# ---- design 1 ----
Fig. 1: design 1, metal layers overlaid
Bar = 20 um. Only two layers are drawn.
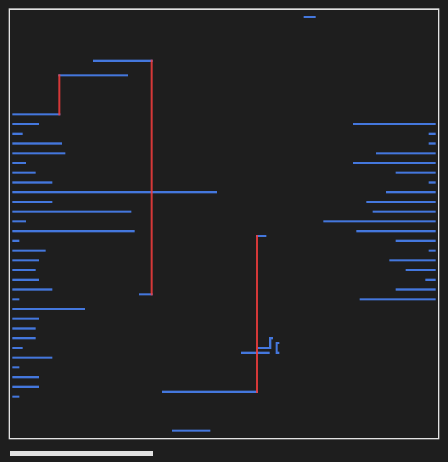

==> src/rtl/regfile_arbiter_pkg.sv <==
// Shared defaults and ownership-FSM encoding for the register-file arbiter.
package regfile_arbiter_pkg;

   localparam int DATA_W_DEF   = 16;
   localparam int ADDR_W_DEF   = 4;
   localparam int LOCK_MAX_DEF = 8;

   typedef enum logic [1:0] {
      IDLE = 2'd0,
      OWN0 = 2'd1,
      OWN1 = 2'd2
   } arb_state_t;

endpackage

==> src/rtl/regfile_rr_pick.sv <==
// Two-way round-robin picker: a lone request wins outright; on contention the
// requester that was not granted most recently wins.
module regfile_rr_pick (
   input  logic [1:0] req,
   input  logic       last_gnt,
   output logic [1:0] gnt
);

   always_comb begin
      gnt = req;
      if (req == 2'b11) begin
         gnt = last_gnt ? 2'b01 : 2'b10;
      end
   end

endmodule

==> src/rtl/regfile_arbiter.sv <==
// Two-requester arbiter driving a register file (1-cycle read latency).
// Define REGFILE_ARBITER_LOCK_EN to enable lock ownership (IDLE/OWN0/OWN1 FSM).
module regfile_arbiter
   import regfile_arbiter_pkg::*;
#(
   parameter int DATA_W   = DATA_W_DEF,
   parameter int ADDR_W   = ADDR_W_DEF,
   parameter int LOCK_MAX = LOCK_MAX_DEF
) (
   input  logic              clk,
   input  logic              rst,
   input  logic              req0,
   input  logic              wr0,
   input  logic [ADDR_W-1:0] aa0,
   input  logic [ADDR_W-1:0] ba0,
   input  logic [ADDR_W-1:0] da0,
   input  logic [DATA_W-1:0] d0,
   input  logic              lock0,
   input  logic              req1,
   input  logic              wr1,
   input  logic [ADDR_W-1:0] aa1,
   input  logic [ADDR_W-1:0] ba1,
   input  logic [ADDR_W-1:0] da1,
   input  logic [DATA_W-1:0] d1,
   input  logic              lock1,
   output logic              gnt0,
   output logic              gnt1,
   output logic              rvalid0,
   output logic              rvalid1,
   output logic [DATA_W-1:0] rf_D,
   output logic [ADDR_W-1:0] rf_DA,
   output logic [ADDR_W-1:0] rf_AA,
   output logic [ADDR_W-1:0] rf_BA,
   output logic              rf_RW,
   output logic              rf_en,
   output logic              rf_rst,
   output arb_state_t        state
);

   // gntN is a same-cycle combinational answer to reqN; rvalidN follows one
   // cycle later for every granted cycle, except that reset masks both.
   logic [1:0] req, pick, gnt, gnt_v;
   logic [1:0] rvalid_q;
   logic       last_gnt;
   arb_state_t state_q;

   assign req = {req1, req0};

   regfile_rr_pick u_pick (
      .req      (req),
      .last_gnt (last_gnt),
      .gnt      (pick)
   );

`ifdef REGFILE_ARBITER_LOCK_EN
   localparam int               CNT_W   = $clog2(LOCK_MAX + 1);
   localparam logic [CNT_W-1:0] CNT_MAX = CNT_W'(LOCK_MAX);

   arb_state_t       state_d;
   logic [CNT_W-1:0] cnt_q, cnt_d;
   logic [1:0]       lock;
   logic             own;
   logic             rearb;

   assign lock = {lock1, lock0};

   always_comb begin
      state_d = state_q;
      cnt_d   = cnt_q;
      gnt     = pick;
      own     = (state_q == OWN1);
      rearb   = 1'b1;
      if ((state_q == OWN0 || state_q == OWN1) && req[own]) begin
         rearb = 1'b0;
         gnt   = own ? 2'b10 : 2'b01;
         cnt_d = cnt_q + 1'b1;
         if (!lock[own] || cnt_d >= CNT_MAX) begin
            state_d = IDLE;
            cnt_d   = '0;
         end
      end
      // Owner dropped its request (or no owner): arbitrate this cycle as idle.
      if (rearb) begin
         state_d = IDLE;
         cnt_d   = '0;
         if (LOCK_MAX > 1) begin
            if (pick[0] && lock0) begin
               state_d = OWN0;
               cnt_d   = CNT_W'(1);
            end else if (pick[1] && lock1) begin
               state_d = OWN1;
               cnt_d   = CNT_W'(1);
            end
         end
      end
   end

   always_ff @(posedge clk) begin
      if (rst) begin
         state_q <= IDLE;
         cnt_q   <= '0;
      end else begin
         state_q <= state_d;
         cnt_q   <= cnt_d;
      end
   end
`else
   logic unused_lock;
   localparam int unused_lock_max = LOCK_MAX;

   assign unused_lock = lock0 ^ lock1;
   assign state_q     = IDLE;
   assign gnt         = pick;
`endif

   assign gnt_v = rst ? 2'b00 : gnt;

   always_ff @(posedge clk) begin
      if (rst) begin
         last_gnt <= 1'b1;
         rvalid_q <= 2'b00;
      end else begin
         if (|gnt_v) last_gnt <= gnt_v[1];
         rvalid_q <= gnt_v;
      end
   end

   assign gnt0    = gnt_v[0];
   assign gnt1    = gnt_v[1];
   assign rvalid0 = rvalid_q[0] & ~rst;
   assign rvalid1 = rvalid_q[1] & ~rst;
   assign state   = state_q;

   // Reset enables the register file so its own clear takes effect.
   always_comb begin
      rf_rst = rst;
      rf_en  = rst;
      rf_RW  = 1'b0;
      rf_AA  = '0;
      rf_BA  = '0;
      rf_DA  = '0;
      rf_D   = '0;
      if (gnt_v[0]) begin
         rf_en = 1'b1;
         rf_RW = wr0;
         rf_AA = aa0;
         rf_BA = ba0;
         rf_DA = da0;
         rf_D  = d0;
      end else if (gnt_v[1]) begin
         rf_en = 1'b1;
         rf_RW = wr1;
         rf_AA = aa1;
         rf_BA = ba1;
         rf_DA = da1;
         rf_D  = d1;
      end
   end

endmodule
==> config.mk <==
export PLATFORM = sky130hd
export DESIGN_NAME = regfile_arbiter
export DESIGN_NICKNAME = d
export VERILOG_FILES = /design/src/rtl/regfile_arbiter_pkg.sv /design/src/rtl/regfile_rr_pick.sv /design/src/rtl/regfile_arbiter.sv
export SDC_FILE = /design/constraint.sdc
export NUM_CORES = 1
export LEC_CHECK = 0
export CAP_MARGIN = 10
export CORE_MARGIN = 3
export CORE_UTILIZATION = 23
export CTS_CLUSTER_SIZE = 24
export DETAILED_ROUTE_END_ITERATION = 10
export HOLD_SLACK_MARGIN = 0.15
export PLACE_DENSITY = 0.86
export SKIP_LAST_GASP = 1
export SYNTH_ARGS = -nofsm -noshare
export SYNTH_HDL_FRONTEND = slang
export SYNTH_SLANG_ARGS = --single-unit
export TNS_END_PERCENT = 20
==> constraint.sdc <==
create_clock -name clk -period 1.6 [get_ports clk]
set_clock_uncertainty 0.15 [all_clocks]
set_input_delay 0.24 -clock clk [delete_from_list [all_inputs] [get_ports clk]]
set_output_delay 0.24 -clock clk [all_outputs]
set_load 0.05 [all_outputs]
# ---- design 2 ----
==> config.mk <==
export PLATFORM = sky130hd
export DESIGN_NAME = ysyx_22050854_opnd_fwd_stage
export DESIGN_NICKNAME = d
export VERILOG_FILES = /design/src/rtl/ysyx_22050854_opnd_fwd_stage_pkg.sv /design/src/rtl/ysyx_22050854_fwd_resolve.sv /design/src/rtl/ysyx_22050854_opnd_fwd_stage.sv
export SDC_FILE = /design/constraint.sdc
export NUM_CORES = 1
export LEC_CHECK = 0
export CAP_MARGIN = 10
export CORE_AREA = 4 4 266 268
export CTS_BUF_LIST = sky130_fd_sc_hd__clkbuf_16
export CTS_CLUSTER_DIAMETER = 150
export DETAILED_ROUTE_END_ITERATION = 10
export DIE_AREA = 0 0 270 272
export GPL_TIMING_DRIVEN = 0
export SKIP_CTS_REPAIR_TIMING = 1
export SYNTH_ARGS = -nofsm -noshare
export SYNTH_HDL_FRONTEND = slang
export SYNTH_SLANG_ARGS = --single-unit
export TNS_END_PERCENT = 5
==> constraint.sdc <==
create_clock -name clk_i -period 5.5 [get_ports clk_i]
set_clock_uncertainty 0.1 [all_clocks]
set_input_delay 0.825 -clock clk_i [delete_from_list [all_inputs] [get_ports clk_i]]
set_output_delay 0.825 -clock clk_i [all_outputs]
set_load 0.005 [all_outputs]
==> src/rtl/ysyx_22050854_opnd_fwd_stage_pkg.sv <==
// Shared encodings for the ID->EX operand stage: operand select codes and register index width.
package ysyx_22050854_opnd_fwd_stage_pkg;

  localparam int REG_IDX_W = 5;

  typedef enum logic [1:0] {
    SRC1_RS1      = 2'd0,
    SRC1_PC       = 2'd1,
    SRC1_ZERO     = 2'd2,
    SRC1_ZERO_ALT = 2'd3
  } src1_sel_e;

  typedef enum logic [1:0] {
    SRC2_RS2        = 2'd0,
    SRC2_IMM        = 2'd1,
    SRC2_INST_BYTES = 2'd2,
    SRC2_ZERO       = 2'd3
  } src2_sel_e;

endpackage

==> src/rtl/ysyx_22050854_fwd_resolve.sv <==
// Resolves one source register against the bypass channels and the regfile.
// result_o = {value, pending_hit}; channel 0 is the youngest and wins ties.
module ysyx_22050854_fwd_resolve
  import ysyx_22050854_opnd_fwd_stage_pkg::*;
#(
  parameter int XLEN    = 64,
  parameter int NUM_FWD = 3
) (
  input  logic [REG_IDX_W-1:0]         idx_i,
  input  logic [XLEN-1:0]              rf_rdata_i,
  input  logic [NUM_FWD-1:0]           fwd_valid_i,
  input  logic [NUM_FWD-1:0]           fwd_pending_i,
  input  logic [NUM_FWD*REG_IDX_W-1:0] fwd_rd_i,
  input  logic [NUM_FWD*XLEN-1:0]      fwd_data_i,
  output logic [XLEN:0]                result_o
);

  logic [XLEN-1:0] value;
  logic            pending_hit;
  logic            found;

  always_comb begin
    value       = rf_rdata_i;
    pending_hit = 1'b0;
    found       = 1'b0;
    for (int k = 0; k < NUM_FWD; k++) begin
      if (!found && fwd_valid_i[k] && (fwd_rd_i[k*REG_IDX_W +: REG_IDX_W] == idx_i)) begin
        found       = 1'b1;
        value       = fwd_data_i[k*XLEN +: XLEN];
        pending_hit = fwd_pending_i[k];
      end
    end
    // x0 is hardwired; a channel writing x0 must never leak through or stall.
    if (idx_i == '0) begin
      value       = '0;
      pending_hit = 1'b0;
    end
  end

  assign result_o = {value, pending_hit};

endmodule

==> src/rtl/ysyx_22050854_opnd_fwd_stage.sv <==
// Registered ID->EX operand stage: bypass resolution, ALU operand select, load-use
// hazard detection and a valid/ready output register feeding the ALU.
module ysyx_22050854_opnd_fwd_stage
  import ysyx_22050854_opnd_fwd_stage_pkg::*;
#(
  parameter int XLEN       = 64,
  parameter int PC_W       = 32,
  parameter int NUM_FWD    = 3,
  parameter int INST_BYTES = 4
) (
  input  logic                         clk_i,
  input  logic                         rst_i,
  input  logic                         flush_i,
  input  logic                         in_valid_i,
  output logic                         in_ready_o,
  input  logic [REG_IDX_W-1:0]         rs1_idx_i,
  input  logic [REG_IDX_W-1:0]         rs2_idx_i,
  input  logic [1:0]                   src1_sel_i,
  input  logic [1:0]                   src2_sel_i,
  input  logic [PC_W-1:0]              pc_i,
  input  logic [XLEN-1:0]              imm_i,
  input  logic [XLEN-1:0]              rf_rdata1_i,
  input  logic [XLEN-1:0]              rf_rdata2_i,
  input  logic [NUM_FWD-1:0]           fwd_valid_i,
  input  logic [NUM_FWD-1:0]           fwd_pending_i,
  input  logic [NUM_FWD*REG_IDX_W-1:0] fwd_rd_i,
  input  logic [NUM_FWD*XLEN-1:0]      fwd_data_i,
  output logic                         out_valid_o,
  input  logic                         out_ready_i,
  output logic [XLEN-1:0]              alu_src1_o,
  output logic [XLEN-1:0]              alu_src2_o,
  output logic [XLEN-1:0]              store_data_o,
  output logic [31:0]                  stall_cnt_o
);

  localparam logic [XLEN-1:0] INST_BYTES_EXT = XLEN'(INST_BYTES);

  logic [XLEN:0]   res1, res2;
  logic [XLEN-1:0] rs1_val, rs2_val;
  logic            rs1_pend, rs2_pend;
  logic [XLEN-1:0] pc_ext;
  logic [XLEN-1:0] src1_mux, src2_mux;
  logic            hazard, capture;

  logic            out_valid_q, out_valid_d;
  logic [XLEN-1:0] src1_q, src1_d;
  logic [XLEN-1:0] src2_q, src2_d;
  logic [XLEN-1:0] store_q, store_d;
  logic [31:0]     stall_cnt_q, stall_cnt_d;

  ysyx_22050854_fwd_resolve #(.XLEN(XLEN), .NUM_FWD(NUM_FWD)) u_res_rs1 (
    .idx_i         (rs1_idx_i),
    .rf_rdata_i    (rf_rdata1_i),
    .fwd_valid_i   (fwd_valid_i),
    .fwd_pending_i (fwd_pending_i),
    .fwd_rd_i      (fwd_rd_i),
    .fwd_data_i    (fwd_data_i),
    .result_o      (res1)
  );

  ysyx_22050854_fwd_resolve #(.XLEN(XLEN), .NUM_FWD(NUM_FWD)) u_res_rs2 (
    .idx_i         (rs2_idx_i),
    .rf_rdata_i    (rf_rdata2_i),
    .fwd_valid_i   (fwd_valid_i),
    .fwd_pending_i (fwd_pending_i),
    .fwd_rd_i      (fwd_rd_i),
    .fwd_data_i    (fwd_data_i),
    .result_o      (res2)
  );

  assign {rs1_val, rs1_pend} = res1;
  assign {rs2_val, rs2_pend} = res2;
  assign pc_ext = XLEN'(pc_i);

  always_comb begin
    case (src1_sel_i)
      SRC1_RS1: src1_mux = rs1_val;
      SRC1_PC:  src1_mux = pc_ext;
      default:  src1_mux = '0;
    endcase
  end

  always_comb begin
    case (src2_sel_i)
      SRC2_RS2:        src2_mux = rs2_val;
      SRC2_IMM:        src2_mux = imm_i;
      SRC2_INST_BYTES: src2_mux = INST_BYTES_EXT;
      default:         src2_mux = '0;
    endcase
  end

  // store_data alone does not stall: only ALU operand uses of a pending value do.
  assign hazard = in_valid_i &&
                  ((rs1_pend && (src1_sel_i == SRC1_RS1)) ||
                   (rs2_pend && (src2_sel_i == SRC2_RS2)));

  assign in_ready_o = (!out_valid_q || out_ready_i) && !hazard && !flush_i;
  assign capture    = in_valid_i && in_ready_o;

  always_comb begin
    out_valid_d = out_valid_q;
    src1_d      = src1_q;
    src2_d      = src2_q;
    store_d     = store_q;
    if (flush_i) begin
      out_valid_d = 1'b0;
    end else if (capture) begin
      out_valid_d = 1'b1;
      src1_d      = src1_mux;
      src2_d      = src2_mux;
      store_d     = rs2_val;
    end else if (out_ready_i) begin
      out_valid_d = 1'b0;
    end
  end

  always_comb begin
    stall_cnt_d = stall_cnt_q;
    if (hazard && !flush_i && (stall_cnt_q != 32'hFFFF_FFFF)) begin
      stall_cnt_d = stall_cnt_q + 32'd1;
    end
  end

  always_ff @(posedge clk_i) begin
    if (rst_i) begin
      out_valid_q <= 1'b0;
      src1_q      <= '0;
      src2_q      <= '0;
      store_q     <= '0;
      stall_cnt_q <= '0;
    end else begin
      out_valid_q <= out_valid_d;
      src1_q      <= src1_d;
      src2_q      <= src2_d;
      store_q     <= store_d;
      stall_cnt_q <= stall_cnt_d;
    end
  end

  assign out_valid_o  = out_valid_q;
  assign alu_src1_o   = src1_q;
  assign alu_src2_o   = src2_q;
  assign store_data_o = store_q;
  assign stall_cnt_o  = stall_cnt_q;

endmodule
Fig. 2: design 2, sequential cells grouped by signal name
Bar = 100 um.
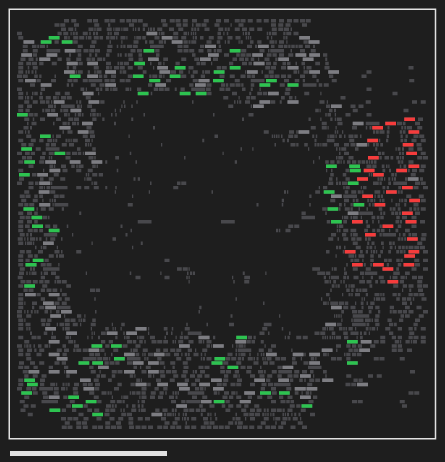
[red] stall_cnt_o | flops: 32 | where: east
[green] alu_src2_o | flops: 64 | where: all over the die
not colored: 129
Layout Utilization: 32.3%
power consumed by sequential cells: 1730 uW

==> results.txt, design 2 <==
Implementation numbers.

- The cell type of the slowest stage on the worst timing path is sky130_fd_sc_hd__o21ai_2.
- The reported max-cap violation count is 0.
- The critical path class is in2out.
- The registers of the reported paths see a clock transition of about 60 ps.
- The critical path's top delay family is buffers and inverters.
- The checks that failed: design-rule violations.
- The report lists the power per cell area as 225 mW/mm2.
- In this run the biggest area consumer among cell types represents 34.6% of the synthesized area.
- The arrival time of the worst setup path is 4160 ps.
- The flow ran to the end, but the final reports show violations.
- The die area is around 0.073 mm2.
- The number of vias per cell after detailed routing is 5.45.
- The transition time at the pin with the least slew margin is between 1000 and 1500 ps.
- The largest net degree at the start of global routing is 15.
- The number of DRC violations after detailed routing is 17.
- The violation count after the first detailed-route iteration is between 2000 and 2500.
-- design 2: power breakdown --
part           internal, uW  total, uW  switching [uW]
Combinational           581       1150             569
Sequential             1690       1730            38.1
Clock                  1230       2080             845
Total                  3500       4960            1450
-- design 2: routing by layer --
metal	vias up	global-route usage, %	share of wire, %
met4	18	8.73	4.0
met2	1218	43.9	45
met1	8447	34.3	41
met3	204	7.90	9.9
met5	-	0	0.10
li1	7616	-	-
-- design 2: area by class of cell --
type	count	area, um2
Multi-Input combinational cell	1192	7800
Timing Repair Buffer	687	6910
Inverter	5	18.8
Clock inverter	23	263
Fill cell	7259	46300
Clock buffer	29	726
Tap cell	882	1100
Buffer	166	722
Sequential cell	225	4500
Antenna cell	4	10.0
-- design 2: per-stage QoR --
stage                     instance area, um2  util (%)  std cells  hold WS (ps)  total power (uW)
after CTS                              22000      32.2       3207           364              4970
after global routing                   22100      32.3       3210           375              5090
final                                  22100      32.3       3213           364              4960
after global placement                 20900      30.6       3149           344              2890
after detailed placement               21000      30.8       3155           345              2900
after floorplan                        13000         -       1588           356              2130
-- design 2: flip-flops by register name, summed over array words and instances (netlist names) --
register      flops
alu_src1_o       64
alu_src2_o       64
out_valid_o       1
stall_cnt_o      32
store_data_o     64
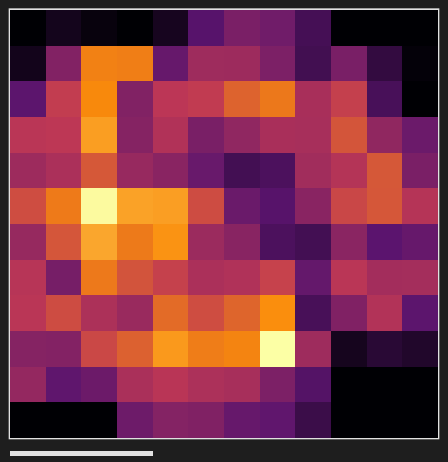
Fig. 3. Routed metal per tile (design 1).
Bar = 20 um. 12 x 12 tiles, from black (low) to pale yellow (high), scaled to the fullest tile. Values are wire area over tile area, all layers added.
fullest tile: 0.53
mean over tiles: 0.20
emptiest ninth of the die: south-east
tiles over half the peak: 27%
global routing usage summed across all routing layers: 22.4%
overall routed net length: 4550 um
DR vias: 1198

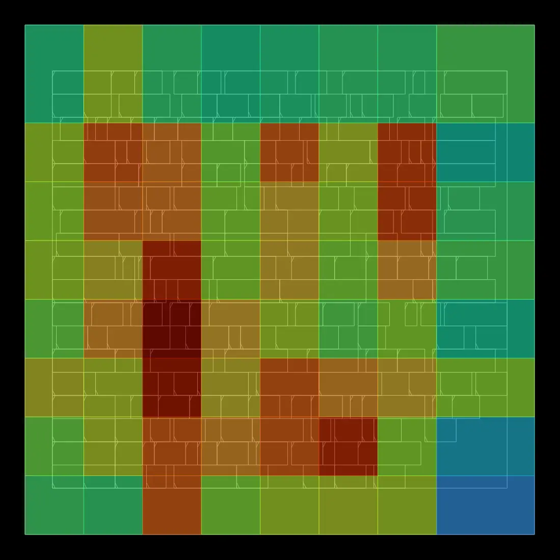
Fig. 4. Congestion heat map (design 1).
Layout Utilization: 84.1%
routing usage on met1: 21.1%
GRT met3 Usage: 8.64%
layer with the highest usage after global routing: met2

## Picture notes: Fig. 1
[red] met4 | wire length: 59.8 um
[blue] met3 | wire length: 328 um
per-cell routed wire length: 20.5 um

==> results.txt, design 1 <==
Implementation numbers.

- The run finished, with violations left.
- The final reports fail on negative setup slack.
- Per the detail_route log, the uppermost layer with routed signals is met4.
- Setup violations remaining at the end of the flow were counted as 34.
- The layout report lists the clock-cell share of area as 1.20%.
- The wire length of the first global-routing pass is slightly below 6000 um.
- The combinational cell power is 842 uW.
- The cell sequence reported for the critical path is buf_4 -> nand2b_4 -> a32oi_1 -> nor2_1 -> buf_12.
- The worst IR drop on VDD is 0.633 mV.
- The final power report lists total power as 1080 uW.
- The routed length on met2 is between 2000 and 3000 um.
- The switching portion of total power is between 40% and 50%.
- The final worst hold slack is about 480 ps.
- The sequential power share is approximately 7.7%.
- The total of warnings raised by yosys is 0.
- Yosys reported that registers with async set or reset make up 0%.
- Per the post-place timing report, worst setup slack is -407 ps.
- The final worst setup slack is -318 ps.
- Recorded from the global router log, the overflow total was 0.
- Per report_power, the clock group accounts for 14.4% of the total.
- Among logic cells in the layout, the one with the most instances is sky130_fd_sc_hd__clkdlybuf4s50_1.
- Once detailed placement completed, the half-perimeter wirelength came to between 2000 and 3000 um.
- The total length of routed met3 wires is 328 um.
- The cell-mix breakdown from Yosys lists the compound-gate area share as 41.7%.
- The die area is ~0.0036 mm2.
- The power density over the cells is approximately 500 mW/mm2.
## design 1: worst paths after layout
| kind | startpoint | end | slack [ps] |
|---|---|---|---|
| hold reg to reg | last_gnt | last_gnt | 600 |
| setup / recovery | last_gnt | rf_D[7] | -320 |
| hold / removal | req1 | last_gnt | 480 |
| setup reg to reg | last_gnt | rvalid_q[0] | 370 |
## design 1: synthesized netlist by cell type (2+ instances only)
cell type,count,area [um2]
sky130_fd_sc_hd__a32oi_1,29,254
sky130_fd_sc_hd__buf_4,3,22.5
sky130_fd_sc_hd__buf_6,6,67.6
sky130_fd_sc_hd__clkbuf_1,3,11.3
sky130_fd_sc_hd__clkbuf_8,3,41.3
sky130_fd_sc_hd__dfxtp_1,3,60.1
sky130_fd_sc_hd__nand2_1,2,7.51
sky130_fd_sc_hd__nor2_1,31,116
sky130_fd_sc_hd__nor2b_1,4,25.0
## design 1: timing repair
item	4_1_cts	5_1_grt
hold buffers	0	0
endpoints found under the hold margin	0	0
pin swaps	6	11
setup buffers	4	0
endpoints found under the setup margin	34	34
gates resized	13	19
cloned	3	2
## design 1: state kept, by name, indices dropped and copies added, names as in the netlist
name and cells:
rvalid_q 2, last_gnt 1

==> layout pictures side by side <==
Gate families picked out.
image #1
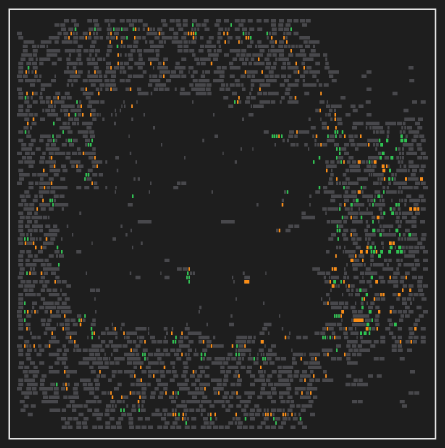
image #2
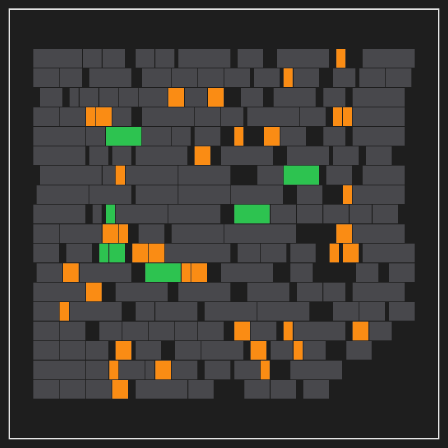
Of these, most cells: image #1
- design 2 = image #1
- design 1 = image #2

Key to image #1:
[orange] NOR gates | cells: 232 | most used: nor2_1 | where: all over the die
[green] NAND gates | cells: 172 | most used: nand2_1


# ---- design 3 ----
$ cat src/rtl/retire_free_list_pkg.sv
// retire_free_list_pkg
// Shared sizing parameters and types for the retirement-side free list.
// NUM_PHYS physical tags, NUM_ARCH architectural registers, XLEN data width,
// tag width log2(NUM_PHYS) and pointer width tag width + 1 (wrap bit).
package retire_free_list_pkg;

  localparam int NUM_PHYS      = 128;
  localparam int NUM_ARCH      = 32;
  localparam int XLEN          = 32;
  localparam int TAG_W         = $clog2(NUM_PHYS);
  localparam int PTR_W         = TAG_W + 1;
  localparam int ARCH_W        = $clog2(NUM_ARCH);
  localparam int NUM_INIT_FREE = NUM_PHYS - NUM_ARCH;

  typedef logic [TAG_W-1:0] phys_tag_t;
  typedef logic [PTR_W-1:0] ptr_t;

endpackage

$ cat src/rtl/retire_free_list_phys_free_fifo.sv
// phys_free_fifo
// Circular FIFO of free physical tags with a speculative head (rename side)
// and a retire head (commit side). A flush rolls the speculative head back
// to the retire head in one cycle.
// Ports:
//   clk, rst         clock, asynchronous active-high reset
//   i_pop            rename takes the head tag (ignored when empty or flushing)
//   i_push/_tag      recycle a tag at the tail
//   i_retire         one allocation has committed; retire head advances
//   i_flush          roll head back to the (post-retire) retire head
//   o_head_tag       tag at the head
//   o_not_empty      registered count is non-zero
//   o_count          number of free tags
//   o_overflow       sticky: push seen while full
module phys_free_fifo
  import retire_free_list_pkg::*;
(
  input  logic             clk,
  input  logic             rst,
  input  logic             i_pop,
  input  logic             i_push,
  input  logic [TAG_W-1:0] i_push_tag,
  input  logic             i_retire,
  input  logic             i_flush,
  output logic [TAG_W-1:0] o_head_tag,
  output logic             o_not_empty,
  output logic [PTR_W-1:0] o_count,
  output logic             o_overflow
);

  localparam ptr_t FULL_COUNT = ptr_t'(NUM_PHYS);
  localparam ptr_t INIT_TAIL  = ptr_t'(NUM_INIT_FREE);

  phys_tag_t r_mem [NUM_PHYS];
  ptr_t      r_head;
  ptr_t      r_tail;
  ptr_t      r_retire_head;
  ptr_t      r_count;
  logic      r_overflow;

  logic w_pop_ok;
  logic w_push_ok;
  ptr_t w_head_nxt;
  ptr_t w_tail_nxt;
  ptr_t w_retire_head_nxt;
  ptr_t w_count_nxt;

  // Next-pointer and next-count computation; a flush uses post-commit pointers.
  always_comb begin
    w_pop_ok          = i_pop && (r_count != ptr_t'(0)) && !i_flush;
    w_push_ok         = i_push && (r_count != FULL_COUNT);
    w_tail_nxt        = r_tail + ptr_t'(w_push_ok);
    w_retire_head_nxt = r_retire_head + ptr_t'(i_retire);
    if (i_flush) begin
      w_head_nxt  = w_retire_head_nxt;
      w_count_nxt = w_tail_nxt - w_retire_head_nxt;
    end else begin
      w_head_nxt  = r_head + ptr_t'(w_pop_ok);
      w_count_nxt = r_count + ptr_t'(w_push_ok) - ptr_t'(w_pop_ok);
    end
  end

  // Pointer, count and overflow state.
  always_ff @(posedge clk or posedge rst) begin
    if (rst) begin
      r_head        <= ptr_t'(0);
      r_tail        <= INIT_TAIL;
      r_retire_head <= ptr_t'(0);
      r_count       <= INIT_TAIL;
      r_overflow    <= 1'b0;
    end else begin
      r_head        <= w_head_nxt;
      r_tail        <= w_tail_nxt;
      r_retire_head <= w_retire_head_nxt;
      r_count       <= w_count_nxt;
      if (i_push && (r_count == FULL_COUNT)) begin
        r_overflow <= 1'b1;
      end
    end
  end

  // Tag storage: slots 0..95 start with tags 32..127, the rest are unused.
  always_ff @(posedge clk or posedge rst) begin
    if (rst) begin
      for (int i = 0; i < NUM_PHYS; i++) begin
        if (i < NUM_INIT_FREE) begin
          r_mem[i] <= phys_tag_t'(NUM_ARCH + i);
        end else begin
          r_mem[i] <= phys_tag_t'(0);
        end
      end
    end else if (w_push_ok) begin
      r_mem[r_tail[TAG_W-1:0]] <= i_push_tag;
    end
  end

  assign o_head_tag  = r_mem[r_head[TAG_W-1:0]];
  assign o_not_empty = (r_count != ptr_t'(0));
  assign o_count     = r_count;
  assign o_overflow  = r_overflow;

endmodule

$ cat src/rtl/retire_free_list.sv
// retire_free_list
// Commit-side consumer of the ROB retirement stream and tag source for rename.
// Holds the retirement map (arch -> phys), the architectural register file and
// the free-tag FIFO. An effective commit updates map and ARF and recycles the
// previously mapped tag; a flush discards all uncommitted allocations.
// Ports:
//   clk, rst                       clock, asynchronous active-high reset
//   i_alloc_valid / o_alloc_ready  rename tag handshake, o_alloc_phys = tag
//   i_commit_*                     one retiring ROB entry per cycle
//   i_flush                        mispredict rollback
//   i_rd_addr_a/b, o_rd_data_a/b   combinational ARF reads, x0 reads 0
//   o_free_count                   number of free tags
//   o_overflow_err                 sticky push-while-full flag
module retire_free_list
  import retire_free_list_pkg::*;
(
  input  logic              clk,
  input  logic              rst,
  input  logic              i_alloc_valid,
  output logic              o_alloc_ready,
  output logic [TAG_W-1:0]  o_alloc_phys,
  input  logic              i_commit_valid,
  input  logic              i_commit_reg_write,
  input  logic [ARCH_W-1:0] i_commit_dest,
  input  logic [TAG_W-1:0]  i_commit_phys,
  input  logic [XLEN-1:0]   i_commit_value,
  input  logic              i_flush,
  input  logic [ARCH_W-1:0] i_rd_addr_a,
  input  logic [ARCH_W-1:0] i_rd_addr_b,
  output logic [XLEN-1:0]   o_rd_data_a,
  output logic [XLEN-1:0]   o_rd_data_b,
  output logic [PTR_W-1:0]  o_free_count,
  output logic              o_overflow_err
);

  phys_tag_t         r_map [NUM_ARCH];
  logic [XLEN-1:0]   r_arf [NUM_ARCH];

  logic              w_commit_eff;
  phys_tag_t         w_old_tag;

  // x0 is hard-wired, so commits to it must not touch any state.
  assign w_commit_eff = i_commit_valid && i_commit_reg_write &&
                        (i_commit_dest != {ARCH_W{1'b0}});
  assign w_old_tag    = r_map[i_commit_dest];

  phys_free_fifo u_fifo (
    .clk        (clk),
    .rst        (rst),
    .i_pop      (i_alloc_valid),
    .i_push     (w_commit_eff),
    .i_push_tag (w_old_tag),
    .i_retire   (w_commit_eff),
    .i_flush    (i_flush),
    .o_head_tag (o_alloc_phys),
    .o_not_empty(o_alloc_ready),
    .o_count    (o_free_count),
    .o_overflow (o_overflow_err)
  );

  // Retirement map: identity at reset, updated by effective commits.
  always_ff @(posedge clk or posedge rst) begin
    if (rst) begin
      for (int i = 0; i < NUM_ARCH; i++) begin
        r_map[i] <= phys_tag_t'(i);
      end
    end else if (w_commit_eff) begin
      r_map[i_commit_dest] <= i_commit_phys;
    end
  end

  // Architectural register file: zero at reset, written by effective commits.
  always_ff @(posedge clk or posedge rst) begin
    if (rst) begin
      for (int i = 0; i < NUM_ARCH; i++) begin
        r_arf[i] <= {XLEN{1'b0}};
      end
    end else if (w_commit_eff) begin
      r_arf[i_commit_dest] <= i_commit_value;
    end
  end

  // Read ports see pre-edge contents; no bypass from a same-cycle commit.
  always_comb begin
    if (i_rd_addr_a == {ARCH_W{1'b0}}) begin
      o_rd_data_a = {XLEN{1'b0}};
    end else begin
      o_rd_data_a = r_arf[i_rd_addr_a];
    end
    if (i_rd_addr_b == {ARCH_W{1'b0}}) begin
      o_rd_data_b = {XLEN{1'b0}};
    end else begin
      o_rd_data_b = r_arf[i_rd_addr_b];
    end
  end

endmodule
$ cat config.mk
export PLATFORM = sky130hd
export DESIGN_NAME = retire_free_list
export DESIGN_NICKNAME = d
export VERILOG_FILES = /design/src/rtl/retire_free_list_pkg.sv /design/src/rtl/retire_free_list_phys_free_fifo.sv /design/src/rtl/retire_free_list.sv
export SDC_FILE = /design/constraint.sdc
export NUM_CORES = 2
export LEC_CHECK = 0
export CAP_MARGIN = 20
export CORE_MARGIN = 2
export CORE_UTILIZATION = 45
export DETAILED_ROUTE_END_ITERATION = 10
export GPL_TIMING_DRIVEN = 0
export PLACE_DENSITY = 0.73
export SLEW_MARGIN = 30
export SYNTH_ARGS = -nofsm -noshare
export SYNTH_HDL_FRONTEND = slang
export SYNTH_SLANG_ARGS = --single-unit
$ cat constraint.sdc
create_clock -name clk -period 86.9 [get_ports clk]
set_input_delay 26.07 -clock clk [delete_from_list [all_inputs] [get_ports clk]]
set_output_delay 26.07 -clock clk [all_outputs]
set_load 0.05 [all_outputs]
# ---- design 4 ----
==> config.mk <==
export PLATFORM = sky130hd
export DESIGN_NAME = poly_tone_gen
export DESIGN_NICKNAME = d
export VERILOG_FILES = /design/src/rtl/poly_tone_gen_pkg.sv /design/src/rtl/tone_voice.sv /design/src/rtl/poly_tone_gen.sv
export SDC_FILE = /design/constraint.sdc
export NUM_CORES = 1
export LEC_CHECK = 0
export ABC_AREA = 0
export ABC_CLOCK_PERIOD_IN_PS = 3000
export CAP_MARGIN = 20
export CORE_ASPECT_RATIO = 0.75
export CORE_UTILIZATION = 35
export CTS_CLUSTER_SIZE = 25
export DETAILED_ROUTE_END_ITERATION = 8
export MAX_ROUTING_LAYER = met4
export PLACE_DENSITY_LB_ADDON = 0.15
export SETUP_SLACK_MARGIN = 0.3
export SYNTH_ARGS = -nofsm -noshare
export SYNTH_HDL_FRONTEND = slang
export SYNTH_HIERARCHICAL = 1
export SYNTH_SLANG_ARGS = --single-unit
==> constraint.sdc <==
create_clock -name clk -period 3 [get_ports clk]
set_clock_uncertainty 0.15 [all_clocks]
set_input_delay 0.3 -clock clk [delete_from_list [all_inputs] [get_ports clk]]
set_output_delay 0.3 -clock clk [all_outputs]
set_load 0.01 [all_outputs]
==> src/rtl/poly_tone_gen_pkg.sv <==
// Shared types and constants for the polyphonic tone generator.
// The command struct carries 32-bit fields; instances use the low PER_W/DUR_W bits.
package poly_tone_gen_pkg;

  localparam int MAX_CHANNELS     = 8;
  localparam int DEF_TICKS_PER_MS = 10;
  localparam int CH_W             = 3;
  localparam int CMD_PER_W        = 32;
  localparam int CMD_DUR_W        = 32;

  typedef struct packed {
    logic [CH_W-1:0]      ch;
    logic [CMD_PER_W-1:0] period;
    logic [CMD_DUR_W-1:0] dur;
  } note_cmd_t;

  function automatic int mix_width(input int channels);
    return $clog2(channels + 1);
  endfunction

endpackage

==> src/rtl/tone_voice.sv <==
// One square-wave voice: phase counter with toggle, millisecond duration
// countdown, busy flag and a one-cycle done pulse on natural expiry.
module tone_voice
  import poly_tone_gen_pkg::*;
#(
  parameter int PER_W = 16,
  parameter int DUR_W = 8
) (
  input  logic             clk,
  input  logic             rst_n,
  input  logic             load,
  input  logic [PER_W-1:0] period,
  input  logic [DUR_W-1:0] dur,
  input  logic             ms_tick,
  output logic             sound,
  output logic             busy,
  output logic             done
);

  logic [PER_W-1:0] phase;
  logic [PER_W-1:0] period_q;
  logic [DUR_W-1:0] dur_cnt;
  logic             expire;
  logic             wrap;

  // dur_cnt of 0 never matches, so sustained notes cannot expire
  assign expire = ms_tick && (dur_cnt == DUR_W'(1));
  assign wrap   = (phase == period_q - PER_W'(1));

  always_ff @(posedge clk or negedge rst_n) begin
    if (!rst_n) begin
      phase    <= '0;
      period_q <= '0;
      dur_cnt  <= '0;
      sound    <= 1'b0;
      busy     <= 1'b0;
      done     <= 1'b0;
    end else begin
      done <= 1'b0;
      if (load) begin
        // A load outranks expiry on the same edge, so a retrigger never reports done
        phase    <= '0;
        period_q <= period;
        dur_cnt  <= dur;
        sound    <= 1'b0;
        busy     <= (period != '0);
      end else if (busy) begin
        if (ms_tick && (dur_cnt != '0)) begin
          dur_cnt <= dur_cnt - DUR_W'(1);
        end
        if (expire) begin
          phase <= '0;
          sound <= 1'b0;
          busy  <= 1'b0;
          done  <= 1'b1;
        end else if (wrap) begin
          phase <= '0;
          sound <= ~sound;
        end else begin
          phase <= phase + PER_W'(1);
        end
      end
    end
  end

endmodule

==> src/rtl/poly_tone_gen.sv <==
// Polyphonic square-wave generator: command decode, shared ms prescaler,
// CHANNELS voices and a first-order sigma-delta mix for a single speaker pin.
module poly_tone_gen
  import poly_tone_gen_pkg::*;
#(
  parameter int CHANNELS     = 2,
  parameter int PER_W        = 16,
  parameter int DUR_W        = 8,
  parameter int TICKS_PER_MS = DEF_TICKS_PER_MS
) (
  input  logic                clk,
  input  logic                rst_n,
  input  logic                note_valid,
  output logic                note_ready,
  input  logic [2:0]          note_ch,
  input  logic [PER_W-1:0]    note_period,
  input  logic [DUR_W-1:0]    note_dur,
  output logic [CHANNELS-1:0] sound,
  output logic                sound_mix,
  output logic [CHANNELS-1:0] busy,
  output logic [CHANNELS-1:0] done,
  output logic                cmd_err
);

  localparam int MW   = mix_width(CHANNELS);
  localparam int PS_W = (TICKS_PER_MS > 1) ? $clog2(TICKS_PER_MS) : 1;
  localparam logic [MW:0] MIX_FULL = (MW+1)'(CHANNELS);

  note_cmd_t           cmd;
  logic                unused_cmd;
  logic                accept;
  logic                ch_ok;
  logic                ms_tick;
  logic [PS_W-1:0]     presc;
  logic [CHANNELS-1:0] load;
  logic [MW-1:0]       pop_n;
  logic [MW:0]         mix_sum;
  logic [MW:0]         mix_acc_p1;
  logic                mix_next;

  function automatic logic mix_over(input logic [MW:0] s);
    return (s >= MIX_FULL);
  endfunction

  assign cmd = '{ch: note_ch, period: CMD_PER_W'(note_period), dur: CMD_DUR_W'(note_dur)};
  assign unused_cmd = (^(cmd.period >> PER_W)) ^ (^(cmd.dur >> DUR_W));

  assign accept  = note_valid & note_ready;
  assign ch_ok   = ({1'b0, cmd.ch} < 4'(CHANNELS));
  assign ms_tick = (presc == PS_W'(TICKS_PER_MS - 1));

  // Prescaler free-runs; commands never realign it
  always_ff @(posedge clk or negedge rst_n) begin
    if (!rst_n) begin
      note_ready <= 1'b0;
      cmd_err    <= 1'b0;
      presc      <= '0;
    end else begin
      note_ready <= 1'b1;
      cmd_err    <= accept & ~ch_ok;
      presc      <= ms_tick ? '0 : presc + PS_W'(1);
    end
  end

  always_comb begin
    load = '0;
    for (int i = 0; i < CHANNELS; i++) begin
      load[i] = accept && ch_ok && (cmd.ch == CH_W'(i));
    end
  end

  for (genvar g = 0; g < CHANNELS; g++) begin : g_voice
    tone_voice #(
      .PER_W (PER_W),
      .DUR_W (DUR_W)
    ) u_voice (
      .clk     (clk),
      .rst_n   (rst_n),
      .load    (load[g]),
      .period  (cmd.period[PER_W-1:0]),
      .dur     (cmd.dur[DUR_W-1:0]),
      .ms_tick (ms_tick),
      .sound   (sound[g]),
      .busy    (busy[g]),
      .done    (done[g])
    );
  end

  always_comb begin
    pop_n = '0;
    for (int i = 0; i < CHANNELS; i++) begin
      pop_n = pop_n + MW'(sound[i]);
    end
    mix_sum  = mix_acc_p1 + (MW+1)'(pop_n);
    mix_next = mix_over(mix_sum);
  end

  // Mixer stage p1: residue stays below CHANNELS, so MW+1 bits never overflow
  always_ff @(posedge clk or negedge rst_n) begin
    if (!rst_n) begin
      mix_acc_p1 <= '0;
      sound_mix  <= 1'b0;
    end else begin
      mix_acc_p1 <= mix_sum - (mix_next ? MIX_FULL : '0);
      sound_mix  <= mix_next;
    end
  end

endmodule

# ---- design 5 ----
[config.mk]
export PLATFORM = sky130hd
export DESIGN_NAME = mem_port_arbiter
export DESIGN_NICKNAME = d
export VERILOG_FILES = /design/src/rtl/mem_port_arbiter.sv
export SDC_FILE = /design/constraint.sdc
export NUM_CORES = 1
export LEC_CHECK = 0
export ABC_AREA = 1
export CAP_MARGIN = 5
export CORE_AREA = 2 2 56 58
export DETAILED_ROUTE_END_ITERATION = 8
export DIE_AREA = 0 0 58 60
export PLACE_DENSITY = 0.91
export SLEW_MARGIN = 40
export SYNTH_ARGS = -nofsm -noshare
export SYNTH_HDL_FRONTEND = slang
export SYNTH_SLANG_ARGS = --single-unit
[constraint.sdc]
create_clock -name clk -period 1.5 [get_ports clk]
set_clock_uncertainty 0.2 [all_clocks]
set_input_delay 0.15 -clock clk [delete_from_list [all_inputs] [get_ports clk]]
set_output_delay 0.15 -clock clk [all_outputs]
set_load 0.01 [all_outputs]
[src/rtl/mem_port_arbiter.sv]
// rtl/mem_port_arbiter.sv - two-port round-robin arbiter with bounded locked bursts for a single-port memory
module mem_port_arbiter #(
   parameter int AW        = 8,
   parameter int DW        = 8,
   parameter int MAX_BURST = 4
) (
   input  logic          clk,
   input  logic          rst,
   input  logic          req_a,
   input  logic          lock_a,
   input  logic          we_a,
   input  logic [AW-1:0] addr_a,
   input  logic [DW-1:0] wdata_a,
   output logic          gnt_a,
   output logic          rvalid_a,
   input  logic          req_b,
   input  logic          lock_b,
   input  logic          we_b,
   input  logic [AW-1:0] addr_b,
   input  logic [DW-1:0] wdata_b,
   output logic          gnt_b,
   output logic          rvalid_b,
   output logic [DW-1:0] rdata,
   input  logic          mem_ready,
   output logic          mem_en,
   output logic          mem_we,
   output logic [AW-1:0] mem_addr,
   output logic [DW-1:0] mem_wdata,
   input  logic [DW-1:0] mem_rdata
);

   localparam logic [1:0] IDLE  = 2'd0;
   localparam logic [1:0] OWN_A = 2'd1;
   localparam logic [1:0] OWN_B = 2'd2;

   localparam int            CW      = $clog2(MAX_BURST + 1);
   localparam logic [CW-1:0] MAX_CNT = CW'(MAX_BURST);

   logic [1:0]    state;
   logic          prio;            // 0: A wins a tie, 1: B wins a tie
   logic [CW-1:0] burst_cnt;
   logic          rvalid_a_q, rvalid_b_q;
   logic          own_a, own_b, win_a, win_b;
   logic [CW-1:0] next_cnt_a, next_cnt_b;

   assign own_a = (state == OWN_A) && lock_a;
   assign own_b = (state == OWN_B) && lock_b;

   always_comb begin
      win_a = req_a && (own_a || (!own_b && (!req_b || !prio)));
      win_b = req_b && (own_b || (!own_a && (!req_a || prio)));
   end

   assign gnt_a = !rst && mem_ready && win_a;
   assign gnt_b = !rst && mem_ready && win_b;

   assign mem_en    = gnt_a || gnt_b;
   assign mem_we    = gnt_a ? we_a : (gnt_b ? we_b : 1'b0);
   assign mem_addr  = gnt_a ? addr_a : (gnt_b ? addr_b : '0);
   assign mem_wdata = gnt_a ? wdata_a : (gnt_b ? wdata_b : '0);

   // A return pending when reset arrives is dropped in the reset cycle itself
   assign rvalid_a = rvalid_a_q && !rst;
   assign rvalid_b = rvalid_b_q && !rst;
   assign rdata    = mem_rdata;

   assign next_cnt_a = (state == OWN_A) ? burst_cnt + CW'(1) : CW'(1);
   assign next_cnt_b = (state == OWN_B) ? burst_cnt + CW'(1) : CW'(1);

   always_ff @(posedge clk) begin
      if (rst) begin
         state      <= IDLE;
         prio       <= 1'b0;
         burst_cnt  <= '0;
         rvalid_a_q <= 1'b0;
         rvalid_b_q <= 1'b0;
      end else begin
         rvalid_a_q <= gnt_a && !we_a;
         rvalid_b_q <= gnt_b && !we_b;
         if (gnt_a) begin
            prio <= 1'b1;
            if (lock_a && (next_cnt_a < MAX_CNT)) begin
               state     <= OWN_A;
               burst_cnt <= next_cnt_a;
            end else begin
               state     <= IDLE;
               burst_cnt <= '0;
            end
         end else if (gnt_b) begin
            prio <= 1'b0;
            if (lock_b && (next_cnt_b < MAX_CNT)) begin
               state     <= OWN_B;
               burst_cnt <= next_cnt_b;
            end else begin
               state     <= IDLE;
               burst_cnt <= '0;
            end
         end else if (mem_ready && ((state == OWN_A && !lock_a) ||
                                    (state == OWN_B && !lock_b))) begin
            state     <= IDLE;
            burst_cnt <= '0;
         end
      end
   end

endmodule

# ---- design 6 ----
[config.mk]
export PLATFORM = sky130hd
export DESIGN_NAME = femto_reset_seq
export DESIGN_NICKNAME = d
export VERILOG_FILES = /design/src/rtl/femto_reset_pkg.sv /design/src/rtl/femto_sync2.sv /design/src/rtl/femto_reset_seq.sv
export SDC_FILE = /design/constraint.sdc
export NUM_CORES = 1
export LEC_CHECK = 0
export CORE_MARGIN = 2
export CORE_UTILIZATION = 55
export DETAILED_ROUTE_END_ITERATION = 8
export PLACE_DENSITY = 0.75
export SLEW_MARGIN = 20
export SYNTH_ARGS = -nofsm -noshare
export SYNTH_HDL_FRONTEND = slang
export SYNTH_HIERARCHICAL = 1
export SYNTH_SLANG_ARGS = --single-unit
[constraint.sdc]
create_clock -name clk -period 5.35 [get_ports clk]
set_input_delay 0.8025 -clock clk [delete_from_list [all_inputs] [get_ports clk]]
set_output_delay 0.8025 -clock clk [all_outputs]
set_load 0.02 [all_outputs]
[src/rtl/femto_reset_pkg.sv]
// Shared types and constants for the femto reset sequencer.
package femto_reset_pkg;

  localparam int STATE_W = 2;

  typedef enum logic [STATE_W-1:0] {
    S_WAIT_LOCK = 2'd0,
    S_FILTER    = 2'd1,
    S_HOLD      = 2'd2,
    S_RUN       = 2'd3
  } state_t;

  localparam int                LOSS_W   = 8;
  localparam logic [LOSS_W-1:0] LOSS_SAT = 8'd255;

  function automatic int max2(input int a, input int b);
    return (a > b) ? a : b;
  endfunction

endpackage

[src/rtl/femto_sync2.sv]
// Two-flop synchronizer with synchronous active-high clear.
module femto_sync2 (
  input  logic clk,
  input  logic clr,
  input  logic d,
  output logic q
);

  logic meta;

  // NOTE: sequential state always uses non-blocking assignments so both flops
  // sample their inputs from the same edge and the chain really is two deep.
  always_ff @(posedge clk) begin
    if (clr) begin
      meta <= 1'b0;
      q    <= 1'b0;
    end else begin
      meta <= d;
      q    <= meta;
    end
  end

endmodule

[src/rtl/femto_reset_seq.sv]
// Reset sequencer: filters PLL lock, holds reset off, tracks lock losses.
// Optional debounced reset button is enabled with `define FEMTO_RST_BTN_EN.
module femto_reset_seq
  import femto_reset_pkg::*;
#(
  parameter int LOCK_FILTER = 16,
  parameter int HOLD_CYCLES = 1024
`ifdef FEMTO_RST_BTN_EN
  ,
  parameter int DEBOUNCE_CYCLES = 65536
`endif
) (
  input  logic              clk,
  input  logic              reset,
  input  logic              pll_locked,
`ifdef FEMTO_RST_BTN_EN
  input  logic              btn_n,
`endif
  output logic              sys_reset,
  output logic              sys_resetn,
  output logic              ready,
  output logic [STATE_W-1:0] seq_state,
  output logic [LOSS_W-1:0] lock_loss_cnt
);

  localparam int CNT_W = $clog2(max2(LOCK_FILTER, HOLD_CYCLES)) + 1;
  localparam logic [CNT_W-1:0] FILTER_LAST = CNT_W'(LOCK_FILTER - 1);
  localparam logic [CNT_W-1:0] HOLD_LAST   = CNT_W'(HOLD_CYCLES - 1);

  state_t           state, next_state;
  logic [CNT_W-1:0] cnt, next_cnt;
  logic             locked_s;
  logic             loss_inc;
  logic             force_wait;

  femto_sync2 u_sync_lock (
    .clk (clk),
    .clr (reset),
    .d   (pll_locked),
    .q   (locked_s)
  );

`ifdef FEMTO_RST_BTN_EN
  localparam int DB_W = $clog2(DEBOUNCE_CYCLES);
  localparam logic [DB_W-1:0] DB_LAST = DB_W'(DEBOUNCE_CYCLES - 1);

  logic            pressed_s;
  logic            btn_db;
  logic [DB_W-1:0] db_cnt;

  // Synchronize the pressed sense so a cleared synchronizer reads "released".
  femto_sync2 u_sync_btn (
    .clk (clk),
    .clr (reset),
    .d   (~btn_n),
    .q   (pressed_s)
  );

  always_ff @(posedge clk) begin
    if (reset) begin
      btn_db <= 1'b0;
      db_cnt <= '0;
    end else if (pressed_s == btn_db) begin
      db_cnt <= '0;
    end else if (db_cnt == DB_LAST) begin
      btn_db <= pressed_s;
      db_cnt <= '0;
    end else begin
      db_cnt <= db_cnt + DB_W'(1);
    end
  end

  assign force_wait = btn_db;
`else
  assign force_wait = 1'b0;
`endif

  // NOTE: every signal driven here gets a default first, so no path through
  // the case can leave one unassigned and infer a latch.
  always_comb begin
    next_state = state;
    next_cnt   = cnt;
    loss_inc   = 1'b0;
    case (state)
      S_WAIT_LOCK: begin
        if (locked_s) begin
          next_state = S_FILTER;
          next_cnt   = '0;
        end
      end
      S_FILTER: begin
        if (!locked_s) begin
          next_state = S_WAIT_LOCK;
          next_cnt   = '0;
        end else if (cnt == FILTER_LAST) begin
          next_state = S_HOLD;
          next_cnt   = '0;
        end else begin
          next_cnt = cnt + CNT_W'(1);
        end
      end
      S_HOLD: begin
        if (!locked_s) begin
          next_state = S_WAIT_LOCK;
          next_cnt   = '0;
        end else if (cnt == HOLD_LAST) begin
          next_state = S_RUN;
          next_cnt   = '0;
        end else begin
          next_cnt = cnt + CNT_W'(1);
        end
      end
      S_RUN: begin
        if (!locked_s) begin
          next_state = S_WAIT_LOCK;
          next_cnt   = '0;
          loss_inc   = 1'b1;
        end
      end
      default: begin
        next_state = S_WAIT_LOCK;
        next_cnt   = '0;
      end
    endcase

    // A button press overrides everything and is not a lock loss.
    if (force_wait) begin
      next_state = S_WAIT_LOCK;
      next_cnt   = '0;
      loss_inc   = 1'b0;
    end
  end

  // Outputs come from next_state so they move on the same edge as the state.
  always_ff @(posedge clk) begin
    if (reset) begin
      state         <= S_WAIT_LOCK;
      cnt           <= '0;
      sys_reset     <= 1'b1;
      sys_resetn    <= 1'b0;
      ready         <= 1'b0;
      lock_loss_cnt <= '0;
    end else begin
      state      <= next_state;
      cnt        <= next_cnt;
      sys_reset  <= (next_state != S_RUN);
      sys_resetn <= (next_state == S_RUN);
      ready      <= (next_state == S_RUN);
      if (loss_inc && (lock_loss_cnt != LOSS_SAT)) begin
        lock_loss_cnt <= lock_loss_cnt + LOSS_W'(1);
      end
    end
  end

  assign seq_state = state;

endmodule

Fig. 5: design 3, metal layers overlaid
Bar = 100 um. Only two layers are drawn.
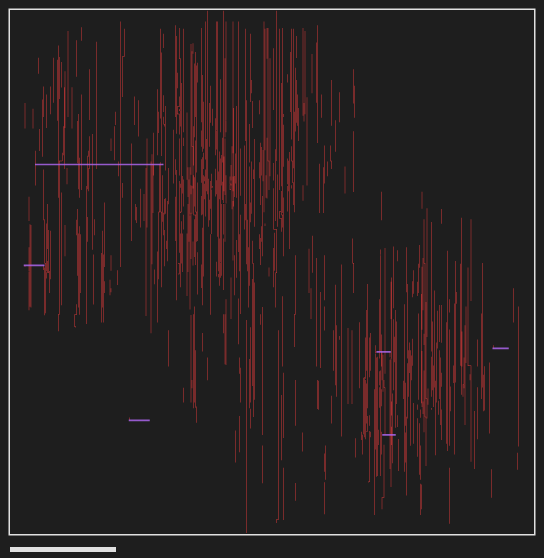
[red] met4 | wire length: 26.9 mm
[purple] met5 | wire length: 193 um
per-cell routed wire length: 34.4 um
global routing usage summed across all routing layers: 29.7%

==> results.txt, design 3 <==
Implementation numbers.

- The multi-input gate count is 3923.
- The highest supply drop recorded on VDD is between 0.015 and 0.02 mV.
- The highest attainable clock frequency is between 0.015 and 0.02 GHz.
- The cell count after placement is 10200.
- The synthesized design spends more area on one cell type than any other, namely sky130_fd_sc_hd__dfrtp_1.
- The register with the most flip-flops in the layout has approximately 1000 of them.
- After global routing, the most crowded layer is met2.
- The clock transition at the registers of the reported paths is 60 ps.
- The post-route antenna net violation count is 0.
- The tally of unique sky130hd cells used after synthesis is 72.
- The final layout contains 7312 nets.
- According to the Yosys statistics, the synthesized design has a chip area of between 0.1 and 0.15 mm2.
- The initial antenna violation count came to 17.
- The first global-routing pass estimated 521000 um of wire.
- The combinational cell fraction of total power is approximately a quarter.
- The launching element type of the critical path is an input pin.
- TritonCTS built the clock tree.
- The switching portion of total power is around a third.
- The chip occupies approximately 0.24 mm2.
- Buffers inserted during clock tree synthesis total 225.
- The most used logic cell in the final layout is sky130_fd_sc_hd__mux2_2.
- The flow ran to the end, and the final reports show no timing, DRC or antenna violations.
- The leading power group is registers.
- The CTS root buffer is sky130_fd_sc_hd__clkbuf_16.
- The clock share of power is 35.1%.
- The met1 demand-to-capacity share in global routing is between 30% and 40%.
- Non-clock buffering takes up between 4 and 5% of total cell area after layout.
- The die is 494 um wide.
- The transition time recorded at the tightest slew-check pin is 1150 ps.
- The proportion of register bits with asynchronous set or reset after synthesis is 100%.
- The cell row count is between 150 and 200.
- The number of global-route vias before repair is 72200.
- The final number of hold-violating endpoints is 0.
- The area taken by multi-input combinational cells is reported as 0.0497 mm2.
- The register containing the most flip-flops in the final layout is r_arf.
design 3: worst paths after layout:
check                                     to  slack, ps  depth (start not counted)
setup reg to reg           u_fifo.r_mem[325]      82790                          9
setup / recovery             o_rd_data_a[31]      29870                          9
hold reg to reg                   r_map[222]        460                          1
min in group asynchronous         r_map[198]      25710                          2
hold / removal                    r_map[222]        460                          1
max in group asynchronous         r_arf[536]      58070                          8
design 3: logic make-up (layout without fill, tap and decap cells):
kind of cell               Yosys count  in the layout  share of synthesized area [%]
AOI/OAI and AO/OA                  289            289                           1.93
xor gates and xnor gates            25             25                          0.202
adders and majority gates           26             26                          0.315
buffers and inverters              722           1328                           3.24
DFF                               2176           2176                           50.9
muxes                             3167           3167                           41.6
other                                0              8                              0
and+or+nand+nor                    416            416                           1.83
design 3: critical path, delay by kind of cell:
| family | cells | cell delay [ps] |
|---|---|---|
| buffers and inverters | 6 | 3720 |
| and+or+nand+nor | 3 | 1110 |
design 3: per-layer routing:
metal	wire length, um	vias up
li1	-	26700
met1	134000	37400
met2	164000	3997
met4	26900	12
met5	192	-
met3	39300	1170
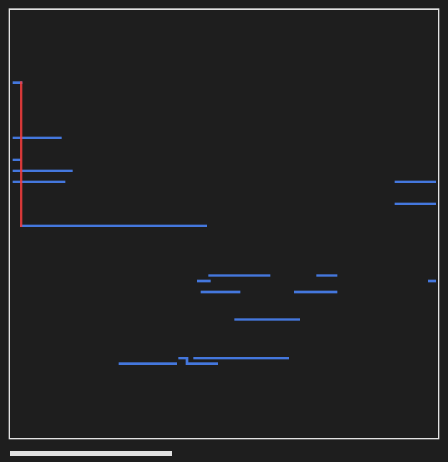
Fig. 6. Metal layers overlaid (design 6).
Bar = 20 um. Only two layers are drawn.
[blue] met3 | wire length: 106 um
[red] met4 | wire length: 17.7 um
DR vias: 1143
per-cell routed wire length: 13.0 um
global routing usage summed across all routing layers: 20.5%
overall routed net length: 2550 um

==> results.txt, design 6 <==
Implementation numbers.

- The clock period minus worst slack is around 2500 ps.
- The flow ran to the end, and the final reports show no timing, DRC or antenna violations.
- Per the post-synthesis stats, the area per cell is between 8 and 9 um2.
- After Yosys synthesis, AND-OR and OR-AND compound gates account for 16.1% of the synthesized area.
- In this run the count of I/O pins placed on the die edge is 16.
- The number of vias per cell after detailed routing is 5.83.
- After clock tree synthesis, the setup repair step added 0 buffers.
- The count of antenna diodes in the layout is 0.
- The die area is around 0.0028 mm2.
- The worst flop-to-flop path endpoint is cnt[10].
- The most frequently used flop master after synthesis is sky130_fd_sc_hd__dfxtp_1.
- Setup slack on the critical path of the routed design comes to around 2800 ps.
- Setup repair after global routing left no endpoint under its margin.
- The iteration count recorded for the first detailed-route pass is 4.
- The internal power is ~220 uW.
- The violation count after the first detailed-route iteration is between 40 and 50.
- The worst setup path endpoint is cnt[10].
- Measured along the y axis, the die boundary spans roughly 53 um.
- The combinational power reported by the tool is 17.0 uW.
- In this run the tightest slew margin relative to its limit is between 50% and 60%.
- The design received a total of 28 well taps at floorplan.
- The transition time at the pin with the least slew margin is between 600 and 700 ps.
## design 6: cell usage in the layout (no fill, tap or decap), types with 5 or more instances in the layout
cell type                         count
sky130_fd_sc_hd__nor2_1              12
sky130_fd_sc_hd__inv_1                7
sky130_fd_sc_hd__clkdlybuf4s50_1     15
sky130_fd_sc_hd__nand3_1              7
sky130_fd_sc_hd__dfxtp_1             25
sky130_fd_sc_hd__nand4_1              6
sky130_fd_sc_hd__nor2b_1              5
sky130_fd_sc_hd__o21ai_0              8
sky130_fd_sc_hd__ha_1                 7
sky130_fd_sc_hd__xnor2_1              5
sky130_fd_sc_hd__nand2_1             20
## design 6: metal layers
layer  global-route usage [%]  vias up  routed length, um
li1                         -      580                  -
met2                     33.8       27               1170
met3                     4.00        2                105
met4                     7.26        0                 17
met1                     26.5      534               1260
met5                        0        -                  0
## design 6: per-stage QoR
stage               util [%]  instance area, um2  total power [uW]  instances  hold WS, ps
finish                  67.0                1500               290        196          462
global placement        65.8                1470               209        192          424
global route            67.0                1500               302        196          464
floorplan                  -                1310               204        153          414
CTS                     67.0                1500               293        196          462
detailed placement      65.8                1470               209        192          425
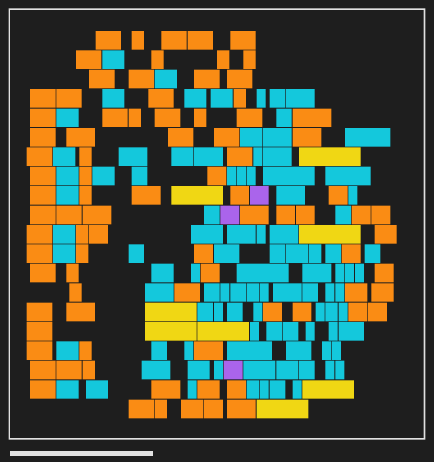
Fig. 7. Placement by cell class (design 5).
Bar = 20 um.
[yellow] flops | cells: 8 | share of their area: 10%
[purple] cells driving clock nets | cells: 3 | share of their area: 1.4%
[orange] other buffers and delay cells | cells: 86 | share of their area: 45%
[cyan] all other logic | cells: 97 | share of their area: 44%
Seq area share: 9.90%
post-route cell area: 0.00169 mm2
standard-cell row count: 20
Layout Utilization: 58.4%
core area: 0.00290 mm2

==> results.txt, design 5 <==
Implementation numbers.

- Of the total power, registers draw 30.6%.
- The proportion of register bits with asynchronous set or reset after synthesis is 0%.
- The max-slew check reports its worst relative slack as around 86%.
- The main area contributors are sky130_fd_sc_hd__dfxtp_1 (19%), sky130_fd_sc_hd__a22o_1 (16%), sky130_fd_sc_hd__nand2_1 (7.8%).
- The proportion of cell area occupied by multi-input gates is 36.0%.
- The internal power is just under 500 uW.
- The layout report lists the combined flip-flop and latch area as 168 um2.
- The report shows a maximum critical-path fanout of 5.
- The cell count after synthesis came out at approximately 110.
- TritonCTS built the clock tree.
- The placed instances occupy a cell area of between 0.0015 and 0.002 mm2.
- In the placement report, post-DP HPWL is listed as between 2000 and 2500 um.
- The post-synthesis compound-gate area fraction is roughly 22%.
- The netlist uses 24 different library cells.
- The top cell types in the final layout, fill and taps aside, are sky130_fd_sc_hd__clkdlybuf4s50_1 (36), sky130_fd_sc_hd__buf_4 (18), sky130_fd_sc_hd__buf_2 (17), sky130_fd_sc_hd__a22o_1 (16), sky130_fd_sc_hd__nand2_1 (12).
- The violation count after the first detailed-route iteration is 37.
- The cell count after placement is around 210.
- The final timing report counts setup violations totalling 26.
- The count of plain and timing-repair buffers in the layout is ~86.
- The power density over the cells is 427 mW/mm2.
- Setup repair after global routing could not meet its margin everywhere.
- The share of total power dissipated in the clock network is about 24%.
- The flow reports an fmax of between 0.5 and 0.6 GHz.
- The run finished, with violations left.
- The data required time reported for the critical path is 1150 ps.
- The via count of the routed design is between 1000 and 1500.
- For this configuration, the core starts out at a cell density of between 20% and 30%.
- The critical path in the final layout is reported with a setup slack of -301 ps.
- In the synthesized netlist, mux cells make up 0% of the area.
- The checks that failed: negative setup slack.
- Before antenna repair, the detailed router went through 4 iterations.
design 5: worst max-delay path by stage:
stage,startpoint,end,slack (ps),cells after the start
CTS,state[0],mem_wdata[6],-300,8
finish,state[0],mem_we,-300,9
global placement,mem_ready,mem_we,-690,8
detailed placement,mem_ready,mem_we,-700,8
global route,state[0],mem_we,-360,9
floorplan,state[1],mem_we,20,9
design 5: worst max-delay path: stages, from the launching register on:
cell and delay, ps:
sky130_fd_sc_hd__dfxtp_4 360, sky130_fd_sc_hd__inv_4 60, sky130_fd_sc_hd__nand3_4 80, sky130_fd_sc_hd__buf_6 130, sky130_fd_sc_hd__nand2_4 70, sky130_fd_sc_hd__nand2_8 80, sky130_fd_sc_hd__inv_8 80, sky130_fd_sc_hd__nand2_4 40
sky130_fd_sc_hd__a21oi_2 140, sky130_fd_sc_hd__buf_2 140
design 5: layer usage:
metal | vias up | GRT usage [%] | share of wire, %
met4 | 0 | 10.3 | 2.7
met2 | 53 | 33.8 | 57
met5 | - | 0 | 0
met1 | 522 | 20.1 | 36
li1 | 537 | - | -
met3 | 8 | 2.81 | 4.8
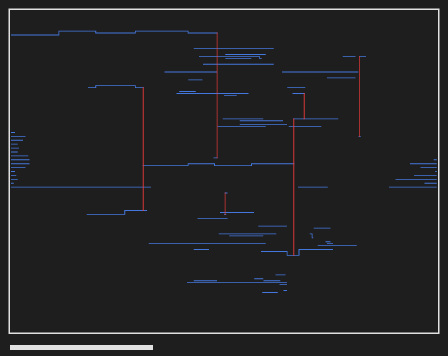
Fig. 8. Metal layers overlaid (design 4).
Bar = 50 um. Only two layers are drawn.
[blue] met3 | wire length: 852 um
[red] met4 | wire length: 178 um
per-cell routed wire length: 17.5 um
global routing usage summed across all routing layers: 19.7%
DR vias: 4868
overall routed net length: 15500 um

==> results.txt, design 4 <==
Implementation numbers.

- According to the floorplan report, the placeable core area is 0.0156 mm2.
- The horizontal extent of the die is about 150 um.
- The synthesized chip area reported by yosys is about 0.0057 mm2.
- Setup repair after global routing could not meet its margin everywhere.
- Across all register-to-register paths, the minimum setup slack is between 150 and 200 ps.
- The overall die size recorded for this design is ~0.017 mm2.
- Net switching is 37.4% of the power.
- The critical path is of the reg2reg type.
- The transition time at the pin with the least slew margin is roughly 1100 ps.
- Logic depth along the worst register-to-register path is recorded as 8.
- No sink is reached through more buffers than the 2 on the longest clock path.
- Before CTS, the worst setup slack after placement is between 80 and 90 ps.
- The worst IR drop on VDD is approximately 0.3 mV.
- The proportion of register bits with asynchronous set or reset after synthesis is 100%.
- RePlAce ended its routability-driven mode at a weighted congestion of about 0.85.
- The flow ran to the end, and the final reports show no timing, DRC or antenna violations.
- The clock period minus worst slack is 2810 ps.
- The final number of hold-violating endpoints is 0.
- TritonCTS built the clock tree.
- The cell type with the highest aggregate area in the netlist is sky130_fd_sc_hd__dfrtp_1.
- The launching element type of the critical path is a flip-flop.
design 4: cell type report:
| cell class | count | area (um2) | area share [%] |
|---|---|---|---|
| inverters | 29 | 109 | 1.45 |
| multi-input cells | 445 | 3540 | 47.3 |
| flip-flops and latches | 96 | 2410 | 32.2 |
| well taps | 205 | 256 | 3.43 |
| clock inverters | 7 | 72.6 | 0.970 |
| clock buffers | 9 | 225 | 3.01 |
| repair buffers | 93 | 867 | 11.6 |
design 4: worst max-delay path, stage by stage, from the launching register on:
cell                        delay (ps)
sky130_fd_sc_hd__dfrtp_1           380
sky130_fd_sc_hd__or4_1             580
sky130_fd_sc_hd__nor3_2            160
sky130_fd_sc_hd__buf_4             150
sky130_fd_sc_hd__mux2_2            360
sky130_fd_sc_hd__a31oi_4           170
sky130_fd_sc_hd__o2111ai_4         170
sky130_fd_sc_hd__or4b_1            510
sky130_fd_sc_hd__nand3_1           100
design 4: cells by family (layout without fill, tap and decap cells):
logic type      Yosys count  count (layout)  synth area share (%)
other cells               1               1                0.0659
fa+ha+maj                10              10                  2.33
buf+inv                  57             138                  4.07
simple gates            229             229                  22.3
compound gates          112             112                  13.3
xor+xnor                 62              62                  9.55
flops                    96              96                  42.2
mux                      31              31                  6.14


## Gallery

Congestion heat map.
panel A
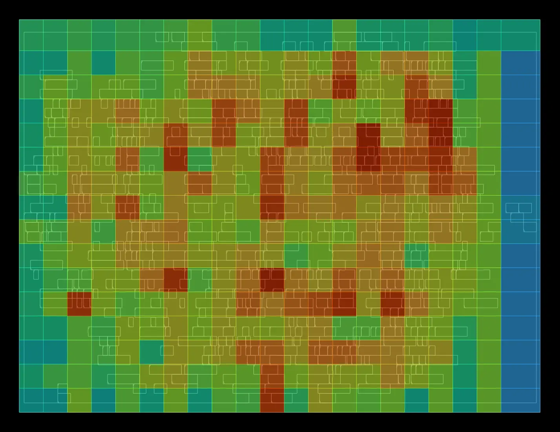
panel B
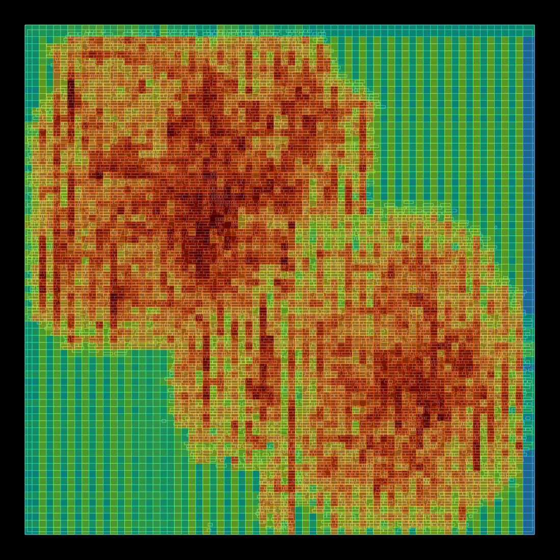
panel C
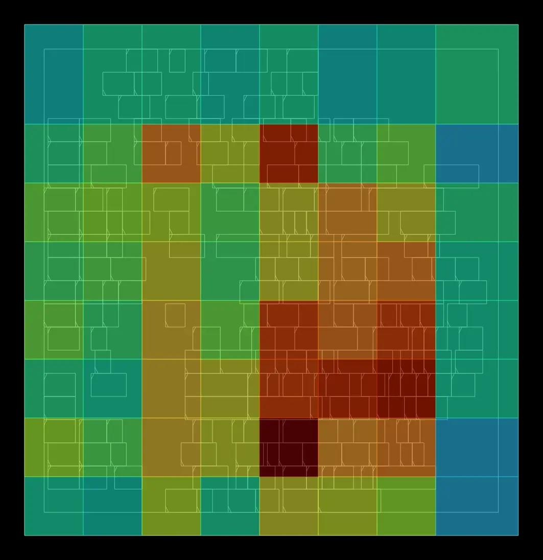
panel D
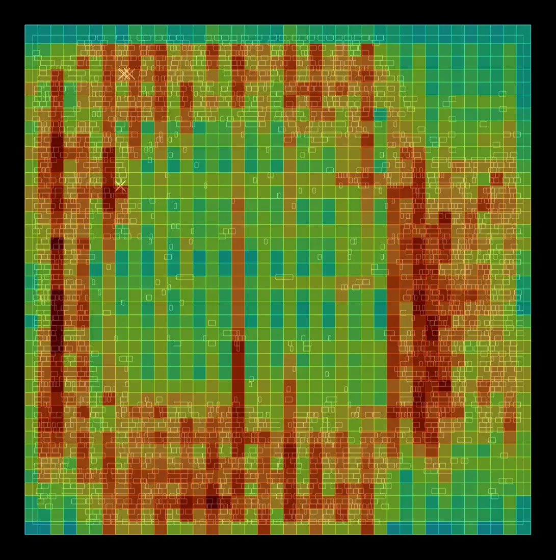
panel E
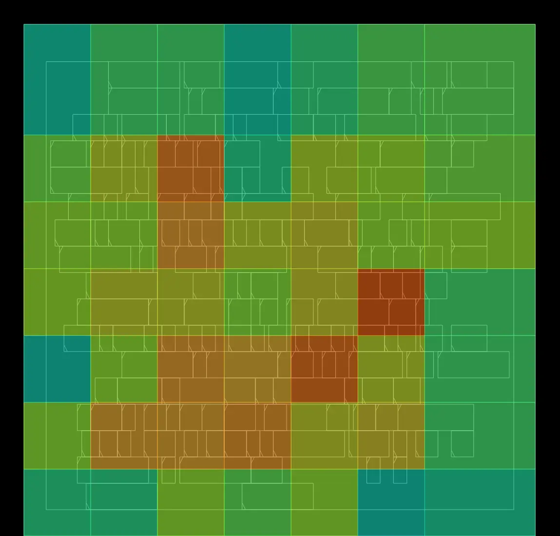
- lowest utilization: panel D
panel B: design 3
panel D: design 2
panel C: design 5
panel A: design 4
panel E: design 6


## Gallery

Placement by cell class.
shot_01.png
Bar = 20 um.
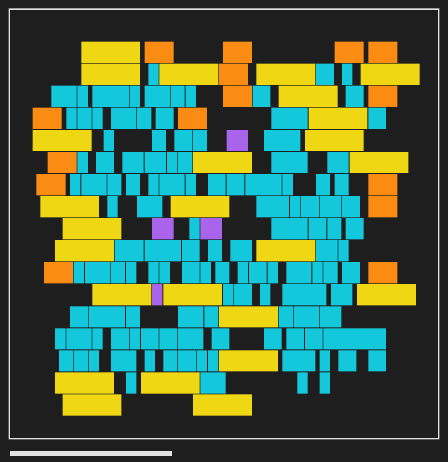
shot_02.png
Bar = 100 um.
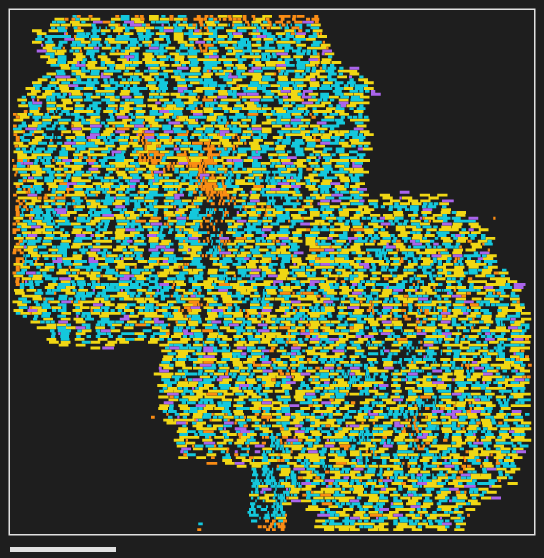
shot_03.png
Bar = 50 um.
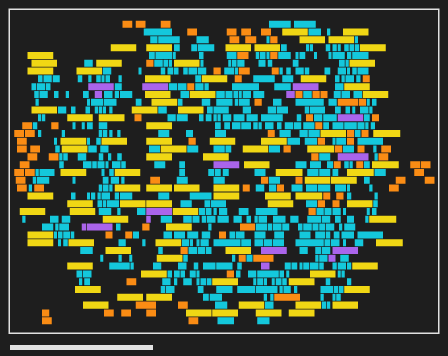
shot_04.png
Bar = 20 um.
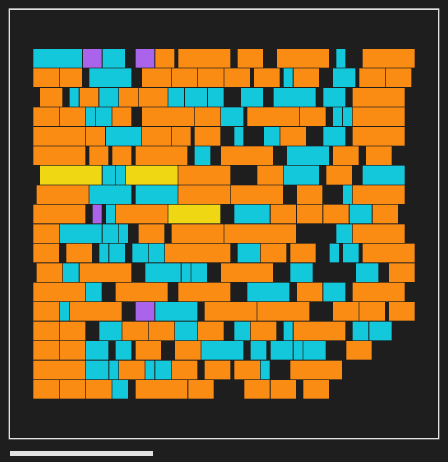
shot_05.png
Bar = 100 um.
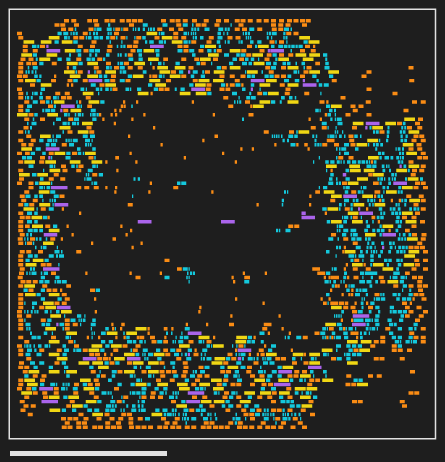
For design 2, see shot_05.png.
For design 4, see shot_03.png.
For design 3, see shot_02.png.
For design 6, see shot_01.png.
For design 1, see shot_04.png.
The one with the highest utilization is shot_04.png.

Key to shot_03.png:
[orange] other buffers and delay cells | cells: 93 | share of their area: 12%
[cyan] all other logic | cells: 474 | share of their area: 50%
[yellow] flops | cells: 96 | share of their area: 33%
[purple] clock drivers and dummy loads | cells: 16 | share of their area: 4.1%

Power is estimated from default activity; no workload was simulated.
